######## design 1 ########
Design 1, met1 routing:
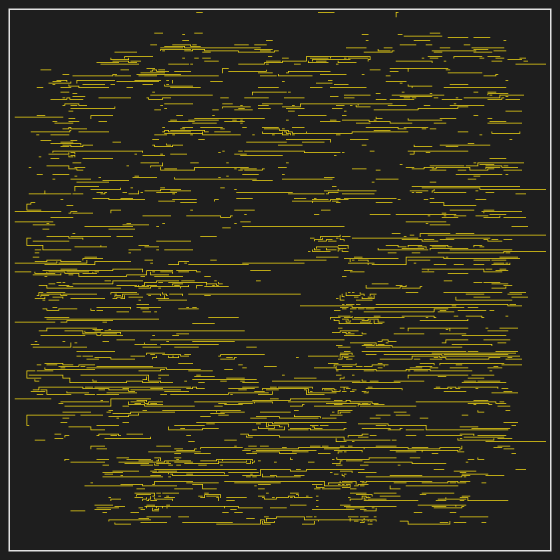

`src/rtl/instruction_fetch.sv`:
```
// Fetch PC and prefetch queue in front of a combinational instruction memory (option: IFETCH_MISALIGN_CHECK_EN).
// Latency: address presented in cycle N appears at the queue head in N+1; a redirect restarts output two cycles later.
// Backpressure: fetch stalls while the queue is full and not popping; out_ready_i low holds the head.
module instruction_fetch #(
  parameter int unsigned        RegBits = 32,
  parameter int unsigned        Depth   = 2,
  parameter logic [RegBits-1:0] ResetPc = '0
) (
  input  logic               clk_i,
  input  logic               rst_ni,
  output logic [RegBits-1:0] imem_addr_o,
  input  logic [RegBits-1:0] imem_rd_i,
  input  logic               redirect_i,
  input  logic [RegBits-1:0] redirect_pc_i,
  output logic               out_valid_o,
  input  logic               out_ready_i,
  output logic [RegBits-1:0] out_instr_o,
  output logic [RegBits-1:0] out_pc_o,
  output logic               misaligned_o
);

  localparam int unsigned PtrW = $clog2(Depth);
  localparam int unsigned CntW = PtrW + 1;

  typedef struct packed {
    logic [RegBits-1:0] pc;
    logic [RegBits-1:0] instr;
  } entry_t;

  entry_t             mem [Depth];
  logic [PtrW-1:0]    rd_ptr;
  logic [PtrW-1:0]    wr_ptr;
  logic [CntW-1:0]    count;
  logic [RegBits-1:0] fetch_pc;
  logic               pop;
  logic               room;
  logic               push;

  assign pop  = (count != '0) & out_ready_i;
  // A pop in the same cycle frees the slot the push needs.
  assign room = (count < CntW'(Depth)) | pop;

`ifdef IFETCH_MISALIGN_CHECK_EN
  logic halted;
  logic misalign;
  logic fetch_req;

  assign misalign  = fetch_pc[1:0] != 2'b00;
  assign fetch_req = ~redirect_i & ~halted & room;
  assign push      = fetch_req & ~misalign;

  // Sticky until steered to an aligned target; a misaligned redirect leaves it set.
  always_ff @(posedge clk_i or negedge rst_ni) begin
    if (!rst_ni) begin
      halted <= 1'b0;
    end else if (redirect_i) begin
      if (redirect_pc_i[1:0] == 2'b00) halted <= 1'b0;
    end else if (fetch_req & misalign) begin
      halted <= 1'b1;
    end
  end

  assign misaligned_o = halted;
`else
  assign push         = ~redirect_i & room;
  assign misaligned_o = 1'b0;
`endif

  always_ff @(posedge clk_i or negedge rst_ni) begin
    if (!rst_ni) begin
      fetch_pc <= ResetPc;
      rd_ptr   <= '0;
      wr_ptr   <= '0;
      count    <= '0;
      mem      <= '{default: '0};
    end else if (redirect_i) begin
      fetch_pc <= redirect_pc_i;
      rd_ptr   <= '0;
      wr_ptr   <= '0;
      count    <= '0;
    end else begin
      if (push) begin
        mem[wr_ptr] <= '{pc: fetch_pc, instr: imem_rd_i};
        wr_ptr      <= wr_ptr + PtrW'(1);
        fetch_pc    <= fetch_pc + RegBits'(4);
      end
      if (pop) rd_ptr <= rd_ptr + PtrW'(1);
      count <= count + CntW'(push) - CntW'(pop);
    end
  end

  assign imem_addr_o = fetch_pc;
  assign out_valid_o = count != '0;
  assign out_pc_o    = mem[rd_ptr].pc;
  assign out_instr_o = mem[rd_ptr].instr;

endmodule

```
`config.mk`:
```
export PLATFORM = sky130hd
export DESIGN_NAME = instruction_fetch
export DESIGN_NICKNAME = d
export VERILOG_FILES = /design/src/rtl/instruction_fetch.sv
export SDC_FILE = /design/constraint.sdc
export NUM_CORES = 1
export LEC_CHECK = 0
export ABC_CLOCK_PERIOD_IN_PS = 4700
export CAP_MARGIN = 20
export CORE_MARGIN = 4
export CORE_UTILIZATION = 55
export CTS_CLUSTER_DIAMETER = 200
export CTS_CLUSTER_SIZE = 25
export DETAILED_ROUTE_END_ITERATION = 7
export DONT_BUFFER_PORTS = 1
export PLACE_DENSITY = 0.68
export SYNTH_ARGS = -nofsm -noshare
export SYNTH_HDL_FRONTEND = slang
export SYNTH_SLANG_ARGS = --single-unit
```
`constraint.sdc`:
```
create_clock -name clk_i -period 4.7 [get_ports clk_i]
set_clock_uncertainty 0.1 [all_clocks]
set_input_delay 0.94 -clock clk_i [delete_from_list [all_inputs] [get_ports clk_i]]
set_output_delay 0.94 -clock clk_i [all_outputs]
set_load 0.005 [all_outputs]
```
######## design 2 ########
**src/rtl/clk_div_bank.sv**
```systemverilog
// Bank of independently programmable clock dividers. Divisor updates land only on a
// period boundary, and a global sync strobe realigns every channel's phase.
module clk_div_bank #(
   parameter int unsigned CHANNELS = 8,
   parameter int unsigned CNT_W    = 28,
   parameter int unsigned AW       = 3
) (
   input  logic                clk,
   input  logic                rst_n,
   input  logic                cfg_we,
   input  logic [AW-1:0]       cfg_addr,
   input  logic [CNT_W-1:0]    cfg_div,
   input  logic [CHANNELS-1:0] en,
   input  logic                sync,
   output logic [CHANNELS-1:0] cout,
   output logic [CHANNELS-1:0] tick,
   output logic [CHANNELS-1:0] cfg_pend
);

   localparam int unsigned CAP_SH = CNT_W - 1;

   // Power-on divisor: /2, /4, /8 ... saturating at 2^(CNT_W-1).
   function automatic logic [CNT_W-1:0] rst_div(input int unsigned idx);
      if (idx + 1 >= CAP_SH) return CNT_W'(1) << CAP_SH;
      return CNT_W'(1) << (idx + 1);
   endfunction

   logic [CNT_W-1:0]    cnt_q  [CHANNELS];
   logic [CNT_W-1:0]    cnt_d  [CHANNELS];
   logic [CNT_W-1:0]    div_q  [CHANNELS];
   logic [CNT_W-1:0]    div_d  [CHANNELS];
   logic [CNT_W-1:0]    pdiv_q [CHANNELS];
   logic [CNT_W-1:0]    pdiv_d [CHANNELS];
   logic [CHANNELS-1:0] pf_q, pf_d;
   logic [CHANNELS-1:0] cout_q, cout_d;
   logic [CHANNELS-1:0] tick_q, tick_d;
   logic [CHANNELS-1:0] wr_c;
   logic [CNT_W-1:0]    wdiv_c;

   // Values 0 and 1 would stall the counter, so they run as /2.
   assign wdiv_c = (cfg_div < CNT_W'(2)) ? CNT_W'(2) : cfg_div;

   always_comb begin
      wr_c = '0;
      for (int i = 0; i < CHANNELS; i++) begin
         wr_c[i] = cfg_we && (cfg_addr == AW'(i));
      end
   end

   always_comb begin
      for (int i = 0; i < CHANNELS; i++) begin
         cnt_d[i]  = cnt_q[i];
         div_d[i]  = div_q[i];
         pdiv_d[i] = pdiv_q[i];
         pf_d[i]   = pf_q[i];
         cout_d[i] = 1'b0;
         tick_d[i] = 1'b0;
         // Disable, sync and period end all restart the count and commit a new divisor.
         if (!en[i] || sync || (cnt_q[i] == div_q[i] - CNT_W'(1))) begin
            cnt_d[i]  = '0;
            tick_d[i] = en[i] & ~sync;
            if (wr_c[i]) begin
               div_d[i] = wdiv_c;
            end else if (pf_q[i]) begin
               div_d[i] = pdiv_q[i];
            end
            pf_d[i] = 1'b0;
         end else begin
            cnt_d[i]  = cnt_q[i] + CNT_W'(1);
            cout_d[i] = (cnt_q[i] < (div_q[i] >> 1));
            if (wr_c[i]) begin
               pdiv_d[i] = wdiv_c;
               pf_d[i]   = 1'b1;
            end
         end
      end
   end

   always_ff @(posedge clk or negedge rst_n) begin
      if (!rst_n) begin
         for (int i = 0; i < CHANNELS; i++) begin
            cnt_q[i]  <= '0;
            div_q[i]  <= rst_div(i);
            pdiv_q[i] <= '0;
         end
         pf_q   <= '0;
         cout_q <= '0;
         tick_q <= '0;
      end else begin
         for (int i = 0; i < CHANNELS; i++) begin
            cnt_q[i]  <= cnt_d[i];
            div_q[i]  <= div_d[i];
            pdiv_q[i] <= pdiv_d[i];
         end
         pf_q   <= pf_d;
         cout_q <= cout_d;
         tick_q <= tick_d;
      end
   end

   assign cout     = cout_q;
   assign tick     = tick_q;
   assign cfg_pend = pf_q;

endmodule

```
**config.mk**
```make
export PLATFORM = sky130hd
export DESIGN_NAME = clk_div_bank
export DESIGN_NICKNAME = d
export VERILOG_FILES = /design/src/rtl/clk_div_bank.sv
export SDC_FILE = /design/constraint.sdc
export NUM_CORES = 2
export LEC_CHECK = 0
export CAP_MARGIN = 20
export CORE_UTILIZATION = 40
export CTS_BUF_LIST = sky130_fd_sc_hd__clkbuf_8
export CTS_CLUSTER_SIZE = 8
export DETAILED_ROUTE_END_ITERATION = 12
export PLACE_DENSITY = 0.64
export REMOVE_ABC_BUFFERS = 1
export SLEW_MARGIN = 30
export SYNTH_ARGS = -nofsm -noshare
export SYNTH_HDL_FRONTEND = slang
export SYNTH_SLANG_ARGS = --single-unit
```
**constraint.sdc**
```tcl
create_clock -name clk -period 10.7 [get_ports clk]
set_input_delay 3.21 -clock clk [delete_from_list [all_inputs] [get_ports clk]]
set_output_delay 3.21 -clock clk [all_outputs]
set_load 0.01 [all_outputs]
```
######## design 3 ########
File: src/rtl/delay_seq_ctrl.sv
// Frame sequencer for the CP-correlation delay line: clear pulse, input
// acceptance, drain timing and a valid shadow pipe for the 1- and N-cycle taps.
module delay_seq_ctrl #(
  parameter int N  = 256,
  parameter int LW = 16
) (
  input  logic          clk,
  input  logic          rst,
  input  logic          start,
  input  logic [LW-1:0] frame_len,
  input  logic          abort,
  input  logic          in_valid,
  output logic          in_ready,
  output logic          dl_clr,
  output logic          d1_valid,
  output logic          dN_valid,
  output logic          pair_valid,
  output logic [LW-1:0] sample_idx,
  output logic          busy,
  output logic          done
);

  localparam int CW = $clog2(N + 1);

  typedef enum logic [1:0] {IDLE, CLEAR, RUN, DRAIN} state_t;

  state_t        state, state_nxt;
  logic [LW-1:0] len_r;
  logic [CW-1:0] drain_cnt;
  logic [N:0]    vld_p;
  logic          acc;
  logic          last_acc;
  logic          start_go;
  logic          abort_go;
  logic          done_nxt;

  always_ff @(posedge clk or negedge rst) begin
    if (!rst) state <= IDLE;
    else      state <= state_nxt;
  end

  always_comb begin
    state_nxt = state;
    in_ready  = 1'b0;
    start_go  = 1'b0;
    abort_go  = 1'b0;
    done_nxt  = 1'b0;
    acc       = 1'b0;
    last_acc  = 1'b0;
    case (state)
      IDLE: begin
        if (start) begin
          start_go  = 1'b1;
          state_nxt = CLEAR;
        end
      end
      CLEAR: begin
        if (len_r == '0) begin
          state_nxt = IDLE;
          done_nxt  = 1'b1;
        end else begin
          state_nxt = RUN;
        end
      end
      RUN: begin
        in_ready = 1'b1;
        acc      = in_valid;
        last_acc = in_valid && (sample_idx == len_r - LW'(1));
        if (last_acc) state_nxt = DRAIN;
      end
      DRAIN: begin
        if (drain_cnt == '0) begin
          state_nxt = IDLE;
          done_nxt  = 1'b1;
        end
      end
      default: state_nxt = IDLE;
    endcase
    // Abort overrides every transition, including a completion in the same cycle
    if (abort && (state != IDLE)) begin
      abort_go  = 1'b1;
      state_nxt = IDLE;
      done_nxt  = 1'b0;
    end
  end

  always_ff @(posedge clk or negedge rst) begin
    if (!rst) begin
      dl_clr     <= 1'b0;
      done       <= 1'b0;
      len_r      <= '0;
      sample_idx <= '0;
      drain_cnt  <= '0;
    end else begin
      dl_clr <= start_go | abort_go;
      done   <= done_nxt;
      if (start_go) begin
        len_r      <= frame_len;
        sample_idx <= '0;
      end else if (acc && !abort_go) begin
        sample_idx <= sample_idx + LW'(1);
      end
      if (last_acc)
        drain_cnt <= CW'(N);
      else if ((state == DRAIN) && (drain_cnt != '0))
        drain_cnt <= drain_cnt - CW'(1);
    end
  end

  // Shadow of the delay line: bit k qualifies the sample k+1 cycles old
  always_ff @(posedge clk or negedge rst) begin
    if (!rst)
      vld_p <= '0;
    else if (start_go || abort_go || (state == CLEAR))
      vld_p <= '0;
    else
      vld_p <= {vld_p[N-1:0], acc};
  end

  assign d1_valid   = vld_p[0];
  assign dN_valid   = vld_p[N];
  assign pair_valid = vld_p[0] & vld_p[N];
  assign busy       = (state != IDLE);

endmodule
File: config.mk
export PLATFORM = sky130hd
export DESIGN_NAME = delay_seq_ctrl
export DESIGN_NICKNAME = d
export VERILOG_FILES = /design/src/rtl/delay_seq_ctrl.sv
export SDC_FILE = /design/constraint.sdc
export NUM_CORES = 1
export LEC_CHECK = 0
export CAP_MARGIN = 40
export CORE_MARGIN = 2
export CORE_UTILIZATION = 56
export CTS_BUF_LIST = sky130_fd_sc_hd__clkbuf_4 sky130_fd_sc_hd__clkbuf_8
export DETAILED_ROUTE_END_ITERATION = 8
export GPL_ROUTABILITY_DRIVEN = 0
export PLACE_DENSITY = 0.87
export SLEW_MARGIN = 0
export SYNTH_ARGS = -nofsm -noshare
export SYNTH_HDL_FRONTEND = slang
export SYNTH_SLANG_ARGS = --single-unit
File: constraint.sdc
create_clock -name clk -period 2.2 [get_ports clk]
set_input_delay 0.44 -clock clk [delete_from_list [all_inputs] [get_ports clk]]
set_output_delay 0.44 -clock clk [all_outputs]
set_load 0.03 [all_outputs]
######## design 4 ########
File: src/rtl/filtr_wejsc.sv
// Input conditioning for one PLC input port: two-flop synchroniser, per-bit
// tick-based debounce, sticky rise/fall flags and a port-wide change pulse.

module filtr_wejsc_lane #(
    parameter int DEB_CYCLES = 16,
    parameter int CNT_W      = 5
) (
    input  logic clk,
    input  logic rst_n,
    input  logic raw,
    input  logic en_tick,
    input  logic clr,
    output logic out,
    output logic rise,
    output logic fall,
    output logic flip
);
    localparam logic [CNT_W-1:0] LAST = CNT_W'(DEB_CYCLES - 1);

    logic             s1, s2;
    logic [CNT_W-1:0] cnt;

    // The accepting tick is the one where a full run of disagreeing samples completes.
    assign flip = en_tick && (s2 != out) && (cnt == LAST);

    always_ff @(posedge clk) begin
        if (!rst_n) begin
            s1   <= 1'b0;
            s2   <= 1'b0;
            cnt  <= '0;
            out  <= 1'b0;
            rise <= 1'b0;
            fall <= 1'b0;
        end else begin
            s1 <= raw;
            s2 <= s1;
            if (en_tick) begin
                if (s2 == out) begin
                    cnt <= '0;
                end else if (cnt == LAST) begin
                    out <= s2;
                    cnt <= '0;
                end else begin
                    cnt <= cnt + CNT_W'(1);
                end
            end
            // A new edge outranks a simultaneous clear so no event is lost.
            if (flip && s2)
                rise <= 1'b1;
            else if (clr)
                rise <= 1'b0;
            if (flip && !s2)
                fall <= 1'b1;
            else if (clr)
                fall <= 1'b0;
        end
    end
endmodule

module filtr_wejsc #(
    parameter int WIDTH      = 8,
    parameter int DEB_CYCLES = 16,
    parameter int CNT_W      = 5
) (
    input  logic             clk,
    input  logic             rst_n,
    input  logic [WIDTH-1:0] raw_in,
    input  logic             en_tick,
    input  logic [WIDTH-1:0] clr_edges,
    output logic [WIDTH-1:0] out,
    output logic [WIDTH-1:0] rise,
    output logic [WIDTH-1:0] fall,
    output logic             changed
);
    logic [WIDTH-1:0] flips;

    for (genvar i = 0; i < WIDTH; i++) begin : g_lane
        filtr_wejsc_lane #(
            .DEB_CYCLES(DEB_CYCLES),
            .CNT_W     (CNT_W)
        ) u_lane (
            .clk    (clk),
            .rst_n  (rst_n),
            .raw    (raw_in[i]),
            .en_tick(en_tick),
            .clr    (clr_edges[i]),
            .out    (out[i]),
            .rise   (rise[i]),
            .fall   (fall[i]),
            .flip   (flips[i])
        );
    end

    always_ff @(posedge clk) begin
        if (!rst_n)
            changed <= 1'b0;
        else
            changed <= |flips;
    end
endmodule
File: config.mk
export PLATFORM = sky130hd
export DESIGN_NAME = filtr_wejsc
export DESIGN_NICKNAME = d
export VERILOG_FILES = /design/src/rtl/filtr_wejsc.sv
export SDC_FILE = /design/constraint.sdc
export NUM_CORES = 1
export LEC_CHECK = 0
export CAP_MARGIN = 20
export CORE_MARGIN = 1
export CORE_UTILIZATION = 55
export DETAILED_ROUTE_END_ITERATION = 10
export PLACE_DENSITY_LB_ADDON = 0.05
export SKIP_LAST_GASP = 1
export SYNTH_ARGS = -nofsm -noshare
export SYNTH_HDL_FRONTEND = slang
export SYNTH_HIERARCHICAL = 1
export SYNTH_SLANG_ARGS = --single-unit
File: constraint.sdc
create_clock -name clk -period 1.86 [get_ports clk]
set_input_delay 0.186 -clock clk [delete_from_list [all_inputs] [get_ports clk]]
set_output_delay 0.186 -clock clk [all_outputs]
set_load 0.02 [all_outputs]
Design 3, signal metal coverage by tile:
Scale bar: 50 um. The die is cut into 28 by 28 equal tiles; dark blue is low, red is high, scaled to the fullest tile. Values are wire area over tile area, all layers added.
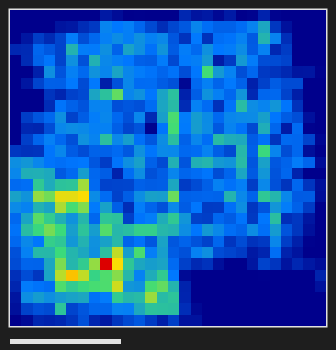
densest ninth of the die	bottom left
tiles over half the peak	4.5%
emptiest ninth of the die	bottom right
nearly empty tiles	17%
fullest tile	0.68
final WL: 18330 um
drt wl/cell: 15.73 um
vias: 5834
GRT Overall Usage: 19.44%

==> out/metrics.yaml, design 3 <==
syn-cell-area_um2: 10720
final_nets: 920
crit_path_cell_trace: "or4_4 -> o21a_1 -> nor4_2 -> o2111ai_1 -> nor4bb_1 -> buf_4 -> a22oi_2"
drc: 0
top_area_cell: "dfrtp_1"
failed_checks: "setup timing"
total_leakage_power_nw: 6.470
status: "finished, violations left"
synth-seq-cells: 302
synth_sequential_area_ratio_pct: 70.50
hold_slack_ns: 0.3979
avgSynthCellArea_um2: 13.43
setup_viol: 9
met1_usage_pct: 28.73
cp.arrival_ns: 2.76
clock_sinks: 302
largest_register_ffs: 257
core_area_um2: 18770
layout_setup_ws_ns: -0.1363
design 3: logic make-up (layout without fill, tap and decap cells):
| family | after synthesis | count (layout) |
|---|---|---|
| muxes | 15 | 15 |
| DFF | 302 | 302 |
| buffers and inverters | 45 | 178 |
| and+or+nand+nor | 354 | 354 |
| xor gates and xnor gates | 36 | 36 |
| AOI/OAI and AO/OA | 43 | 43 |
| adders and majority gates | 3 | 3 |
design 3: report_power, final:
group / internal [mW] / switching, mW
Combinational: 0.545 / 0.715
Clock: 3.02 / 2.13
Sequential: 5.68 / 0.153
design 3: Yosys cell counts (all sizes together) (4+ instances only):
master,count
dfrtp,302
and2,258
clkbuf,31
nor2,23
xor2,19
nand2,17
xnor2,17
a21oi,14
mux2,14
o21ai,9
inv,8
nand4,8
nor3,7
nand3,6
nor4,6
buf,5
nor3b,4
design 3: area by class of cell:
cell class | instances | area [um^2] | share of cell area [%]
inverter | 9 | 33.78 | 0.2621
sequential | 302 | 7559 | 58.64
multi-input combinational | 451 | 3078 | 23.88
clock inverter | 15 | 192.7 | 1.495
tap | 234 | 292.8 | 2.272
clock buffer | 67 | 865.8 | 6.718
timing repair buffer | 87 | 867.1 | 6.728
Design 1, the clock network:
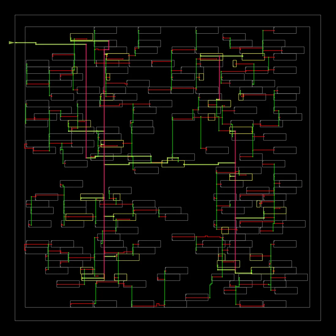
P_clk: 1.32 mW
clock buffer count: 24
CTS Sinks: 164

About 'met1 routing' of design 1:
main direction	horizontal
share of all routed wire	42%
wire length on this layer	6400 um
GRT met1 Usage: 24.96%
final WL: 15160 um

==> out/metrics.yaml, design 1 <==
clock_area_share_pct: 6.951
cts_tree: "done"
synth.distinct_cells: 39
ys_sh_simple_pct: 7.008
drv_cap: 0
cp-end-kind: "output port"
grt_max_degree: 165
stdcell_count: 746
lay_top_cells: "mux2_2, dfrtp_1, nand2_1, o21ai_0, xnor2_1"
dp.cells: 714
finalClockPeriodUsage_pct: 67.24
grtUsageMet2_pct: 32.63
num-multi-input-gates: 365
p_int_mw: 3.516
regMostFlops: "mem"
status: "finished, final reports clean"
crit_path_cell_trace: "buf_4 -> mux2_2"
place_congestion: 0.7260
die_h_um: 124.5
ir_drop_mv: 0.3070
highest_layer: "met4"
edf_count: 0
clkTransAtPathRegs_ns: 0.06
crit_type: "flip-flop to output port"
top_logic_kind: "multiplexers"
finalSetupTns_ns: 0
yosysCellCount: 568
min-delay-path-class: "input pin to async pin"
final_nets: 628
ant_nets: 0
row_count: 42
crit_fanout: 30
common_cells: "mux2_2, dfrtp_1, nand2_1"
drtIter0Drc: 201
comb_share_pct: 39.30
io_buffers: 0
max_stage_delay_ns: 0.87
power.switching_mw: 1.386
nonClockInverterCount: 6
die_area_um2: 15500
[design 1: per-stage QoR]
stage                     utilization, %  power (mW)  setup WS (ns)  area [um^2]  hold slack, ns
final                              61.57       4.902          1.540         8154          0.1120
after global routing               61.57       5.204          1.436         8154         0.08529
after CTS                          61.57       4.969          1.473         8154         0.08987
after detailed placement           57.29       3.640          1.642         7587          0.3653
after global placement             57.29       3.558          1.666         7587          0.3590
after floorplan                        -       3.311          2.173         7463          0.3444
[design 1: power by group through the flow]
stage / clock, mW / combinational [mW] / sequential [mW]
finish: 1.32 / 1.29 / 2.30
global route: 1.40 / 1.43 / 2.37
CTS: 1.34 / 1.33 / 2.30
detailed placement: 0 / 1.32 / 2.32
global placement: 0 / 1.28 / 2.28
floorplan: 0 / 1.14 / 2.17
[design 1: worst paths after layout]
kind,slack [ns],to,cells past startpoint,startpoint
min reg2reg,0.37,mem[50],2,mem[50]
max in group asynchronous,4.13,imem_addr_o[6],0,rst_ni
max,1.54,out_pc_o[7],2,rd_ptr
max reg2reg,2.17,mem[84],6,count[1]
min in group clk_i,0.37,mem[50],2,mem[50]
min,0.11,mem[52],0,rst_ni
Design 4, met1 routing:
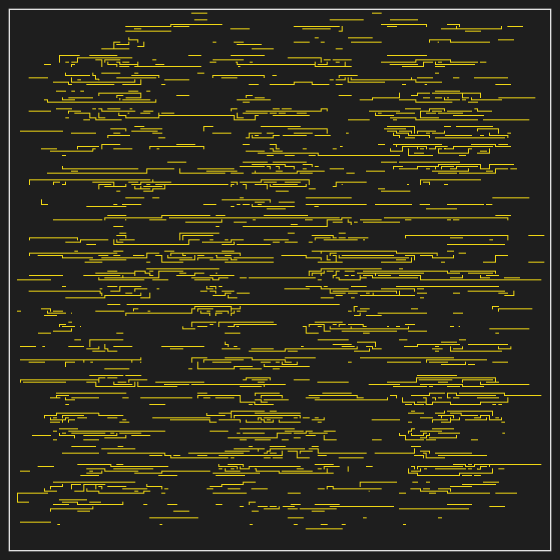
nets with wire on the layer	431
main direction	horizontal

==> out/metrics.yaml, design 4 <==
final_nets: 471
p_clk_share_pct: 40.7
cts_tree: "done"
place_ws_ns: 0.4325
clkbuf_count: 11
status: "finished, final reports clean"
yosys-stat-area_um2: 3573
drc: 0
ant_nets: 0
power.switching_mw: 0.7496
cp.buffers_inverters: 1
max-slew-margin-rel_pct: 76.83
p_int_mw: 2.524
cp_slowest_cell: "clkdlybuf4s50_1"
ff_count: 81
warning_count: 26
buf_share_pct: 10.67
ctsHoldBuffers: 0
grt_pass1_vias: 2636
fillers: 538
finalCoreUtilization_pct: 68.35
synth_sequential_area_ratio_pct: 45.38
grt_usage_pct: 22.25
ioPinCount: 44
stdcell_count: 526
required_ns: 1.67
io_buffers: 43
logic_area_um2: 1832
r2r_setup_slack_ns: 0.41
antenna_cells: 0
regArea_um2: 1622
syn_nets: 423
total_leakage_power_nw: 1.673
syn_inst: 396
syn-cell-area_um2: 3573
==> design 4: kinds of logic after synthesis <==
| kind of cell | after synthesis | share of synthesized area (%) |
|---|---|---|
| AOI/OAI and AO/OA | 73 | 11.69 |
| xor gates and xnor gates | 16 | 5.602 |
| adders and majority gates | 8 | 2.801 |
| buffers and inverters | 32 | 3.361 |
| DFF | 81 | 45.38 |
| and+or+nand+nor | 186 | 31.16 |
==> design 4: layout by cell type, fill, tap and decap left out <==
master and instances:
clkbuf_8 11, and2_1 16, xor2_1 8, nor2_1 8, o21ai_0 24, nand3b_1 16
nand3_2 8, and4b_1 8, o2111ai_1 8, clkinvlp_4 1, ha_1 8, nor4_1 2
nor2b_1 16, clkinv_4 3, dfxtp_1 81, clkdlybuf4s50_1 41, nand4b_1 16, buf_12 2
nand3_1 40, inv_1 24, o31ai_1 8, a21boi_1 1, bufinv_16 1, buf_2 2
a21oi_1 32, xor2_2 8, nand4_1 16, nand2_1 40
==> design 4: routing by layer <==
layer  vias up  part of all wire [%]  GRT usage [%]
met3         5                   4.1          6.923
met4         0                  0.76          7.586
met2        66                    47          36.69
met5         -                     0              0
li1       1514                     -              -
met1      1425                    48          27.45
Design 2, met1 routing:
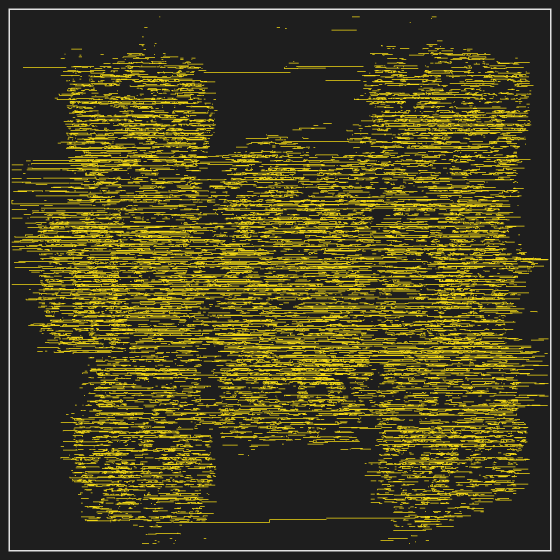
wire length on this layer	51.9 mm
nets with wire on the layer	4409
longest straight run	101 um
GRT met1 Usage: 29.27%
vias: 33410

Design 2, signal metal coverage by tile:
Scale bar: 100 um. The die is cut into 33 by 33 equal tiles; dark blue is low, red is high, scaled to the fullest tile. Values are wire area over tile area, all layers added.
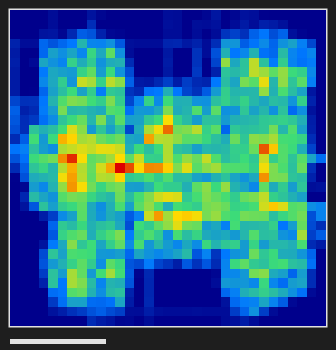
tiles over half the peak	21%
emptiest ninth of the die	top middle
mean over tiles	0.17
densest ninth of the die	middle
nearly empty tiles	20%

==> out/metrics.yaml, design 2 <==
buffers_excl_clock: 129
grt_pass1_vias: 32640
finalCoreUtilization_pct: 44.77
ys_async_sr_fraction_pct: 100.0
cts_tree: "done"
vias_per_cell: 5.675
place_congestion: 0.8848
clock_area_share_pct: 5.360
seq-cell-share_pct: 36.72
finalSetupTns_ns: 0
placed_cell_area_um2: 44830
crit_fanout: 40
min-delay-path-class: "flip-flop to flip-flop"
p_int_mw: 5.209
sequentialPower_mw: 3.54
stdcell_count: 5887
drtIter0Drc: 2615
dp.cells: 5659
grt_pass1_wl_um: 182200
p_comb_share_pct: 21.9
cts_root_buffer: "clkbuf_8"
highest_layer: "met4"
p_per_area_nw_per_um2: 163.7
die_area_um2: 109000
logic_area_um2: 23550
num-multi-input-gates: 3183
syn-cell-area_um2: 43060
status: "finished, final reports clean"
synth-seq-cells: 696
post-route-min-period_ns: 5.644
drtPass1Iterations: 5
p_seq_share_pct: 45.5
antenna_cells: 3
skew_ns: 0.05190
ff_count: 696
yosysCellCount: 4433
edf_count: 0
dr_wl_met3_um: 6425
[design 2: cells by family (layout without fill, tap and decap cells)]
logic type                 count (synthesis)  count (layout)  share of synthesized area (%)
and+or+nand+nor                         1363            1363                          16.81
AOI/OAI and AO/OA                        875             875                          15.06
DFF                                      696             696                          40.47
buffers and inverters                    554             614                          5.106
xor gates and xnor gates                 472             472                          9.601
muxes                                    249             249                          6.442
adders and majority gates                224             224                          6.509
other                                      0               3                              0
[design 2: state kept, by name, summed over array words and instances, names as in the netlist]
name      cells
tick          8
pdiv_q      224
cout          8
div_q       224
cfg_pend      8
cnt_q       224
[design 2: final timing paths]
path | startpoint | to | slack [ns] | cells past startpoint
min in group asynchronous | rst_n | cnt_q[80] | 2.43 | 1
worst min register to register | pdiv_q[136] | pdiv_q[136] | 0.49 | 1
max in group asynchronous | rst_n | div_q[35] | 6.28 | 4
worst max register to register | div_q[145] | pdiv_q[152] | 5.17 | 11
worst min-delay path | pdiv_q[136] | pdiv_q[136] | 0.49 | 1
worst max-delay path | sync | pdiv_q[152] | 5.06 | 8
[design 2: metal layers]
layer  global-route usage (%)  vias up
li1                         -    15930
met4                    6.051        0
met1                    29.27    16510
met3                    3.063      155
met5                        0        -
met2                    33.07      812

## Gallery

Cell classes on the final placement.
Fill, decap, tap and diode cells in grey.
shot_01.png
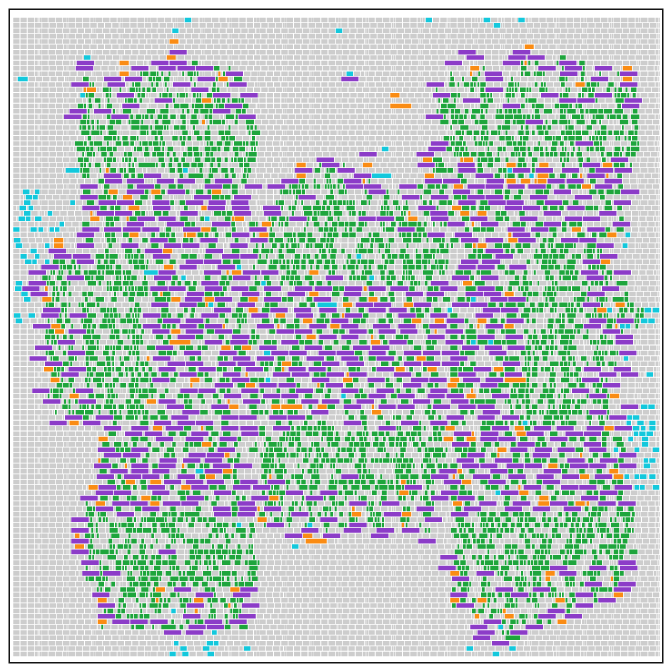
shot_02.png
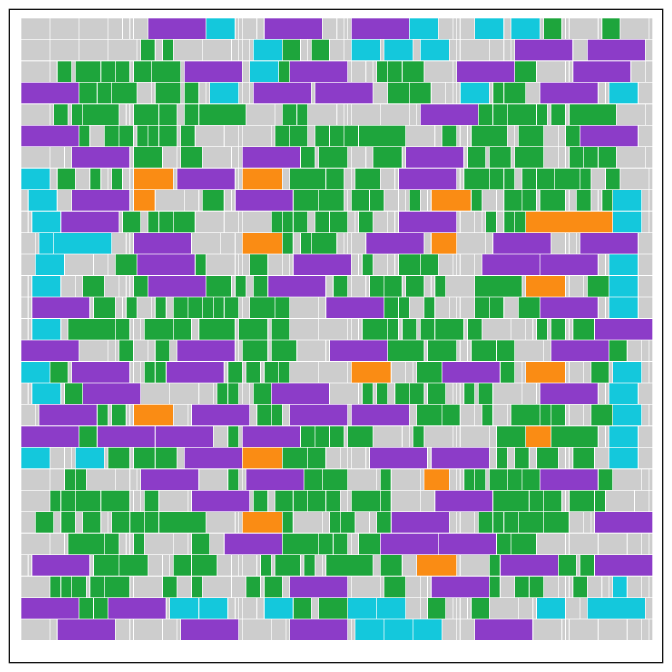
shot_03.png
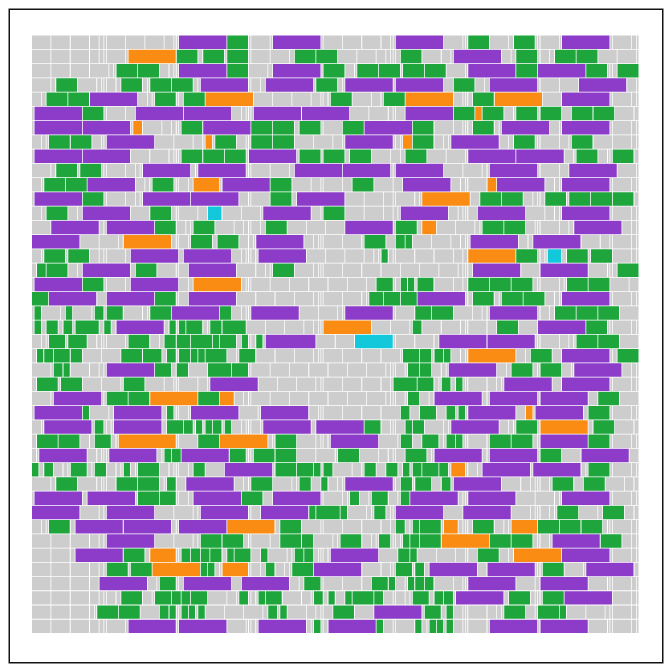
shot_04.png
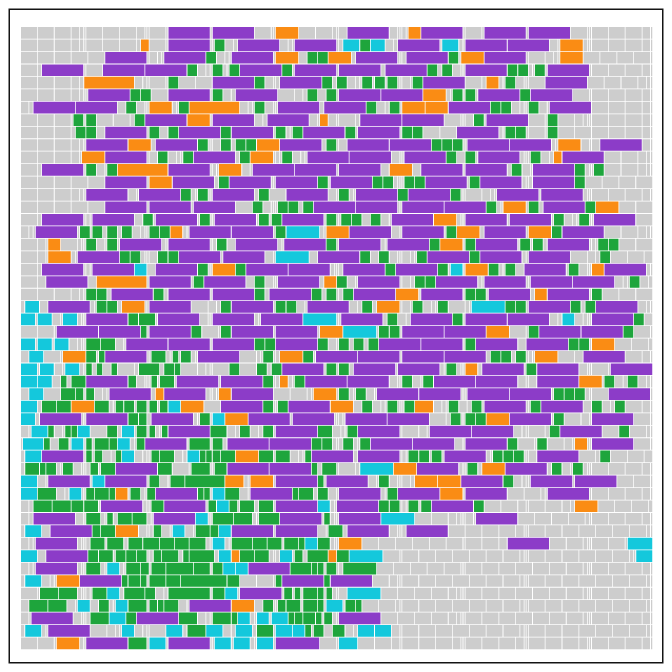
shot_02.png comes from design 4.
shot_04.png comes from design 3.
shot_03.png comes from design 1.
shot_01.png comes from design 2.

Key to shot_04.png:
colour	class	cells	share of their area
orange	clock drivers and dummy loads	82	8.4%
cyan	remaining buffers and delay cells	87	6.9%
green	combinational and other logic	460	25%
purple	sequential cells	302	60%


######## design 5 ########
Design 5, cell classes on the final placement:
Fill, decap, tap and diode cells in grey.
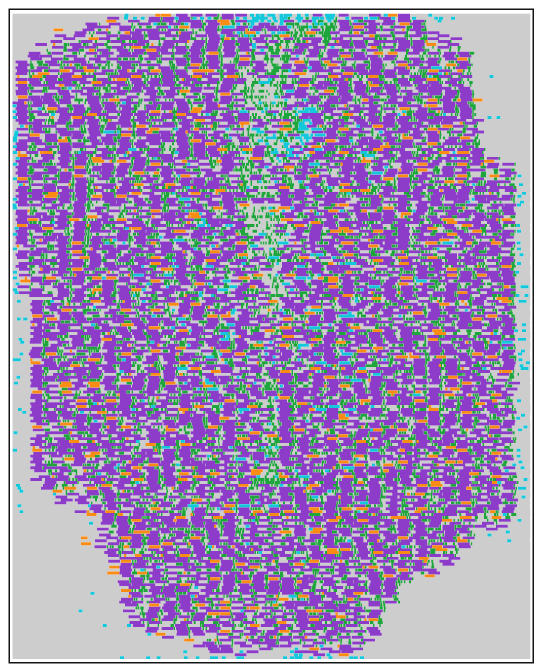

## config.mk

```make
export PLATFORM = sky130hd
export DESIGN_NAME = layer_output_serializer
export DESIGN_NICKNAME = d
export VERILOG_FILES = /design/src/rtl/layer_ser_pkg.sv /design/src/rtl/sync_fifo_packed.sv /design/src/rtl/layer_output_serializer.sv
export SDC_FILE = /design/constraint.sdc
export NUM_CORES = 2
export LEC_CHECK = 0
export ABC_AREA = 1
export ABC_CLOCK_PERIOD_IN_PS = 24900
export CAP_MARGIN = 40
export CORE_ASPECT_RATIO = 1.25
export CORE_MARGIN = 2
export CORE_UTILIZATION = 60
export DETAILED_ROUTE_END_ITERATION = 10
export PLACE_DENSITY = 0.77
export SYNTH_ARGS = -nofsm -noshare
export SYNTH_HDL_FRONTEND = slang
export SYNTH_SLANG_ARGS = --single-unit
```

## constraint.sdc

```tcl
create_clock -name clk -period 24.9 [get_ports clk]
set_input_delay 4.98 -clock clk [delete_from_list [all_inputs] [get_ports clk]]
set_output_delay 4.98 -clock clk [all_outputs]
set_load 0.02 [all_outputs]
```

## src/rtl/layer_ser_pkg.sv

```systemverilog
// Shared types and helpers for the layer output serializer and its FIFO.
package layer_ser_pkg;

    typedef enum logic [0:0] {
        S_IDLE = 1'b0,
        S_SEND = 1'b1
    } ser_state_e;

    localparam int unsigned NUM_CH_DEFAULT = 8;

    function automatic int unsigned ch_slice_width(input int unsigned total_w,
                                                   input int unsigned num_ch);
        return total_w / num_ch;
    endfunction

endpackage

```

## src/rtl/sync_fifo_packed.sv

```systemverilog
// Synchronous FIFO with occupancy count. A push is accepted when full if a pop happens
// in the same cycle. Depth must be a power of two.
module sync_fifo_packed #(
    parameter int unsigned Width = 256,
    parameter int unsigned Depth = 16
) (
    input  logic                     clk_i,
    input  logic                     rst_ni,
    input  logic                     push_i,
    input  logic                     pop_i,
    input  logic [Width-1:0]         wdata_i,
    output logic [Width-1:0]         rdata_o,
    output logic [$clog2(Depth):0]   count_o,
    output logic                     full_o,
    output logic                     empty_o
);

    localparam int unsigned AddrW = (Depth > 1) ? $clog2(Depth) : 1;
    localparam int unsigned CntW  = $clog2(Depth) + 1;

    logic [Width-1:0] mem_q [Depth];
    logic [AddrW-1:0] wr_ptr_q, wr_ptr_d;
    logic [AddrW-1:0] rd_ptr_q, rd_ptr_d;
    logic [CntW-1:0]  count_q, count_d;
    logic             push_en, pop_en;

    assign full_o  = (count_q == CntW'(Depth));
    assign empty_o = (count_q == '0);
    assign pop_en  = pop_i & ~empty_o;
    assign push_en = push_i & (~full_o | pop_en);

    always_comb begin
        wr_ptr_d = wr_ptr_q;
        rd_ptr_d = rd_ptr_q;
        count_d  = count_q;
        if (push_en) begin
            wr_ptr_d = wr_ptr_q + AddrW'(1);
        end
        if (pop_en) begin
            rd_ptr_d = rd_ptr_q + AddrW'(1);
        end
        count_d = count_q + CntW'(push_en) - CntW'(pop_en);
    end

    always_ff @(posedge clk_i or negedge rst_ni) begin
        if (!rst_ni) begin
            wr_ptr_q <= '0;
            rd_ptr_q <= '0;
            count_q  <= '0;
        end else begin
            wr_ptr_q <= wr_ptr_d;
            rd_ptr_q <= rd_ptr_d;
            count_q  <= count_d;
        end
    end

    // Storage needs no reset: only entries covered by count_q are ever read.
    always_ff @(posedge clk_i) begin
        if (push_en) begin
            mem_q[wr_ptr_q] <= wdata_i;
        end
    end

    assign rdata_o = mem_q[rd_ptr_q];
    assign count_o = count_q;

endmodule

```

## src/rtl/layer_output_serializer.sv

```systemverilog
// Buffers packed conv-layer pixels and emits them one channel word per valid/ready handshake.
// Define SER_DROP_COUNT_EN to add the saturating Drop_Count output.
module layer_output_serializer
    import layer_ser_pkg::*;
#(
    parameter int unsigned DATA_WIDHT = 32,
    parameter int unsigned NUM_CH     = NUM_CH_DEFAULT,
    parameter int unsigned FIFO_DEPTH = 16,
    parameter int unsigned IMG_WIDTH  = 218,
    parameter int unsigned IMG_HEIGHT = 218
) (
    input  logic                           clk,
    input  logic                           rst,
    input  logic [DATA_WIDHT*NUM_CH-1:0]   Data_In,
    input  logic                           Valid_In,
    output logic [DATA_WIDHT-1:0]          Data_Out,
    output logic                           Valid_Out,
    input  logic                           Ready_In,
    output logic [$clog2(NUM_CH)-1:0]      Ch_Idx,
    output logic [$clog2(IMG_WIDTH)-1:0]   Col_Idx,
    output logic [$clog2(IMG_HEIGHT)-1:0]  Row_Idx,
    output logic                           Last_Out,
    output logic                           Overflow,
`ifdef SER_DROP_COUNT_EN
    output logic [15:0]                    Drop_Count,
`endif
    output logic [$clog2(FIFO_DEPTH):0]    Fifo_Count
);

    localparam int unsigned PixW   = DATA_WIDHT * NUM_CH;
    localparam int unsigned SliceW = ch_slice_width(PixW, NUM_CH);
    localparam int unsigned ChW    = $clog2(NUM_CH);
    localparam int unsigned ColW   = $clog2(IMG_WIDTH);
    localparam int unsigned RowW   = $clog2(IMG_HEIGHT);

    ser_state_e        state_q, state_d;
    logic [PixW-1:0]   pix_q, pix_d;
    logic [ChW-1:0]    ch_q, ch_d;
    logic [ColW-1:0]   col_q, col_d;
    logic [RowW-1:0]   row_q, row_d;
    logic              ovf_q, ovf_d;

    logic [PixW-1:0]   fifo_rdata;
    logic              fifo_full, fifo_empty, fifo_pop;
    logic              send, drop;
    logic [NUM_CH-1:0][SliceW-1:0] pix_words;

    sync_fifo_packed #(
        .Width (PixW),
        .Depth (FIFO_DEPTH)
    ) u_fifo (
        .clk_i   (clk),
        .rst_ni  (rst),
        .push_i  (Valid_In),
        .pop_i   (fifo_pop),
        .wdata_i (Data_In),
        .rdata_o (fifo_rdata),
        .count_o (Fifo_Count),
        .full_o  (fifo_full),
        .empty_o (fifo_empty)
    );

    always_comb begin
        state_d  = state_q;
        pix_d    = pix_q;
        ch_d     = ch_q;
        col_d    = col_q;
        row_d    = row_q;
        fifo_pop = 1'b0;
        send     = 1'b0;
        unique case (state_q)
            S_IDLE: begin
                if (!fifo_empty) begin
                    fifo_pop = 1'b1;
                    pix_d    = fifo_rdata;
                    ch_d     = '0;
                    state_d  = S_SEND;
                end
            end
            S_SEND: begin
                send = 1'b1;
                if (Ready_In) begin
                    if (ch_q != ChW'(NUM_CH - 1)) begin
                        ch_d = ch_q + ChW'(1);
                    end else begin
                        ch_d = '0;
                        if (col_q == ColW'(IMG_WIDTH - 1)) begin
                            col_d = '0;
                            row_d = (row_q == RowW'(IMG_HEIGHT - 1)) ? '0 : row_q + RowW'(1);
                        end else begin
                            col_d = col_q + ColW'(1);
                        end
                        // Back-to-back pixels: reload in the same cycle, no idle bubble.
                        if (!fifo_empty) begin
                            fifo_pop = 1'b1;
                            pix_d    = fifo_rdata;
                        end else begin
                            state_d = S_IDLE;
                        end
                    end
                end
            end
            default: state_d = S_IDLE;
        endcase
    end

    assign drop  = Valid_In & fifo_full & ~fifo_pop;
    assign ovf_d = ovf_q | drop;

    always_ff @(posedge clk or negedge rst) begin
        if (!rst) begin
            state_q <= S_IDLE;
            pix_q   <= '0;
            ch_q    <= '0;
            col_q   <= '0;
            row_q   <= '0;
            ovf_q   <= 1'b0;
        end else begin
            state_q <= state_d;
            pix_q   <= pix_d;
            ch_q    <= ch_d;
            col_q   <= col_d;
            row_q   <= row_d;
            ovf_q   <= ovf_d;
        end
    end

`ifdef SER_DROP_COUNT_EN
    logic [15:0] drop_cnt_q, drop_cnt_d;

    always_comb begin
        drop_cnt_d = drop_cnt_q;
        if (drop && (drop_cnt_q != 16'hFFFF)) begin
            drop_cnt_d = drop_cnt_q + 16'd1;
        end
    end

    always_ff @(posedge clk or negedge rst) begin
        if (!rst) begin
            drop_cnt_q <= '0;
        end else begin
            drop_cnt_q <= drop_cnt_d;
        end
    end

    assign Drop_Count = drop_cnt_q;
`endif

    assign pix_words = pix_q;
    assign Valid_Out = send;
    assign Data_Out  = send ? pix_words[ch_q] : '0;
    assign Ch_Idx    = ch_q;
    assign Col_Idx   = col_q;
    assign Row_Idx   = row_q;
    assign Overflow  = ovf_q;
    assign Last_Out  = send && (ch_q == ChW'(NUM_CH - 1)) && (col_q == ColW'(IMG_WIDTH - 1))
                       && (row_q == RowW'(IMG_HEIGHT - 1));

endmodule

```

######## design 6 ########
--- src/rtl/axil_master_pkg.sv ---
// Shared definitions for the AXI4-Lite master: FSM encoding, response codes
// and the default watchdog limit.
package axil_master_pkg;

  localparam logic [2:0] ST_IDLE  = 3'd0;
  localparam logic [2:0] ST_WRITE = 3'd1;
  localparam logic [2:0] ST_WRESP = 3'd2;
  localparam logic [2:0] ST_RADDR = 3'd3;
  localparam logic [2:0] ST_RDATA = 3'd4;
  localparam logic [2:0] ST_DONE  = 3'd5;

  localparam logic [1:0] RESP_OKAY   = 2'b00;
  localparam logic [1:0] RESP_SLVERR = 2'b10;

  localparam int DEFAULT_TIMEOUT = 255;

  // States in which the master is waiting on the slave and the watchdog runs
  function automatic logic isActive(input logic [2:0] st);
    return (st == ST_WRITE) || (st == ST_WRESP) || (st == ST_RADDR) || (st == ST_RDATA);
  endfunction

endpackage

--- src/rtl/axil_master_if.sv ---
// Command/response port plus AXI4-Lite master bus, bundled for axil_master.
interface axil_master_if #(
  parameter int ADDR_W = 32,
  parameter int DATA_W = 32
);

  logic                cmd_valid;
  logic                cmd_ready;
  logic                cmd_write;
  logic [ADDR_W-1:0]   cmd_addr;
  logic [DATA_W-1:0]   cmd_wdata;
  logic [DATA_W/8-1:0] cmd_wstrb;

  logic                rsp_valid;
  logic                rsp_ready;
  logic [DATA_W-1:0]   rsp_rdata;
  logic [1:0]          rsp_resp;
  logic                rsp_timeout;
  logic                busy;

  logic [ADDR_W-1:0]   M_AXI_AWADDR;
  logic                M_AXI_AWVALID;
  logic                M_AXI_AWREADY;
  logic [DATA_W-1:0]   M_AXI_WDATA;
  logic [DATA_W/8-1:0] M_AXI_WSTRB;
  logic                M_AXI_WVALID;
  logic                M_AXI_WREADY;
  logic [1:0]          M_AXI_BRESP;
  logic                M_AXI_BVALID;
  logic                M_AXI_BREADY;
  logic [ADDR_W-1:0]   M_AXI_ARADDR;
  logic                M_AXI_ARVALID;
  logic                M_AXI_ARREADY;
  logic [DATA_W-1:0]   M_AXI_RDATA;
  logic [1:0]          M_AXI_RRESP;
  logic                M_AXI_RVALID;
  logic                M_AXI_RREADY;

  modport master (
    input  cmd_valid, cmd_write, cmd_addr, cmd_wdata, cmd_wstrb, rsp_ready,
    output cmd_ready, rsp_valid, rsp_rdata, rsp_resp, rsp_timeout, busy,
    output M_AXI_AWADDR, M_AXI_AWVALID, input M_AXI_AWREADY,
    output M_AXI_WDATA, M_AXI_WSTRB, M_AXI_WVALID, input M_AXI_WREADY,
    input  M_AXI_BRESP, M_AXI_BVALID, output M_AXI_BREADY,
    output M_AXI_ARADDR, M_AXI_ARVALID, input M_AXI_ARREADY,
    input  M_AXI_RDATA, M_AXI_RRESP, M_AXI_RVALID, output M_AXI_RREADY
  );

  modport slave (
    output cmd_valid, cmd_write, cmd_addr, cmd_wdata, cmd_wstrb, rsp_ready,
    input  cmd_ready, rsp_valid, rsp_rdata, rsp_resp, rsp_timeout, busy,
    input  M_AXI_AWADDR, M_AXI_AWVALID, output M_AXI_AWREADY,
    input  M_AXI_WDATA, M_AXI_WSTRB, M_AXI_WVALID, output M_AXI_WREADY,
    output M_AXI_BRESP, M_AXI_BVALID, input M_AXI_BREADY,
    input  M_AXI_ARADDR, M_AXI_ARVALID, output M_AXI_ARREADY,
    output M_AXI_RDATA, M_AXI_RRESP, M_AXI_RVALID, input M_AXI_RREADY
  );

endinterface

--- src/rtl/axil_timeout.sv ---
// Watchdog counter: cleared on command accept, counts active cycles and flags
// the cycle in which the running count reaches TIMEOUT (0 disables it).
module axil_timeout
  import axil_master_pkg::*;
#(
  parameter int TIMEOUT = DEFAULT_TIMEOUT
) (
  input  logic clk,
  input  logic rst,
  input  logic clr,
  input  logic en,
  output logic expired
);

  localparam int CNT_W = (TIMEOUT < 1) ? 1 : $clog2(TIMEOUT + 1);
  localparam logic [CNT_W-1:0] LIMIT = CNT_W'(TIMEOUT);

  logic [CNT_W-1:0] cnt_q, cnt_d;

  always_comb begin
    cnt_d = cnt_q;
    if (clr) begin
      cnt_d = '0;
    end else if (en) begin
      cnt_d = cnt_q + CNT_W'(1);
    end
  end

  // Comparing the incremented value makes the abort land exactly TIMEOUT
  // active cycles after the command was accepted
  assign expired = (TIMEOUT != 0) && en && (cnt_d == LIMIT);

  always_ff @(posedge clk or posedge rst) begin
    if (rst) begin
      cnt_q <= '0;
    end else begin
      cnt_q <= cnt_d;
    end
  end

endmodule

--- src/rtl/axil_master.sv ---
// AXI4-Lite master: one single-word write or read at a time, driven from a
// valid/ready command port and answered on a valid/ready response port.
module axil_master
  import axil_master_pkg::*;
#(
  parameter int ADDR_W  = 32,
  parameter int DATA_W  = 32,
  parameter int TIMEOUT = DEFAULT_TIMEOUT
) (
  input  logic          clk,
  input  logic          rst,
  axil_master_if.master bus
);

  logic [2:0]          state_q, state_d;
  logic                awvalid_q, awvalid_d;
  logic                wvalid_q, wvalid_d;
  logic                arvalid_q, arvalid_d;
  logic [ADDR_W-1:0]   addr_q, addr_d;
  logic [DATA_W-1:0]   wdata_q, wdata_d;
  logic [DATA_W/8-1:0] wstrb_q, wstrb_d;
  logic [DATA_W-1:0]   rdata_q, rdata_d;
  logic [1:0]          resp_q, resp_d;
  logic                timeout_q, timeout_d;
  logic                accept;
  logic                wdExpired;

  assign accept = (state_q == ST_IDLE) && bus.cmd_valid;

  axil_timeout #(.TIMEOUT(TIMEOUT)) u_timeout (
    .clk     (clk),
    .rst     (rst),
    .clr     (accept),
    .en      (isActive(state_q)),
    .expired (wdExpired)
  );

  always_comb begin
    state_d   = state_q;
    awvalid_d = awvalid_q;
    wvalid_d  = wvalid_q;
    arvalid_d = arvalid_q;
    addr_d    = addr_q;
    wdata_d   = wdata_q;
    wstrb_d   = wstrb_q;
    rdata_d   = rdata_q;
    resp_d    = resp_q;
    timeout_d = timeout_q;
    case (state_q)
      ST_IDLE: begin
        if (accept) begin
          addr_d  = bus.cmd_addr;
          wdata_d = bus.cmd_wdata;
          wstrb_d = bus.cmd_wstrb;
          if (bus.cmd_write) begin
            awvalid_d = 1'b1;
            wvalid_d  = 1'b1;
            state_d   = ST_WRITE;
          end else begin
            arvalid_d = 1'b1;
            state_d   = ST_RADDR;
          end
        end
      end
      // AW and W complete independently; move on once both are gone
      ST_WRITE: begin
        if (awvalid_q && bus.M_AXI_AWREADY) awvalid_d = 1'b0;
        if (wvalid_q && bus.M_AXI_WREADY)   wvalid_d  = 1'b0;
        if (!awvalid_d && !wvalid_d)        state_d   = ST_WRESP;
      end
      ST_WRESP: begin
        if (bus.M_AXI_BVALID) begin
          resp_d    = bus.M_AXI_BRESP;
          rdata_d   = '0;
          timeout_d = 1'b0;
          state_d   = ST_DONE;
        end
      end
      ST_RADDR: begin
        if (bus.M_AXI_ARREADY) begin
          arvalid_d = 1'b0;
          state_d   = ST_RDATA;
        end
      end
      ST_RDATA: begin
        if (bus.M_AXI_RVALID) begin
          rdata_d   = bus.M_AXI_RDATA;
          resp_d    = bus.M_AXI_RRESP;
          timeout_d = 1'b0;
          state_d   = ST_DONE;
        end
      end
      ST_DONE: begin
        if (bus.rsp_ready) state_d = ST_IDLE;
      end
      default: state_d = ST_IDLE;
    endcase
    // A hung slave is abandoned outright; it needs a reset before reuse
    if (wdExpired) begin
      awvalid_d = 1'b0;
      wvalid_d  = 1'b0;
      arvalid_d = 1'b0;
      rdata_d   = '0;
      resp_d    = RESP_SLVERR;
      timeout_d = 1'b1;
      state_d   = ST_DONE;
    end
  end

  always_ff @(posedge clk or posedge rst) begin
    if (rst) begin
      state_q   <= ST_IDLE;
      awvalid_q <= 1'b0;
      wvalid_q  <= 1'b0;
      arvalid_q <= 1'b0;
      addr_q    <= '0;
      wdata_q   <= '0;
      wstrb_q   <= '0;
      rdata_q   <= '0;
      resp_q    <= RESP_OKAY;
      timeout_q <= 1'b0;
    end else begin
      state_q   <= state_d;
      awvalid_q <= awvalid_d;
      wvalid_q  <= wvalid_d;
      arvalid_q <= arvalid_d;
      addr_q    <= addr_d;
      wdata_q   <= wdata_d;
      wstrb_q   <= wstrb_d;
      rdata_q   <= rdata_d;
      resp_q    <= resp_d;
      timeout_q <= timeout_d;
    end
  end

  assign bus.cmd_ready     = (state_q == ST_IDLE);
  assign bus.busy          = (state_q != ST_IDLE);
  assign bus.rsp_valid     = (state_q == ST_DONE);
  assign bus.rsp_rdata     = rdata_q;
  assign bus.rsp_resp      = resp_q;
  assign bus.rsp_timeout   = timeout_q;
  assign bus.M_AXI_AWADDR  = addr_q;
  assign bus.M_AXI_AWVALID = awvalid_q;
  assign bus.M_AXI_WDATA   = wdata_q;
  assign bus.M_AXI_WSTRB   = wstrb_q;
  assign bus.M_AXI_WVALID  = wvalid_q;
  assign bus.M_AXI_BREADY  = (state_q == ST_WRESP);
  assign bus.M_AXI_ARADDR  = addr_q;
  assign bus.M_AXI_ARVALID = arvalid_q;
  assign bus.M_AXI_RREADY  = (state_q == ST_RDATA);

endmodule

--- src/flat_wrapper.sv ---
// flat-port wrapper written by rule: the top's interface ports become plain ports
module axil_master_flat import axil_master_pkg::*;
#(
  parameter int ADDR_W  = 32,
  parameter int DATA_W  = 32,
  parameter int TIMEOUT = DEFAULT_TIMEOUT
)
  (clk, rst, bus_cmd_valid, bus_cmd_write, bus_cmd_addr, bus_cmd_wdata, bus_cmd_wstrb, bus_rsp_ready, bus_cmd_ready, bus_rsp_valid, bus_rsp_rdata, bus_rsp_resp, bus_rsp_timeout, bus_busy, bus_M_AXI_AWADDR, bus_M_AXI_AWVALID, bus_M_AXI_AWREADY, bus_M_AXI_WDATA, bus_M_AXI_WSTRB, bus_M_AXI_WVALID, bus_M_AXI_WREADY, bus_M_AXI_BRESP, bus_M_AXI_BVALID, bus_M_AXI_BREADY, bus_M_AXI_ARADDR, bus_M_AXI_ARVALID, bus_M_AXI_ARREADY, bus_M_AXI_RDATA, bus_M_AXI_RRESP, bus_M_AXI_RVALID, bus_M_AXI_RREADY);
  axil_master_if #(.ADDR_W(ADDR_W), .DATA_W(DATA_W)) bus_i ();
  input  logic clk;
  input  logic rst;
  input wire logic [$bits(bus_i.cmd_valid)-1:0] bus_cmd_valid;
  input wire logic [$bits(bus_i.cmd_write)-1:0] bus_cmd_write;
  input wire logic [$bits(bus_i.cmd_addr)-1:0] bus_cmd_addr;
  input wire logic [$bits(bus_i.cmd_wdata)-1:0] bus_cmd_wdata;
  input wire logic [$bits(bus_i.cmd_wstrb)-1:0] bus_cmd_wstrb;
  input wire logic [$bits(bus_i.rsp_ready)-1:0] bus_rsp_ready;
  output wire logic [$bits(bus_i.cmd_ready)-1:0] bus_cmd_ready;
  output wire logic [$bits(bus_i.rsp_valid)-1:0] bus_rsp_valid;
  output wire logic [$bits(bus_i.rsp_rdata)-1:0] bus_rsp_rdata;
  output wire logic [$bits(bus_i.rsp_resp)-1:0] bus_rsp_resp;
  output wire logic [$bits(bus_i.rsp_timeout)-1:0] bus_rsp_timeout;
  output wire logic [$bits(bus_i.busy)-1:0] bus_busy;
  output wire logic [$bits(bus_i.M_AXI_AWADDR)-1:0] bus_M_AXI_AWADDR;
  output wire logic [$bits(bus_i.M_AXI_AWVALID)-1:0] bus_M_AXI_AWVALID;
  input wire logic [$bits(bus_i.M_AXI_AWREADY)-1:0] bus_M_AXI_AWREADY;
  output wire logic [$bits(bus_i.M_AXI_WDATA)-1:0] bus_M_AXI_WDATA;
  output wire logic [$bits(bus_i.M_AXI_WSTRB)-1:0] bus_M_AXI_WSTRB;
  output wire logic [$bits(bus_i.M_AXI_WVALID)-1:0] bus_M_AXI_WVALID;
  input wire logic [$bits(bus_i.M_AXI_WREADY)-1:0] bus_M_AXI_WREADY;
  input wire logic [$bits(bus_i.M_AXI_BRESP)-1:0] bus_M_AXI_BRESP;
  input wire logic [$bits(bus_i.M_AXI_BVALID)-1:0] bus_M_AXI_BVALID;
  output wire logic [$bits(bus_i.M_AXI_BREADY)-1:0] bus_M_AXI_BREADY;
  output wire logic [$bits(bus_i.M_AXI_ARADDR)-1:0] bus_M_AXI_ARADDR;
  output wire logic [$bits(bus_i.M_AXI_ARVALID)-1:0] bus_M_AXI_ARVALID;
  input wire logic [$bits(bus_i.M_AXI_ARREADY)-1:0] bus_M_AXI_ARREADY;
  input wire logic [$bits(bus_i.M_AXI_RDATA)-1:0] bus_M_AXI_RDATA;
  input wire logic [$bits(bus_i.M_AXI_RRESP)-1:0] bus_M_AXI_RRESP;
  input wire logic [$bits(bus_i.M_AXI_RVALID)-1:0] bus_M_AXI_RVALID;
  output wire logic [$bits(bus_i.M_AXI_RREADY)-1:0] bus_M_AXI_RREADY;
  assign bus_i.cmd_valid = bus_cmd_valid;
  assign bus_i.cmd_write = bus_cmd_write;
  assign bus_i.cmd_addr = bus_cmd_addr;
  assign bus_i.cmd_wdata = bus_cmd_wdata;
  assign bus_i.cmd_wstrb = bus_cmd_wstrb;
  assign bus_i.rsp_ready = bus_rsp_ready;
  assign bus_cmd_ready = bus_i.cmd_ready;
  assign bus_rsp_valid = bus_i.rsp_valid;
  assign bus_rsp_rdata = bus_i.rsp_rdata;
  assign bus_rsp_resp = bus_i.rsp_resp;
  assign bus_rsp_timeout = bus_i.rsp_timeout;
  assign bus_busy = bus_i.busy;
  assign bus_M_AXI_AWADDR = bus_i.M_AXI_AWADDR;
  assign bus_M_AXI_AWVALID = bus_i.M_AXI_AWVALID;
  assign bus_i.M_AXI_AWREADY = bus_M_AXI_AWREADY;
  assign bus_M_AXI_WDATA = bus_i.M_AXI_WDATA;
  assign bus_M_AXI_WSTRB = bus_i.M_AXI_WSTRB;
  assign bus_M_AXI_WVALID = bus_i.M_AXI_WVALID;
  assign bus_i.M_AXI_WREADY = bus_M_AXI_WREADY;
  assign bus_i.M_AXI_BRESP = bus_M_AXI_BRESP;
  assign bus_i.M_AXI_BVALID = bus_M_AXI_BVALID;
  assign bus_M_AXI_BREADY = bus_i.M_AXI_BREADY;
  assign bus_M_AXI_ARADDR = bus_i.M_AXI_ARADDR;
  assign bus_M_AXI_ARVALID = bus_i.M_AXI_ARVALID;
  assign bus_i.M_AXI_ARREADY = bus_M_AXI_ARREADY;
  assign bus_i.M_AXI_RDATA = bus_M_AXI_RDATA;
  assign bus_i.M_AXI_RRESP = bus_M_AXI_RRESP;
  assign bus_i.M_AXI_RVALID = bus_M_AXI_RVALID;
  assign bus_M_AXI_RREADY = bus_i.M_AXI_RREADY;
  axil_master #(.ADDR_W(ADDR_W), .DATA_W(DATA_W), .TIMEOUT(TIMEOUT)) u_core (.clk(clk), .rst(rst), .bus(bus_i));
endmodule
--- config.mk ---
export PLATFORM = sky130hd
export DESIGN_NAME = axil_master_flat
export DESIGN_NICKNAME = d
export VERILOG_FILES = /design/src/rtl/axil_master_pkg.sv /design/src/rtl/axil_master_if.sv /design/src/rtl/axil_timeout.sv /design/src/rtl/axil_master.sv /design/src/flat_wrapper.sv
export SDC_FILE = /design/constraint.sdc
export NUM_CORES = 1
export LEC_CHECK = 0
export CAP_MARGIN = 10
export CORE_MARGIN = 1
export CORE_UTILIZATION = 36
export CTS_CLUSTER_SIZE = 25
export DETAILED_ROUTE_END_ITERATION = 6
export GPL_ROUTABILITY_DRIVEN = 1
export PLACE_DENSITY = 0.86
export REMOVE_ABC_BUFFERS = 1
export SYNTH_ARGS = -nofsm -noshare
export SYNTH_HDL_FRONTEND = slang
export SYNTH_HIERARCHICAL = 1
export SYNTH_SLANG_ARGS = --single-unit
--- constraint.sdc ---
create_clock -name clk -period 3.2 [get_ports clk]
set_clock_uncertainty 0.05 [all_clocks]
set_input_delay 0.48 -clock clk [delete_from_list [all_inputs] [get_ports clk]]
set_output_delay 0.48 -clock clk [all_outputs]
set_load 0.03 [all_outputs]

## Gallery

The clock network.
(a)
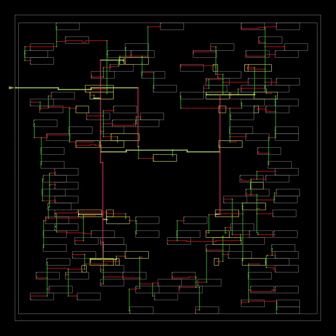
(b)
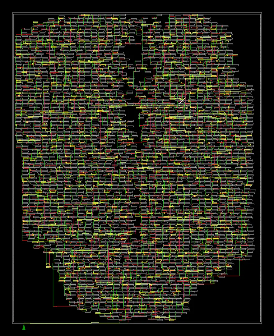
For design 5, see (b).
For design 6, see (a).

Design 5, signal metal coverage by tile:
Scale bar: 100 um. The die is cut into 24 by 30 equal tiles; dark blue is low, red is high, scaled to the fullest tile. Values are wire area over tile area, all layers added.
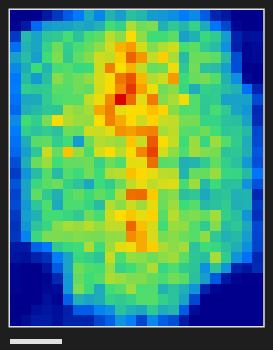
fullest tile	0.66
tiles over half the peak	45%
mean over tiles	0.29

## Picture notes: 'cell classes on the final placement' of design 5
colour	class	cells	share of their area
purple	sequential cells	4386	69%
cyan	remaining buffers and delay cells	558	3.3%
green	combinational and other logic	9153	21%
orange	clock drivers and dummy loads	737	6.9%
CORE AREA: 289800 um^2
proportion of cell area occupied by registers: 66.96%
Core Util, Final: 67.14%
post-route cell area: 194600 um^2
row cnt: 221

==> out/metrics.yaml, design 5 <==
grtUsageMet2_pct: 50.45
holdCritStartpoint: "pix_q[184]"
cp-end-kind: "output port"
r2r_start: "Ch_Idx[0]"
final_nets: 14780
warning_count: 157
placed_cell_area_um2: 181200
stdcell_count: 18690
antenna_found_initial: 94
min-delay-path-class: "flip-flop to flip-flop"
failed_checks: "DRC"
clock_sinks: 4386
required_ns: 19.92
rsz0062_at_grt: "no"
finalSetupTns_ns: 0
post-route-min-period_ns: 9.937
status: "finished, violations left"
vias_per_cell: 6.282
yosys-stat-area_um2: 174800
num_vias: 117400
syn_inst: 14500
io_buffers: 318
total_leakage_power_nw: 69.95
cts_root_buffer: "clkbuf_16"
worstHoldPathCells: 2
place_congestion: 0.9978
ys_sh_xor_pct: 0.07518
dr_wl_met3_um: 58320
top_area_share_pct: 70.38
drc: 3
lay_top_count: "nand2_1"
cp.arrival_ns: 4.96
syn_nets: 14780
[design 5: worst max-delay path: stages (launching register included)]
cell and delay, ns:
dfrtp_4 0.67, inv_6 0.71, o21ai_0 0.17, o22ai_1 0.61
nor2_1 0.33, nor2_1 0.71, clkdlybuf4s50_1 0.76
[design 5: synthesized netlist by cell type (all sizes together)]
cell,count
nand3,3728
o21bai,1
nor3,21
ha,17
and3,1
o211ai,32
a31o,1
a21oi,45
xor2,11
nand4,6
inv,39
dfrtp,290
o22ai,34
nor4,1
or2,2
nor2,240
nand3b,3
o21ai,141
clkbuf,167
nand2,4825
fa,1
xnor2,4
buf,791
edfxtp,4096
[design 5: where the power goes]
part / switching, mW / internal (mW) / leakage (nW)
logic: 5.21 / 1.95 / 22.8
clock network: 2.66 / 3.53 / 6.44
registers: 0.582 / 8.89 / 40.7
[design 5: final cells by class]
| type | count | share of cell area [%] |
|---|---|---|
| flip-flops and latches | 4386 | 66.96 |
| well taps | 3791 | 2.438 |
| clock inverters | 178 | 0.9485 |
| clock buffers | 559 | 5.808 |
| inverters | 39 | 0.1061 |
| diodes | 60 | 0.07717 |
| multi-input cells | 9114 | 20.42 |
| repair buffers | 558 | 3.244 |
Design 6, signal metal coverage by tile:
Scale bar: 20 um. The die is cut into 24 by 24 equal tiles; dark blue is low, red is high, scaled to the fullest tile. Values are wire area over tile area, all layers added.
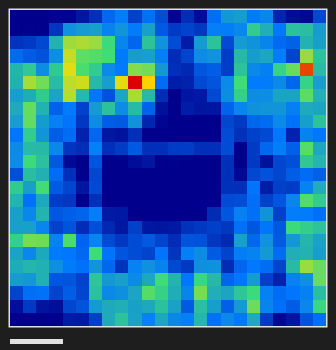
fullest tile	0.61
nearly empty tiles	13%
emptiest ninth of the die	middle

Design 6, cell classes on the final placement:
Fill, decap, tap and diode cells in grey.
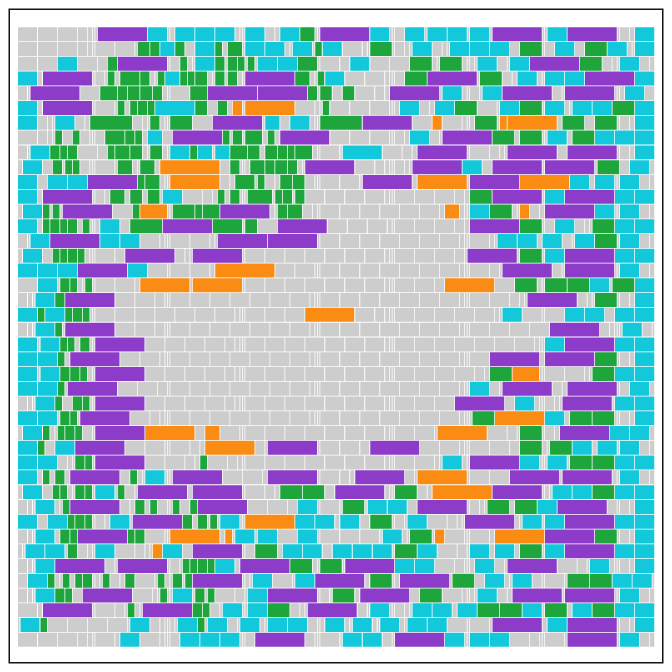
colour	class	cells	share of their area
purple	sequential cells	117	37%
orange	clock drivers and dummy loads	31	7.5%
cyan	remaining buffers and delay cells	264	33%
green	combinational and other logic	256	22%

==> out/metrics.yaml, design 6 <==
cts_root_buffer: "clkbuf_16"
postCtsSetupRepairBufs: 0
drtIter0Drc: 196
ys_sh_simple_pct: 9.726
status: "finished, final reports clean"
hold_violations: 0
met1_usage_pct: 21.66
worst_pin_slew_ns: 0.8663
power.switching_mw: 4.180
yosys_most_used_dff: "dfrtp_1"
grtUsageMet2_pct: 32.40
fillers: 1035
lay_top_cells: "clkdlybuf4s50_1, dfrtp_1, nand2_1, mux2_1, o21ai_1"
antenna_found_initial: 0
ir_drop_mv: 0.6467
min-delay-path-class: "input pin to async pin"
[design 6: layout make-up]
class,instances,area share [%]
flip-flops and latches,117,36.01
repair buffers,264,32.56
multi-input cells,245,20.91
clock buffers,21,5.663
well taps,176,2.709
clock inverters,10,1.600
inverters,11,0.5386
[design 6: worst max-delay path, delay by kind of cell (launching register included)]
kind | cells | cell delay, ns
XOR/XNOR | 1 | 0.20
buffers and inverters | 1 | 0.19
AND/OR/NAND/NOR | 7 | 1.60
flip-flops | 1 | 0.40
AND-OR/OR-AND | 3 | 0.48
[design 6: per-stage QoR]
step | hold WS (ns) | utilization (%) | setup TNS [ns] | power, mW | std cells
finish | 0.3871 | 60.67 | 0 | 9.886 | 844
global route | 0.4077 | 60.67 | 0 | 10.40 | 844
CTS | 0.3740 | 60.54 | 0 | 9.959 | 844
detailed placement | 0.4237 | 56.13 | 0 | 8.020 | 813
global placement | 0.4155 | 56.13 | 0 | 7.866 | 813
floorplan | 0.2457 | - | -155.92 | 5.569 | 373

######## design 7 ########
$ cat src/rtl/pipeline_hazard_ctrl_if.sv
// Handshake bundle between the 5-stage pipeline datapath and its hazard controller.
// master: pipeline side (drives hazard sources, receives stage controls).
// slave:  controller side.
interface pipeline_hazard_ctrl_if #(
  parameter int REGIDX = 5
);
  logic [REGIDX-1:0] id_rs1;
  logic [REGIDX-1:0] id_rs2;
  logic              id_use1;
  logic              id_use2;
  logic [REGIDX-1:0] ex_rs1;
  logic [REGIDX-1:0] ex_rs2;
  logic [REGIDX-1:0] ex_rd;
  logic              ex_memread;
  logic              ex_br_taken;
  logic [REGIDX-1:0] mem_rd;
  logic              mem_we;
  logic [REGIDX-1:0] wb_rd;
  logic              wb_we;
  logic              dmem_req;
  logic              dmem_ready;

  logic              pc_en;
  logic              ifid_en;
  logic              idex_en;
  logic              exmem_en;
  logic              memwb_en;
  logic              ifid_flush;
  logic              idex_flush;
  logic              memwb_flush;
  logic [1:0]        fwd_a;
  logic [1:0]        fwd_b;
  logic              mem_timeout;

  modport master (
    output id_rs1, id_rs2, id_use1, id_use2, ex_rs1, ex_rs2, ex_rd, ex_memread,
           ex_br_taken, mem_rd, mem_we, wb_rd, wb_we, dmem_req, dmem_ready,
    input  pc_en, ifid_en, idex_en, exmem_en, memwb_en, ifid_flush, idex_flush,
           memwb_flush, fwd_a, fwd_b, mem_timeout
  );

  modport slave (
    input  id_rs1, id_rs2, id_use1, id_use2, ex_rs1, ex_rs2, ex_rd, ex_memread,
           ex_br_taken, mem_rd, mem_we, wb_rd, wb_we, dmem_req, dmem_ready,
    output pc_en, ifid_en, idex_en, exmem_en, memwb_en, ifid_flush, idex_flush,
           memwb_flush, fwd_a, fwd_b, mem_timeout
  );
endinterface

$ cat src/rtl/pipeline_hazard_ctrl.sv
// Hazard sequencer for a 5-stage RV32 pipeline: stage enables/flushes, EX operand
// forwarding, load-use stalls, taken-branch flushes and data-memory wait with watchdog.
// Optional macro HAZ_PERF_CNT_EN adds stall_cnt/flush_cnt performance counters.
//
// state | meaning
// RUN   | normal flow; branch/load-use hazards handled in-cycle
// MWAIT | data memory busy; pipeline frozen, wait_cnt counts frozen cycles
// ERR   | memory watchdog expired; pipeline halted until rst
//
// The bus interface REGIDX parameter must equal this module's REGIDX.
module pipeline_hazard_ctrl #(
  parameter int REGIDX  = 5,
  parameter int TIMEOUT = 255,
  parameter int CNTW    = 8
) (
  input  logic                     clk,
  input  logic                     rst,
`ifdef HAZ_PERF_CNT_EN
  output logic [31:0]              stall_cnt,
  output logic [31:0]              flush_cnt,
`endif
  pipeline_hazard_ctrl_if.slave    bus
);

  typedef enum logic [1:0] {RUN = 2'd0, MWAIT = 2'd1, ERR = 2'd2} state_t;

  localparam logic [REGIDX-1:0] X0        = '0;
  localparam logic [CNTW-1:0]   TIMEOUT_C = CNTW'(TIMEOUT);

  state_t          state, state_nxt;
  logic [CNTW-1:0] wait_cnt, cnt_nxt;

  logic pc_en, ifid_en, idex_en, exmem_en, memwb_en;
  logic ifid_flush, idex_flush, memwb_flush;
  logic mem_timeout, br_flush, eval_hz, load_use, mem_stall;
  logic [1:0] fwd_a, fwd_b;

  assign load_use = bus.ex_memread && (bus.ex_rd != X0) &&
                    ((bus.id_use1 && (bus.id_rs1 == bus.ex_rd)) ||
                     (bus.id_use2 && (bus.id_rs2 == bus.ex_rd)));
  assign mem_stall = bus.dmem_req && !bus.dmem_ready;

  // State and wait counter registers.
  always_ff @(posedge clk) begin
    if (rst) begin
      state    <= RUN;
      wait_cnt <= '0;
    end else begin
      state    <= state_nxt;
      wait_cnt <= cnt_nxt;
    end
  end

  // Next-state and stage control decode; mem-wait beats branch beats load-use.
  always_comb begin
    state_nxt   = state;
    cnt_nxt     = wait_cnt;
    pc_en       = 1'b1;
    ifid_en     = 1'b1;
    idex_en     = 1'b1;
    exmem_en    = 1'b1;
    memwb_en    = 1'b1;
    ifid_flush  = 1'b0;
    idex_flush  = 1'b0;
    memwb_flush = 1'b0;
    mem_timeout = 1'b0;
    br_flush    = 1'b0;
    eval_hz     = 1'b0;

    case (state)
      RUN: begin
        if (mem_stall) begin
          state_nxt = MWAIT;
          cnt_nxt   = CNTW'(1);
        end else begin
          eval_hz = 1'b1;
        end
      end
      MWAIT: begin
        if (bus.dmem_ready) begin
          state_nxt = RUN;
          cnt_nxt   = '0;
          eval_hz   = 1'b1;
        end else if (wait_cnt >= TIMEOUT_C) begin
          state_nxt = ERR;
        end else begin
          // Never exceeds TIMEOUT_C, so the counter cannot wrap.
          cnt_nxt = wait_cnt + CNTW'(1);
        end
      end
      ERR: begin
        pc_en       = 1'b0;
        ifid_en     = 1'b0;
        idex_en     = 1'b0;
        exmem_en    = 1'b0;
        memwb_en    = 1'b0;
        mem_timeout = 1'b1;
      end
      default: state_nxt = RUN;
    endcase

    // Freeze everything up to MEM and drop a bubble into MEM/WB while memory is busy.
    if ((state == RUN || state == MWAIT) && !eval_hz) begin
      pc_en       = 1'b0;
      ifid_en     = 1'b0;
      idex_en     = 1'b0;
      exmem_en    = 1'b0;
      memwb_flush = 1'b1;
    end

    if (eval_hz) begin
      if (bus.ex_br_taken) begin
        ifid_flush = 1'b1;
        idex_flush = 1'b1;
        br_flush   = 1'b1;
      end else if (load_use) begin
        pc_en      = 1'b0;
        ifid_en    = 1'b0;
        idex_flush = 1'b1;
      end
    end

    if (rst) begin
      pc_en       = 1'b0;
      ifid_en     = 1'b0;
      idex_en     = 1'b0;
      exmem_en    = 1'b0;
      memwb_en    = 1'b0;
      ifid_flush  = 1'b1;
      idex_flush  = 1'b1;
      memwb_flush = 1'b1;
      mem_timeout = 1'b0;
      br_flush    = 1'b0;
    end
  end

  // EX operand forwarding; EX/MEM is newer than MEM/WB so it wins, x0 is never forwarded.
  always_comb begin
    fwd_a = 2'b00;
    fwd_b = 2'b00;
    if (!rst) begin
      if (bus.mem_we && bus.mem_rd != X0 && bus.mem_rd == bus.ex_rs1)
        fwd_a = 2'b10;
      else if (bus.wb_we && bus.wb_rd != X0 && bus.wb_rd == bus.ex_rs1)
        fwd_a = 2'b01;
      if (bus.mem_we && bus.mem_rd != X0 && bus.mem_rd == bus.ex_rs2)
        fwd_b = 2'b10;
      else if (bus.wb_we && bus.wb_rd != X0 && bus.wb_rd == bus.ex_rs2)
        fwd_b = 2'b01;
    end
  end

`ifdef HAZ_PERF_CNT_EN
  // Performance counters: stalled-PC cycles while active, and taken-branch flush cycles.
  always_ff @(posedge clk) begin
    if (rst) begin
      stall_cnt <= '0;
      flush_cnt <= '0;
    end else begin
      if (!pc_en && state != ERR) stall_cnt <= stall_cnt + 32'd1;
      if (br_flush)               flush_cnt <= flush_cnt + 32'd1;
    end
  end
`else
  logic unused_br_flush;
  assign unused_br_flush = br_flush;
`endif

  assign bus.pc_en       = pc_en;
  assign bus.ifid_en     = ifid_en;
  assign bus.idex_en     = idex_en;
  assign bus.exmem_en    = exmem_en;
  assign bus.memwb_en    = memwb_en;
  assign bus.ifid_flush  = ifid_flush;
  assign bus.idex_flush  = idex_flush;
  assign bus.memwb_flush = memwb_flush;
  assign bus.fwd_a       = fwd_a;
  assign bus.fwd_b       = fwd_b;
  assign bus.mem_timeout = mem_timeout;

endmodule

$ cat src/flat_wrapper.sv
// flat-port wrapper written by rule: the top's interface ports become plain ports
module pipeline_hazard_ctrl_flat 
#(
  parameter int REGIDX  = 5,
  parameter int TIMEOUT = 255,
  parameter int CNTW    = 8
)
  (clk, rst, bus_id_rs1, bus_id_rs2, bus_id_use1, bus_id_use2, bus_ex_rs1, bus_ex_rs2, bus_ex_rd, bus_ex_memread, bus_ex_br_taken, bus_mem_rd, bus_mem_we, bus_wb_rd, bus_wb_we, bus_dmem_req, bus_dmem_ready, bus_pc_en, bus_ifid_en, bus_idex_en, bus_exmem_en, bus_memwb_en, bus_ifid_flush, bus_idex_flush, bus_memwb_flush, bus_fwd_a, bus_fwd_b, bus_mem_timeout);
  pipeline_hazard_ctrl_if #(.REGIDX(REGIDX)) bus_i ();
  input  logic clk;
  input  logic rst;
  input wire logic [$bits(bus_i.id_rs1)-1:0] bus_id_rs1;
  input wire logic [$bits(bus_i.id_rs2)-1:0] bus_id_rs2;
  input wire logic [$bits(bus_i.id_use1)-1:0] bus_id_use1;
  input wire logic [$bits(bus_i.id_use2)-1:0] bus_id_use2;
  input wire logic [$bits(bus_i.ex_rs1)-1:0] bus_ex_rs1;
  input wire logic [$bits(bus_i.ex_rs2)-1:0] bus_ex_rs2;
  input wire logic [$bits(bus_i.ex_rd)-1:0] bus_ex_rd;
  input wire logic [$bits(bus_i.ex_memread)-1:0] bus_ex_memread;
  input wire logic [$bits(bus_i.ex_br_taken)-1:0] bus_ex_br_taken;
  input wire logic [$bits(bus_i.mem_rd)-1:0] bus_mem_rd;
  input wire logic [$bits(bus_i.mem_we)-1:0] bus_mem_we;
  input wire logic [$bits(bus_i.wb_rd)-1:0] bus_wb_rd;
  input wire logic [$bits(bus_i.wb_we)-1:0] bus_wb_we;
  input wire logic [$bits(bus_i.dmem_req)-1:0] bus_dmem_req;
  input wire logic [$bits(bus_i.dmem_ready)-1:0] bus_dmem_ready;
  output wire logic [$bits(bus_i.pc_en)-1:0] bus_pc_en;
  output wire logic [$bits(bus_i.ifid_en)-1:0] bus_ifid_en;
  output wire logic [$bits(bus_i.idex_en)-1:0] bus_idex_en;
  output wire logic [$bits(bus_i.exmem_en)-1:0] bus_exmem_en;
  output wire logic [$bits(bus_i.memwb_en)-1:0] bus_memwb_en;
  output wire logic [$bits(bus_i.ifid_flush)-1:0] bus_ifid_flush;
  output wire logic [$bits(bus_i.idex_flush)-1:0] bus_idex_flush;
  output wire logic [$bits(bus_i.memwb_flush)-1:0] bus_memwb_flush;
  output wire logic [$bits(bus_i.fwd_a)-1:0] bus_fwd_a;
  output wire logic [$bits(bus_i.fwd_b)-1:0] bus_fwd_b;
  output wire logic [$bits(bus_i.mem_timeout)-1:0] bus_mem_timeout;
  assign bus_i.id_rs1 = bus_id_rs1;
  assign bus_i.id_rs2 = bus_id_rs2;
  assign bus_i.id_use1 = bus_id_use1;
  assign bus_i.id_use2 = bus_id_use2;
  assign bus_i.ex_rs1 = bus_ex_rs1;
  assign bus_i.ex_rs2 = bus_ex_rs2;
  assign bus_i.ex_rd = bus_ex_rd;
  assign bus_i.ex_memread = bus_ex_memread;
  assign bus_i.ex_br_taken = bus_ex_br_taken;
  assign bus_i.mem_rd = bus_mem_rd;
  assign bus_i.mem_we = bus_mem_we;
  assign bus_i.wb_rd = bus_wb_rd;
  assign bus_i.wb_we = bus_wb_we;
  assign bus_i.dmem_req = bus_dmem_req;
  assign bus_i.dmem_ready = bus_dmem_ready;
  assign bus_pc_en = bus_i.pc_en;
  assign bus_ifid_en = bus_i.ifid_en;
  assign bus_idex_en = bus_i.idex_en;
  assign bus_exmem_en = bus_i.exmem_en;
  assign bus_memwb_en = bus_i.memwb_en;
  assign bus_ifid_flush = bus_i.ifid_flush;
  assign bus_idex_flush = bus_i.idex_flush;
  assign bus_memwb_flush = bus_i.memwb_flush;
  assign bus_fwd_a = bus_i.fwd_a;
  assign bus_fwd_b = bus_i.fwd_b;
  assign bus_mem_timeout = bus_i.mem_timeout;
  pipeline_hazard_ctrl #(.REGIDX(REGIDX), .TIMEOUT(TIMEOUT), .CNTW(CNTW)) u_core (.clk(clk), .rst(rst), .bus(bus_i));
endmodule
$ cat config.mk
export PLATFORM = sky130hd
export DESIGN_NAME = pipeline_hazard_ctrl_flat
export DESIGN_NICKNAME = d
export VERILOG_FILES = /design/src/rtl/pipeline_hazard_ctrl_if.sv /design/src/rtl/pipeline_hazard_ctrl.sv /design/src/flat_wrapper.sv
export SDC_FILE = /design/constraint.sdc
export NUM_CORES = 1
export LEC_CHECK = 0
export CAP_MARGIN = 20
export CELL_PAD_IN_SITES_DETAIL_PLACEMENT = 2
export CELL_PAD_IN_SITES_GLOBAL_PLACEMENT = 2
export CORE_MARGIN = 1.5
export CORE_UTILIZATION = 18
export DETAILED_ROUTE_END_ITERATION = 8
export PLACE_DENSITY_LB_ADDON = 0.1
export SLEW_MARGIN = 30
export SYNTH_ARGS = -nofsm -noshare
export SYNTH_HDL_FRONTEND = slang
export SYNTH_SLANG_ARGS = --single-unit
$ cat constraint.sdc
create_clock -name clk -period 1.6 [get_ports clk]
set_input_delay 0.32 -clock clk [delete_from_list [all_inputs] [get_ports clk]]
set_output_delay 0.32 -clock clk [all_outputs]
set_load 0.01 [all_outputs]
######## design 8 ########
===== src/rtl/coherent_bus_arbiter.sv =====
// Round-robin arbiter and broadcast hub for an N-core MSI snooping bus.
// Optional GRANT_TIMEOUT_EN: force-release an owner that idles in GRANTED for TIMEOUT cycles.
module coherent_bus_arbiter #(
  parameter int NUM_CORES    = 4,
  parameter int DATA_W       = 32,
  parameter int ADDR_W       = 32,
  parameter int SNOOP_CYCLES = 2,
  parameter int TIMEOUT      = 64
) (
  input  logic                          clk,
  input  logic                          reset,
  input  logic [NUM_CORES-1:0]          req_core,
  input  logic [NUM_CORES*DATA_W-1:0]   bus_data_out,
  input  logic [NUM_CORES*ADDR_W-1:0]   bus_address_out,
  input  logic [NUM_CORES*2-1:0]        bus_operation_out,
  input  logic [NUM_CORES-1:0]          cache_hit_out,
  output logic [NUM_CORES-1:0]          grant,
  output logic [DATA_W-1:0]             bus_data_in,
  output logic [ADDR_W-1:0]             bus_address_in,
  output logic [1:0]                    bus_operation_in,
  output logic [NUM_CORES-1:0]          cache_hit_in,
  output logic                          hit_valid,
  output logic [$clog2(NUM_CORES)-1:0]  owner_id,
  output logic                          busy
);

  localparam int IDW = $clog2(NUM_CORES);
  localparam int SCW = (SNOOP_CYCLES > 1) ? $clog2(SNOOP_CYCLES) : 1;
  localparam logic [1:0] OP_NON = 2'b11;

  typedef enum logic [1:0] {
    ST_IDLE    = 2'b00,
    ST_GRANTED = 2'b01,
    ST_SNOOP   = 2'b10,
    ST_HOLD    = 2'b11
  } state_t;

  state_t                 state_r, state_s;
  logic [NUM_CORES-1:0]   grant_r, grant_s;
  logic [DATA_W-1:0]      data_r, data_s;
  logic [ADDR_W-1:0]      addr_r, addr_s;
  logic [1:0]             op_r, op_s;
  logic [NUM_CORES-1:0]   hit_r, hit_s;
  logic                   hv_r, hv_s;
  logic [IDW-1:0]         owner_r, owner_s;
  logic                   busy_r, busy_s;
  logic [IDW-1:0]         rr_ptr_r, rr_ptr_s;
  logic [SCW-1:0]         snoop_cnt_r, snoop_cnt_s;
  logic                   release_s;
  logic [IDW-1:0]         win_s;
  logic [1:0]             owner_op_s;
  logic                   owner_req_s;

`ifdef GRANT_TIMEOUT_EN
  localparam int TOW = $clog2(TIMEOUT) + 1;
  logic [TOW-1:0]         to_cnt_r, to_cnt_s;
`endif

  // First requester at or above ptr, wrapping with an explicit compare (NUM_CORES need not be 2^n).
  function automatic logic [IDW-1:0] pick_winner(input logic [NUM_CORES-1:0] req,
                                                 input logic [IDW-1:0] ptr);
    logic [IDW:0]   cand;
    logic [IDW-1:0] idx;
    idx = ptr;
    for (int i = NUM_CORES - 1; i >= 0; i--) begin
      cand = {1'b0, ptr} + (IDW+1)'(i);
      cand = (cand >= (IDW+1)'(NUM_CORES)) ? (cand - (IDW+1)'(NUM_CORES)) : cand;
      idx  = req[cand[IDW-1:0]] ? cand[IDW-1:0] : idx;
    end
    return idx;
  endfunction

  // Owner-side request/operation and round-robin winner.
  always_comb begin
    win_s       = pick_winner(req_core, rr_ptr_r);
    owner_op_s  = bus_operation_out[owner_r*2 +: 2];
    owner_req_s = req_core[owner_r];
  end

  // Next-state and next-output logic.
  always_comb begin
    state_s     = state_r;
    grant_s     = grant_r;
    data_s      = data_r;
    addr_s      = addr_r;
    op_s        = op_r;
    hit_s       = hit_r;
    hv_s        = 1'b0;
    owner_s     = owner_r;
    rr_ptr_s    = rr_ptr_r;
    snoop_cnt_s = snoop_cnt_r;
    release_s   = 1'b0;
`ifdef GRANT_TIMEOUT_EN
    to_cnt_s    = to_cnt_r;
`endif

    case (state_r)
      ST_IDLE: begin
        if (|req_core) begin
          grant_s = {{(NUM_CORES-1){1'b0}}, 1'b1} << win_s;
          owner_s = win_s;
          state_s = ST_GRANTED;
`ifdef GRANT_TIMEOUT_EN
          to_cnt_s = '0;
`endif
        end else begin
          state_s = ST_IDLE;
        end
      end
      ST_GRANTED: begin
        if (owner_op_s != OP_NON) begin
          data_s      = bus_data_out[owner_r*DATA_W +: DATA_W];
          addr_s      = bus_address_out[owner_r*ADDR_W +: ADDR_W];
          op_s        = owner_op_s;
          snoop_cnt_s = SCW'(SNOOP_CYCLES - 1);
          state_s     = ST_SNOOP;
        end else if (!owner_req_s) begin
          release_s = 1'b1;
`ifdef GRANT_TIMEOUT_EN
        end else if (to_cnt_r == TOW'(TIMEOUT - 1)) begin
          release_s = 1'b1;
        end else begin
          to_cnt_s = to_cnt_r + TOW'(1);
`else
        end else begin
          state_s = ST_GRANTED;
`endif
        end
      end
      ST_SNOOP: begin
        if (snoop_cnt_r == SCW'(0)) begin
          hit_s   = cache_hit_out & ~grant_r;
          hv_s    = 1'b1;
          state_s = ST_HOLD;
        end else begin
          snoop_cnt_s = snoop_cnt_r - SCW'(1);
        end
      end
      ST_HOLD: begin
        if (!owner_req_s) begin
          release_s = 1'b1;
        end else begin
          state_s = ST_HOLD;
        end
      end
      default: begin
        state_s = ST_IDLE;
      end
    endcase

    if (release_s) begin
      grant_s  = '0;
      op_s     = OP_NON;
      data_s   = '0;
      addr_s   = '0;
      rr_ptr_s = (owner_r == IDW'(NUM_CORES - 1)) ? IDW'(0) : (owner_r + IDW'(1));
      state_s  = ST_IDLE;
    end else begin
      rr_ptr_s = rr_ptr_r;
    end

    busy_s = (state_s != ST_IDLE);
  end

  // State and output registers with synchronous reset.
  always_ff @(posedge clk) begin
    if (reset) begin
      state_r     <= ST_IDLE;
      grant_r     <= '0;
      data_r      <= '0;
      addr_r      <= '0;
      op_r        <= OP_NON;
      hit_r       <= '0;
      hv_r        <= 1'b0;
      owner_r     <= '0;
      busy_r      <= 1'b0;
      rr_ptr_r    <= '0;
      snoop_cnt_r <= '0;
    end else begin
      state_r     <= state_s;
      grant_r     <= grant_s;
      data_r      <= data_s;
      addr_r      <= addr_s;
      op_r        <= op_s;
      hit_r       <= hit_s;
      hv_r        <= hv_s;
      owner_r     <= owner_s;
      busy_r      <= busy_s;
      rr_ptr_r    <= rr_ptr_s;
      snoop_cnt_r <= snoop_cnt_s;
    end
  end

`ifdef GRANT_TIMEOUT_EN
  // Idle-grant timeout counter.
  always_ff @(posedge clk) begin
    if (reset) begin
      to_cnt_r <= '0;
    end else begin
      to_cnt_r <= to_cnt_s;
    end
  end
`endif

  assign grant            = grant_r;
  assign bus_data_in      = data_r;
  assign bus_address_in   = addr_r;
  assign bus_operation_in = op_r;
  assign cache_hit_in     = hit_r;
  assign hit_valid        = hv_r;
  assign owner_id         = owner_r;
  assign busy             = busy_r;

endmodule


===== config.mk =====
export PLATFORM = sky130hd
export DESIGN_NAME = coherent_bus_arbiter
export DESIGN_NICKNAME = d
export VERILOG_FILES = /design/src/rtl/coherent_bus_arbiter.sv
export SDC_FILE = /design/constraint.sdc
export NUM_CORES = 1
export LEC_CHECK = 0
export CORE_AREA = 4 4 135 137
export DETAILED_ROUTE_END_ITERATION = 10
export DIE_AREA = 0 0 139 141
export HOLD_SLACK_MARGIN = 0.08
export PLACE_DENSITY = 0.68
export RECOVER_POWER = 25
export SLEW_MARGIN = 25
export SYNTH_ARGS = -nofsm -noshare
export SYNTH_HDL_FRONTEND = slang
export SYNTH_SLANG_ARGS = --single-unit

===== constraint.sdc =====
create_clock -name clk -period 2.1 [get_ports clk]
set_input_delay 0.42 -clock clk [delete_from_list [all_inputs] [get_ports clk]]
set_output_delay 0.42 -clock clk [all_outputs]
set_load 0.05 [all_outputs]

######## design 9 ########
**config.mk**
```make
export PLATFORM = sky130hd
export DESIGN_NAME = binary_to_gray_conv
export DESIGN_NICKNAME = d
export VERILOG_FILES = /design/src/rtl/binary_to_gray_conv.sv
export SDC_FILE = /design/constraint.sdc
export NUM_CORES = 1
export LEC_CHECK = 0
export ABC_AREA = 1
export CAP_MARGIN = 20
export CORE_AREA = 2 2 39 41
export CTS_BUF_LIST = sky130_fd_sc_hd__clkbuf_16
export DETAILED_ROUTE_END_ITERATION = 16
export DIE_AREA = 0 0 41 43
export PLACE_DENSITY = 0.4
export SLEW_MARGIN = 20
export SYNTH_ARGS = -nofsm -noshare
export SYNTH_HDL_FRONTEND = slang
export SYNTH_SLANG_ARGS = --single-unit
```
**constraint.sdc**
```tcl
create_clock -name clk -period 1.75 [get_ports clk]
set_input_delay 0.4375 -clock clk [delete_from_list [all_inputs] [get_ports clk]]
set_output_delay 0.4375 -clock clk [all_outputs]
set_load 0.01 [all_outputs]
```
**src/rtl/binary_to_gray_conv.sv**
```systemverilog
// binary_to_gray_conv: registered binary-to-Gray encoder with a one-cycle valid strobe.
// Define GRAY_CHECK_EN to add a Gray-to-binary round-trip checker with a sticky error flag.
module binary_to_gray_conv #(
  parameter int WIDTH = 4
) (
  input  logic             clk,
  input  logic             rst_n,
  input  logic             in_valid,
  input  logic [WIDTH-1:0] binary,
  output logic [WIDTH-1:0] gray,
`ifdef GRAY_CHECK_EN
  output logic [WIDTH-1:0] bin_chk,
  output logic             chk_err,
`endif
  output logic             out_valid
);
  logic [WIDTH-1:0] gray_q, gray_d;
  logic             vld_q;
  // The enable keeps undriven binary values out of gray while idle.
  always_comb gray_d = in_valid ? (binary ^ (binary >> 1)) : gray_q;
  always_ff @(posedge clk or negedge rst_n)
    if (!rst_n) begin
      gray_q <= '0;
      vld_q  <= 1'b0;
    end else begin
      gray_q <= gray_d;
      vld_q  <= in_valid;
    end
  assign gray      = gray_q;
  assign out_valid = vld_q;
`ifdef GRAY_CHECK_EN
  logic [WIDTH-1:0] bin_q, bin_d, dec;
  logic             err_q, err_d;
  // Each decoded bit is the XOR of all Gray bits at or above it.
  for (genvar g = 0; g < WIDTH; g++) begin : g_dec
    assign dec[g] = ^gray_q[WIDTH-1:g];
  end
  always_comb begin
    bin_d = in_valid ? binary : bin_q;
    err_d = err_q | (vld_q && (dec != bin_q));
  end
  always_ff @(posedge clk or negedge rst_n)
    if (!rst_n) begin
      bin_q <= '0;
      err_q <= 1'b0;
    end else begin
      bin_q <= bin_d;
      err_q <= err_d;
    end
  assign bin_chk = dec;
  assign chk_err = err_q;
`endif
endmodule

```
######## design 10 ########
[src/rtl/alu_ctrl_pipe.sv]
// Elastic ALU control decoder: opcode/funct3/funct7 -> 5-bit ALU op through PIPE_DEPTH valid/ready stages.
// Optional macro RV32M_DECODE_EN enables decoding of the M extension (MUL/DIV/REM family).
module alu_ctrl_pipe #(
  parameter int PIPE_DEPTH = 1,
  parameter int ILL_CNT_W  = 8
) (
  input  logic                 CLK,
  input  logic                 RSTn,
  input  logic                 in_valid,
  output logic                 in_ready,
  input  logic [6:0]           in_opcode,
  input  logic [2:0]           in_funct3,
  input  logic [6:0]           in_funct7,
  output logic                 out_valid,
  input  logic                 out_ready,
  output logic [4:0]           out_alu_op,
  output logic                 out_illegal,
  output logic                 out_is_branch,
  output logic                 out_multicyc,
  input  logic                 clr_ill_cnt,
  output logic [ILL_CNT_W-1:0] ill_cnt
);

  localparam logic [6:0] OPC_LUI    = 7'b0110111;
  localparam logic [6:0] OPC_AUIPC  = 7'b0010111;
  localparam logic [6:0] OPC_JAL    = 7'b1101111;
  localparam logic [6:0] OPC_JALR   = 7'b1100111;
  localparam logic [6:0] OPC_LOAD   = 7'b0000011;
  localparam logic [6:0] OPC_STORE  = 7'b0100011;
  localparam logic [6:0] OPC_OP     = 7'b0110011;
  localparam logic [6:0] OPC_OPIMM  = 7'b0010011;
  localparam logic [6:0] OPC_BRANCH = 7'b1100011;

  localparam logic [6:0] F7_BASE = 7'b0000000;
  localparam logic [6:0] F7_ALT  = 7'b0100000;
  localparam logic [6:0] F7_MEXT = 7'b0000001;

  localparam logic [4:0] ALU_ILLEGAL = 5'b01111;

  logic [4:0] dec_op;
  logic       dec_ill;
  logic       dec_br;
  logic       dec_mc;
  logic [7:0] dec_word;

  always_comb begin
    dec_op  = ALU_ILLEGAL;
    dec_ill = 1'b1;
    unique case (in_opcode)
      OPC_LUI: begin
        dec_op  = 5'b01000;
        dec_ill = 1'b0;
      end
      OPC_AUIPC, OPC_JAL: begin
        dec_op  = 5'b00000;
        dec_ill = 1'b0;
      end
      OPC_JALR: begin
        if (in_funct3 == 3'b000) begin
          dec_op  = 5'b00000;
          dec_ill = 1'b0;
        end
      end
      OPC_LOAD: begin
        if (in_funct3 inside {3'b000, 3'b001, 3'b010, 3'b100, 3'b101}) begin
          dec_op  = 5'b00000;
          dec_ill = 1'b0;
        end
      end
      OPC_STORE: begin
        if (in_funct3 inside {3'b000, 3'b001, 3'b010}) begin
          dec_op  = 5'b00000;
          dec_ill = 1'b0;
        end
      end
      OPC_OP: begin
        if (in_funct7 == F7_BASE) begin
          dec_ill = 1'b0;
          case (in_funct3)
            3'b000:  dec_op = 5'b00000;
            3'b001:  dec_op = 5'b01101;
            3'b010:  dec_op = 5'b10110;
            3'b011:  dec_op = 5'b10111;
            3'b100:  dec_op = 5'b00110;
            3'b101:  dec_op = 5'b01010;
            3'b110:  dec_op = 5'b00011;
            default: dec_op = 5'b00010;
          endcase
        end else if (in_funct7 == F7_ALT) begin
          if (in_funct3 == 3'b000) begin
            dec_op  = 5'b00001;
            dec_ill = 1'b0;
          end else if (in_funct3 == 3'b101) begin
            dec_op  = 5'b01011;
            dec_ill = 1'b0;
          end
`ifdef RV32M_DECODE_EN
        end else if (in_funct7 == F7_MEXT) begin
          dec_op  = {2'b11, in_funct3};
          dec_ill = 1'b0;
`endif
        end
      end
      OPC_OPIMM: begin
        dec_ill = 1'b0;
        case (in_funct3)
          3'b000: dec_op = 5'b00000;
          3'b010: dec_op = 5'b10110;
          3'b011: dec_op = 5'b10111;
          3'b100: dec_op = 5'b00110;
          3'b110: dec_op = 5'b00011;
          3'b111: dec_op = 5'b00010;
          3'b001: begin
            if (in_funct7 == F7_BASE) dec_op = 5'b01101;
            else dec_ill = 1'b1;
          end
          default: begin
            if (in_funct7 == F7_BASE) dec_op = 5'b01010;
            else if (in_funct7 == F7_ALT) dec_op = 5'b01011;
            else dec_ill = 1'b1;
          end
        endcase
      end
      OPC_BRANCH: begin
        dec_ill = 1'b0;
        case (in_funct3)
          3'b000:  dec_op = 5'b10000;
          3'b001:  dec_op = 5'b10001;
          3'b100:  dec_op = 5'b10010;
          3'b101:  dec_op = 5'b10011;
          3'b110:  dec_op = 5'b10100;
          3'b111:  dec_op = 5'b10101;
          default: dec_ill = 1'b1;
        endcase
      end
      default: begin
        dec_ill = 1'b1;
      end
    endcase
    // Partially matched encodings above may have set an op before being rejected.
    if (dec_ill) dec_op = ALU_ILLEGAL;
  end

  assign dec_br = !dec_ill && (dec_op >= 5'b10000) && (dec_op <= 5'b10101);
`ifdef RV32M_DECODE_EN
  assign dec_mc = !dec_ill && (dec_op[4:2] == 3'b111);
`else
  assign dec_mc = 1'b0;
`endif
  assign dec_word = {dec_mc, dec_br, dec_ill, dec_op};

  logic [PIPE_DEPTH-1:0] valid_q, valid_d;
  logic [PIPE_DEPTH-1:0] stage_rdy;
  logic [7:0]            data_q [PIPE_DEPTH];
  logic [7:0]            data_d [PIPE_DEPTH];

  // Stage k is ready if any stage from k to the output is empty or the consumer accepts.
  for (genvar k = 0; k < PIPE_DEPTH; k++) begin : g_rdy
    localparam logic [PIPE_DEPTH-1:0] STAGE_MASK = {PIPE_DEPTH{1'b1}} << k;
    assign stage_rdy[k] = out_ready | ~&(valid_q | ~STAGE_MASK);
  end

  always_comb begin
    valid_d = valid_q;
    for (int k = 0; k < PIPE_DEPTH; k++) data_d[k] = data_q[k];
    if (stage_rdy[0]) valid_d[0] = in_valid;
    if (in_valid && stage_rdy[0]) data_d[0] = dec_word;
    for (int k = 1; k < PIPE_DEPTH; k++) begin
      if (stage_rdy[k]) valid_d[k] = valid_q[k-1];
      if (valid_q[k-1] && stage_rdy[k]) data_d[k] = data_q[k-1];
    end
  end

  always_ff @(posedge CLK or negedge RSTn) begin
    if (!RSTn) begin
      valid_q <= '0;
      for (int k = 0; k < PIPE_DEPTH; k++) data_q[k] <= '0;
    end else begin
      valid_q <= valid_d;
      for (int k = 0; k < PIPE_DEPTH; k++) data_q[k] <= data_d[k];
    end
  end

  logic [ILL_CNT_W-1:0] ill_cnt_q, ill_cnt_d;

  always_comb begin
    ill_cnt_d = ill_cnt_q;
    if (clr_ill_cnt) ill_cnt_d = '0;
    else if (in_valid && stage_rdy[0] && dec_ill && (ill_cnt_q != '1))
      ill_cnt_d = ill_cnt_q + ILL_CNT_W'(1);
  end

  always_ff @(posedge CLK or negedge RSTn) begin
    if (!RSTn) ill_cnt_q <= '0;
    else ill_cnt_q <= ill_cnt_d;
  end

  assign in_ready      = stage_rdy[0];
  assign out_valid     = valid_q[PIPE_DEPTH-1];
  assign out_alu_op    = data_q[PIPE_DEPTH-1][4:0];
  assign out_illegal   = data_q[PIPE_DEPTH-1][5];
  assign out_is_branch = data_q[PIPE_DEPTH-1][6];
  assign out_multicyc  = data_q[PIPE_DEPTH-1][7];
  assign ill_cnt       = ill_cnt_q;

endmodule
[config.mk]
export PLATFORM = sky130hd
export DESIGN_NAME = alu_ctrl_pipe
export DESIGN_NICKNAME = d
export VERILOG_FILES = /design/src/rtl/alu_ctrl_pipe.sv
export SDC_FILE = /design/constraint.sdc
export NUM_CORES = 1
export LEC_CHECK = 0
export ABC_AREA = 1
export CAP_MARGIN = 10
export CORE_ASPECT_RATIO = 1.25
export CORE_MARGIN = 8
export CORE_UTILIZATION = 40
export CTS_CLUSTER_DIAMETER = 30
export DETAILED_ROUTE_END_ITERATION = 8
export PLACE_DENSITY = 0.69
export REMOVE_ABC_BUFFERS = 1
export SLEW_MARGIN = 40
export SYNTH_ARGS = -nofsm -noshare
export SYNTH_HDL_FRONTEND = slang
export SYNTH_SLANG_ARGS = --single-unit
[constraint.sdc]
create_clock -name CLK -period 1.6 [get_ports CLK]
set_input_delay 0.24 -clock CLK [delete_from_list [all_inputs] [get_ports CLK]]
set_output_delay 0.24 -clock CLK [all_outputs]
set_load 0.02 [all_outputs]
Design 10, metal 3:
Scale bar: 20 um.
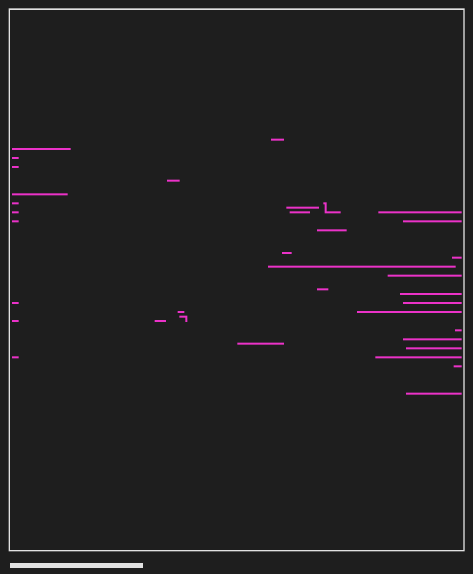
longest straight run	27.8 um
share of all routed wire	4.7%

==> out/metrics.yaml, design 10 <==
setup_viol: 0
yosysCellCount: 199
p_clk_share_pct: 27.9
min-delay-path-class: "input pin to async pin"
cp-end-kind: "output port"
numCtsBuffers: 3
cts_max_path_buffers: 2
edf_count: 0
yosys_most_used_dff: "dfrtp_1"
skew_ns: 0.002557
p_comb_share_pct: 35.4
yosys-stat-area_um2: 1353
drtPass1Iterations: 4
p_per_area_nw_per_um2: 572.3
clock_area_share_pct: 2.489
num-multi-input-gates: 161
vias_per_cell: 4.968
ys_sh_simple_pct: 49.49
status: "finished, final reports clean"
ys_sh_aoi_pct: 9.713
ff_count: 16
ant_nets: 0
die_h_um: 81.02
core_util_floorplan_pct: 41.96
r2r_start: "ill_cnt[0]"
grt_pass1_vias: 1583
cp_slowest_cell: "clkdlybuf4s50_1"
buf_share_pct: 31.00
yosys_warnings: 0
p_int_mw: 0.8665
clock_sinks: 16
place_ws_ns: -0.3673
max_clock_freq_mhz: 633.5
crit_type: "flip-flop to output port"
grt_usage_pct: 15.22
clkTransAtPathRegs_ns: 0.06
clkbuf_count: 4
max_stage_delay_ns: 0.65
synth.distinct_cells: 32
-- design 10: power by group through the flow --
stage	clock, mW	sequential, mW	combinational, mW
after floorplan	0	0.517	0.146
after global placement	0	0.472	0.439
after detailed placement	0	0.471	0.445
after CTS	0.361	0.465	0.444
after global routing	0.379	0.470	0.490
final	0.353	0.464	0.449
-- design 10: metal layers --
layer / wire (um) / vias to the layer above / GRT usage [%] / part of all wire (%)
met5: 0 / - / 0 / 0
met2: 2291 / 42 / 29.73 / 58
li1: - / 800 / - / -
met1: 1428 / 721 / 15.42 / 36
met3: 185 / 7 / 2.613 / 4.7
met4: 65 / 0 / 5.133 / 1.6
-- design 10: worst max path at each step --
stage | startpoint | to | slack (ns) | depth (start not counted)
4_1_cts | in_funct7[4] | data_q[1] | 0.0002 | 11
3_3_place_gp | in_opcode[4] | ill_cnt[7] | -0.32 | 11
3_5_place_dp | in_opcode[4] | ill_cnt[7] | -0.37 | 11
5_1_grt | ill_cnt[2] | ill_cnt[2] | -0.02 | 1
2_1_floorplan | ill_cnt[0] | ill_cnt[2] | 0.06 | 8
6_report | ill_cnt[6] | ill_cnt[6] | 0.02 | 1
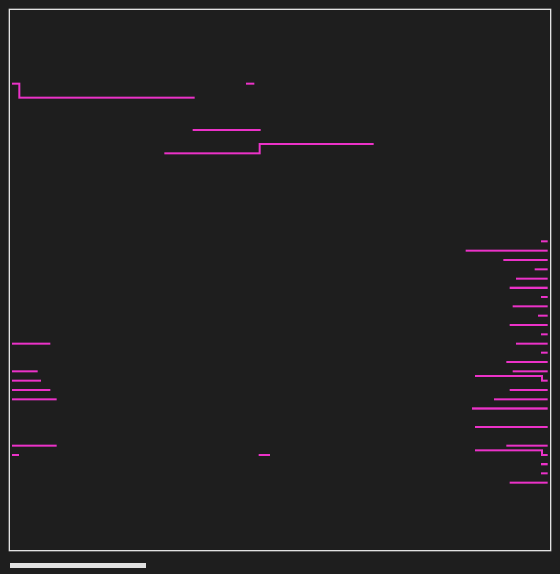
Design 7: metal 3
Scale bar: 20 um.
nets with wire on the layer	36
main direction	horizontal
wire length on this layer	230 um
share of all routed wire	4.4%
longest straight run	25.5 um
vias: 1447
met3 GRT Util: 3.678%
final WL: 5211 um

==> out/metrics.yaml, design 7 <==
status: "finished, violations left"
failed_checks: "setup timing"
warning_count: 29
ioPinCount: 58
layout_setup_ws_ns: -0.3765
core_area_um2: 5540
nonClockInverterCount: 2
total_leakage_power_nw: 0.9728
lay_top_count: "buf_4"
regArea_um2: 205.2
r2r_setup_slack_ns: 0.05
synth_sequential_area_ratio_pct: 19.18
cts_resized: 148
setup_viol: 7
clkTransAtPathRegs_ns: 0.05
avgSynthCellArea_um2: 8.089
cp-end-kind: "output port"
drive_gt1_share_pct: 52.52
adder_share_pct: 1.199
syn-cell-area_um2: 1044
yosys_warnings: 0
cp_slowest_cell: "or4_4"
buf_share_pct: 39.29
holdCritStartpoint: "u_core.wait_cnt[7]"
syn_inst: 129
-- design 7: sequential cells by signal (all words and copies together), names as in the netlist --
signal / cells
u_core.state: 2
u_core.wait_cnt: 8
-- design 7: power breakdown --
group	leakage, nW	internal, mW	switching [mW]
Sequential	0.0826	0.257	0.00667
Combinational	0.869	0.266	0.207
Clock	0.0216	0.165	0.102
-- design 7: synth_stat cells, types with 2 or more instances --
cell type,count,share of area (%)
a211oi_1,2,1.4
a31oi_1,2,1.2
and3_1,2,1.2
nand2_1,7,2.5
and2b_1,2,1.4
a21oi_1,6,2.9
inv_1,2,0.72
dfxtp_1,10,19
xor2_1,18,15
a21o_1,3,2.2
nor4_1,6,3.6
nor2_1,5,1.8
o31ai_1,2,1.4
or4_1,7,5.0
nor2b_1,2,1.2
nand3_1,6,2.9
nor3_1,5,2.4
xnor2_1,12,10
buf_4,3,2.2
o21bai_1,3,2.2
and4_1,2,1.7
or3b_2,2,1.7
-- design 7: routing by layer --
layer  up-vias  global-route usage, %  share of wire, %
met1       704                  18.65                41
met2        42                  33.25                55
met5         -                      0                 0
met3         0                  3.678               4.4
li1        701                      -                 -
met4         0                 0.5263                 0
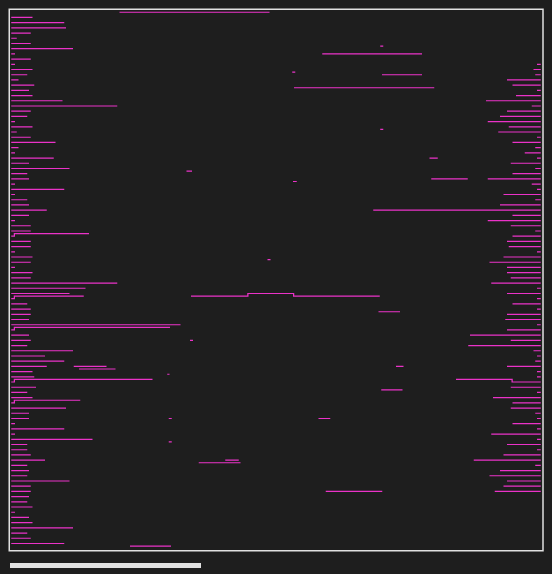
Design 8: metal 3
Scale bar: 50 um.
nets with wire on the layer	199
share of all routed wire	9.0%
wire length on this layer	1650 um

Design 8, the clock network:
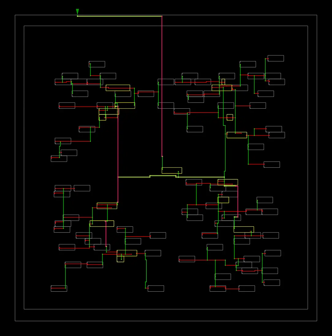
Seq cells: 83
CTS Sinks: 83

==> out/metrics.yaml, design 8 <==
place_congestion: 0.8534
cts_tree: "done"
max_clock_freq_mhz: 494.0
clkTransAtPathRegs_ns: 0.06
power.switching_mw: 2.160
ant_nets: 0
layout_setup_ws_ns: 0.07568
drive_gt1_share_pct: 17.34
die_width_um: 139
ys_sh_xor_pct: 0
top_logic_kind: "multiplexers"
grt_usage_pct: 17.74
synth.distinct_cells: 31
edf_count: 0
drv_cap: 0
cp.arrival_ns: 2.24
synthTopCellsByArea: "dfxtp_1, mux4_2, nand2_1"
grt_most_used_layer: "met2"
fin_area_um2: 8906
ioPinCount: 352
required_ns: 2.32
warning_count: 26
grt_pass1_wl_um: 27370
status: "finished, final reports clean"
p_comb_share_pct: 42.4
grt_pass1_vias: 5051
vias_per_cell: 4.720
syn_nets: 736
avgSynthCellArea_um2: 10.30
grt_max_degree: 54
cts_max_path_buffers: 2
==> design 8: critical path: stages <==
cell,delay (ns)
dlygate4sd3_1,0.54
mux4_2,0.46
nand2b_1,0.21
o21bai_4,0.27
buf_12,0.24
a21oi_1,0.06
==> design 8: area by class of cell <==
cell class,count,area (um^2)
Clock inverter,5,85.08
Tap cell,225,281.5
Inverter,2,7.507
Timing Repair Buffer,374,3757
Clock buffer,11,242.7
Multi-Input combinational cell,338,2863
Sequential cell,83,1669
Fill cell,1588,8150
==> design 8: power groups by stage <==
stage	clock (mW)	sequential [mW]	combinational, mW
after global placement	0	1.90	2.70
final	1.74	1.87	2.65
after detailed placement	0	1.91	2.71
after global routing	1.85	1.90	2.82
after CTS	1.79	1.88	2.72
after floorplan	0	2.50	0.964
==> design 8: final timing paths <==
path / cells past startpoint / start / slack [ns] / end
worst max-delay path: 6 / req_core[0] / 0.08 / bus_address_in[27]
worst min-delay path: 2 / bus_data_in[26] / 0.45 / bus_data_in[26]
worst max register to register: 6 / owner_id[0] / 0.20 / bus_address_in[4]
worst min register to register: 2 / bus_data_in[26] / 0.45 / bus_data_in[26]
Design 9, cell classes on the final placement:
Fill, decap, tap and diode cells in grey.
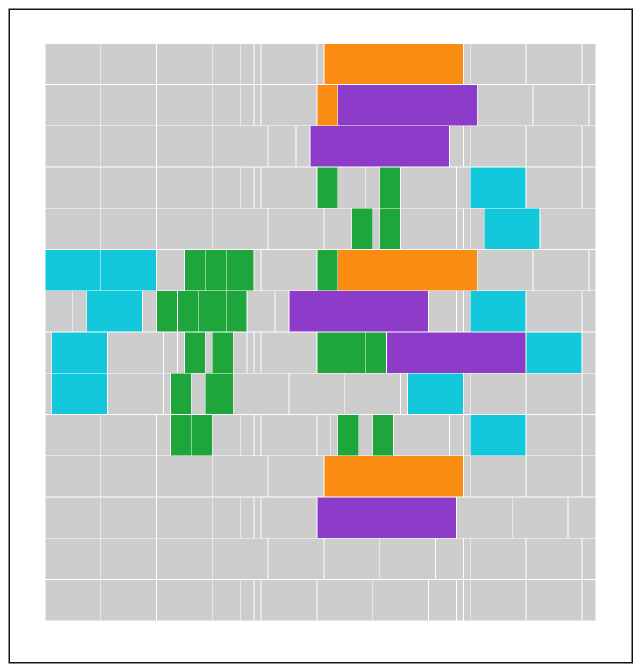
colour	class	cells	share of their area
cyan	remaining buffers and delay cells	11	27%
purple	sequential cells	5	31%
orange	clock drivers and dummy loads	4	19%
green	combinational and other logic	22	23%
CORE AREA: 1384 um^2
proportion of cell area occupied by registers: 29.41%
row cnt: 14
Core Util, Final: 30.74%
post-route cell area: 425.4 um^2

Design 9, met1 routing:
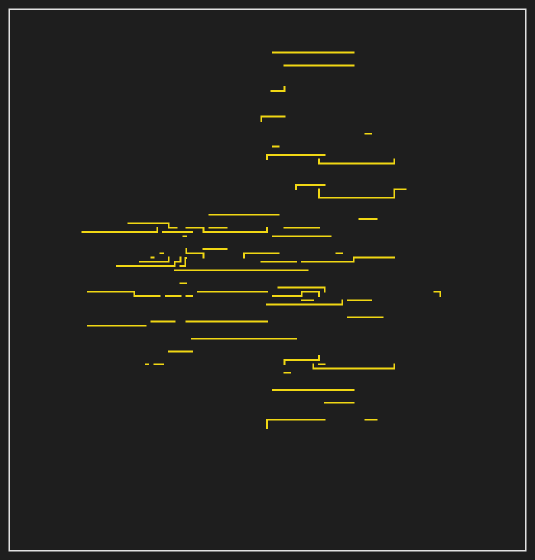
wire length on this layer	198 um
longest straight run	10.6 um
final WL: 473 um
vias: 209
GRT met1 Usage: 7.492%

==> out/metrics.yaml, design 9 <==
status: "finished, final reports clean"
cp.buffers_inverters: 1
postCtsSetupRepairBufs: 0
syn-cell-area_um2: 216.5
p_int_mw: 0.4593
largest_class: "sequential cells"
grt_most_used_layer: "met4"
synth_sequential_area_ratio_pct: 57.80
setup_viol: 0
grt_pass1_wl_um: 717
clkTransAtPathRegs_ns: 0.03
p_comb_share_pct: 11.2
syn_inst: 27
buf_share_pct: 25.88
wire_per_inst_um: 8.155
final_nets: 50
min-delay-path-class: "input pin to async pin"
top_area_cell: "dfrtp_1"
yosys-stat-area_um2: 216.5
finalClockPeriodUsage_pct: 87.66
placed_cell_area_um2: 346.6
nWellTaps: 16
yosysCellCount: 27
clock_area_share_pct: 18.53
clock_sinks: 5
area.growth.synth_to_final_pct: 96.53
lay_top_count: "nand2_1"
cp-end-kind: "output port"
buffers_excl_clock: 11
top_area_share_pct: 57.80
fillers: 141
ff_count: 5
grt_max_degree: 6
worst_pin_slew_ns: 0.2246
grtUsageMet2_pct: 7.500
warning_count: 26
cp.arrival_ns: 1.10
max_stage_delay_ns: 0.54
drtIter0Drc: 1
hold_slack_ns: 0.4328
design 9: flip-flops by register name, indices dropped and copies added (netlist names):
name       flops
out_valid      1
gray           4
design 9: cells in the mapped netlist, drive strengths merged:
library cell	n
nand2	13
dfrtp	5
inv	5
nand3	3
o21ai	1
design 9: metal layers:
| layer | vias to the layer above | wire length (um) |
|---|---|---|
| met1 | 87 | 198 |
| met5 | - | 0 |
| met2 | 13 | 211 |
| li1 | 109 | - |
| met3 | 0 | 63 |
| met4 | 0 | 0 |
design 9: path summary, 6_finish.rpt:
kind | start | to | slack (ns) | cells after the start
max | gray[0] | gray[0] | 0.22 | 1
min | rst_n | gray[3] | 0.43 | 1
max reg2reg | gray[3] | gray[3] | 1.15 | 2
min reg2reg | gray[2] | gray[2] | 0.47 | 2
max in group asynchronous | rst_n | gray[1] | 1.13 | 1
min in group clk | gray[2] | gray[2] | 0.47 | 2
design 9: logic make-up after synthesis:
family | share of synthesized area [%]
and+or+nand+nor | 29.48
AOI/OAI and AO/OA | 4.047
DFF | 57.80
buffers and inverters | 8.667


==> notes/layouts.md <==
Pictures saved along the way, in no particular order.

Metal 3.
picture 1
Scale bar: 50 um.
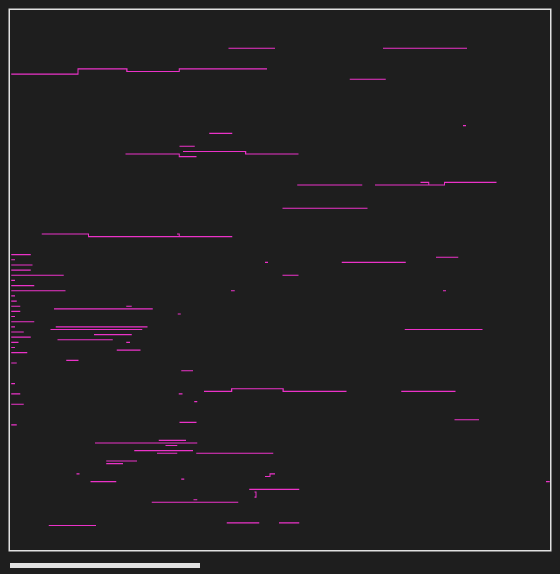
picture 2
Scale bar: 10 um.
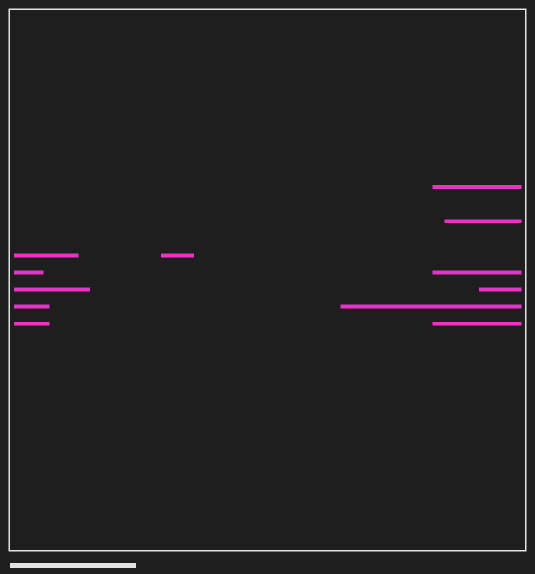
picture 3
Scale bar: 100 um.
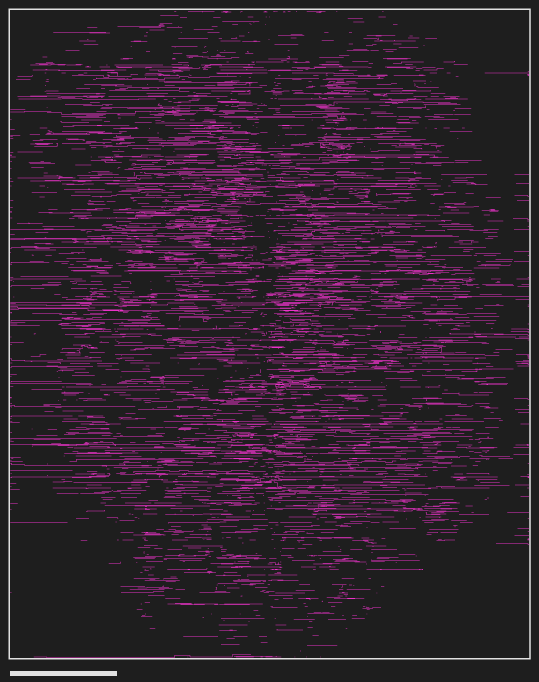
picture 4
Scale bar: 20 um.
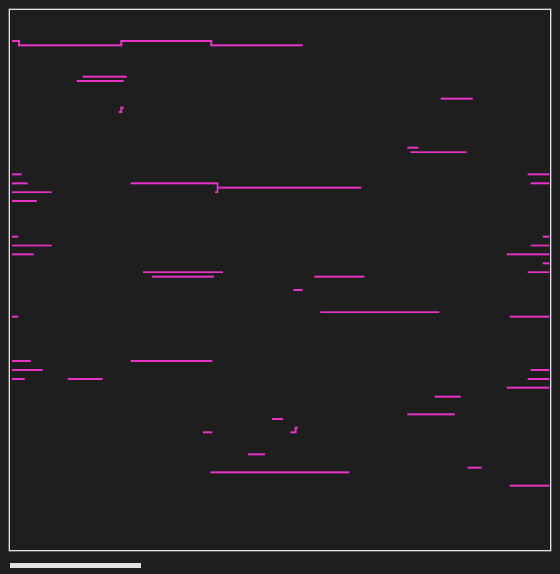
picture 5
Scale bar: 20 um.
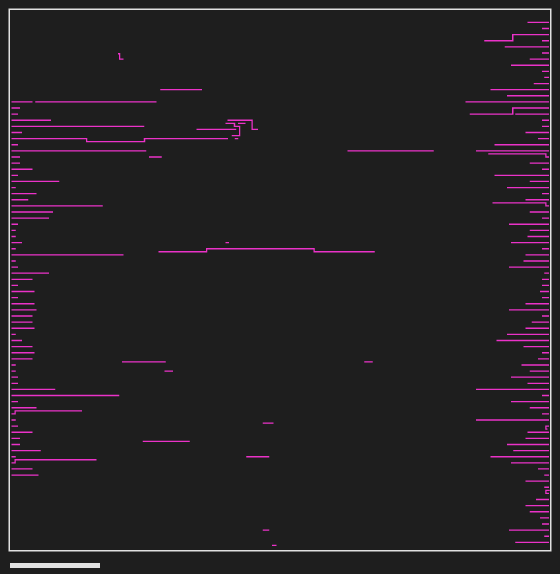
picture 6
Scale bar: 20 um.
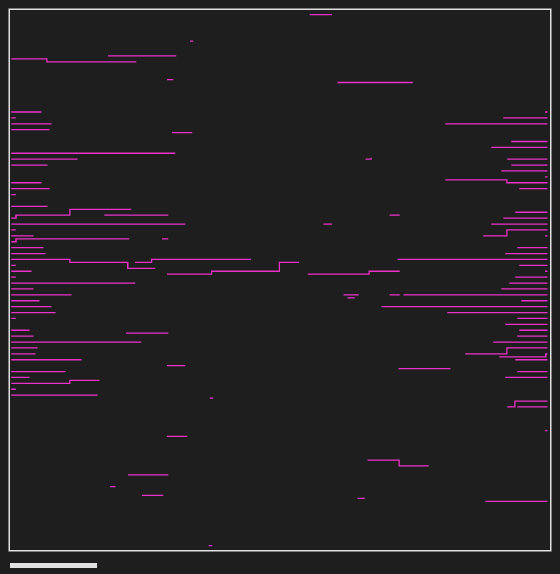
The one with the smallest die is picture 2.
Design 9 is picture 2.
Design 4 is picture 4.
Design 6 is picture 5.
Design 5 is picture 3.
Design 1 is picture 6.
Design 3 is picture 1.


==> gallery <==
Met1 routing.
panel A
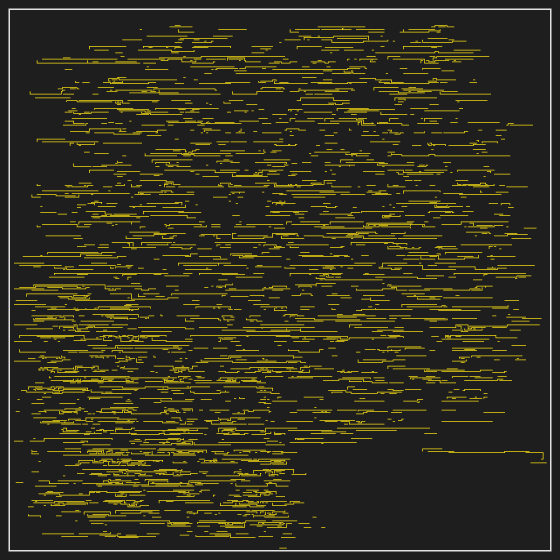
panel B
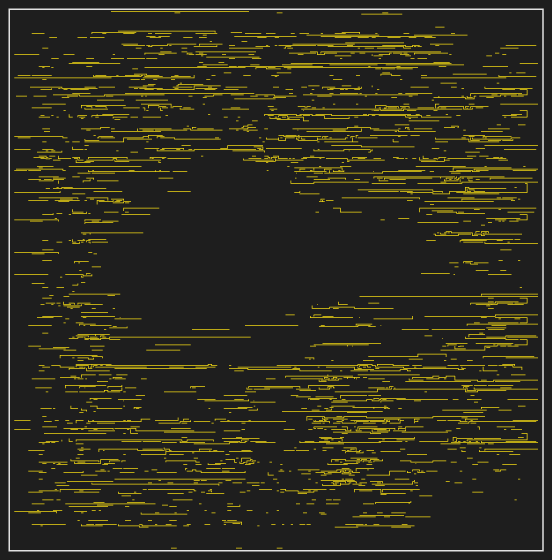
panel C
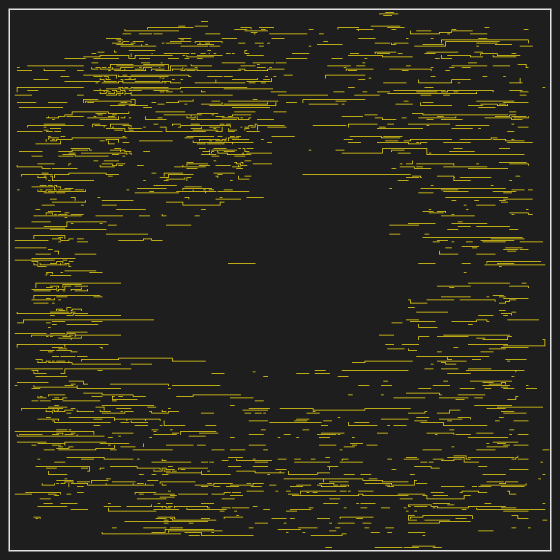
panel D
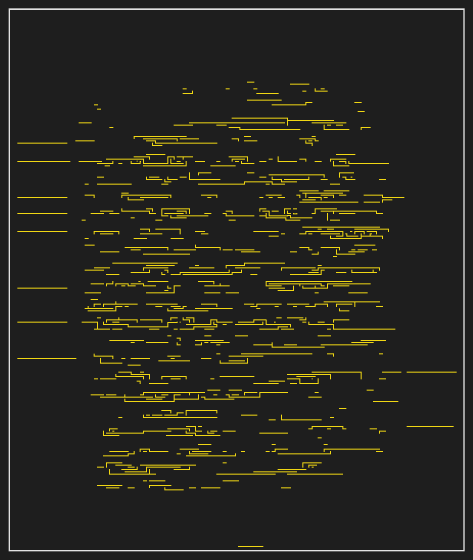
panel E
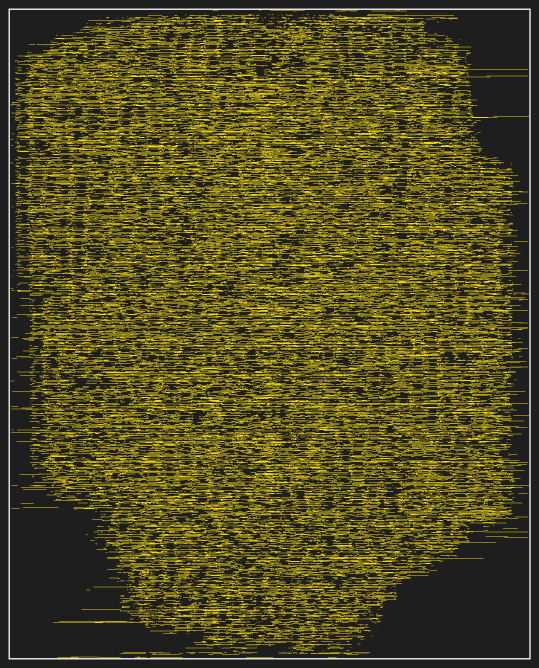
panel F
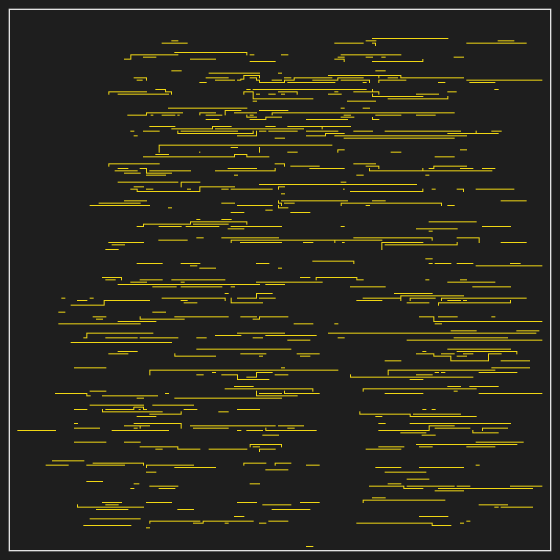
Panel B comes from design 8.
Panel E comes from design 5.
Panel F comes from design 7.
Panel D comes from design 10.
Panel C comes from design 6.
Panel A comes from design 3.

Power and IR drop assume default switching activity.
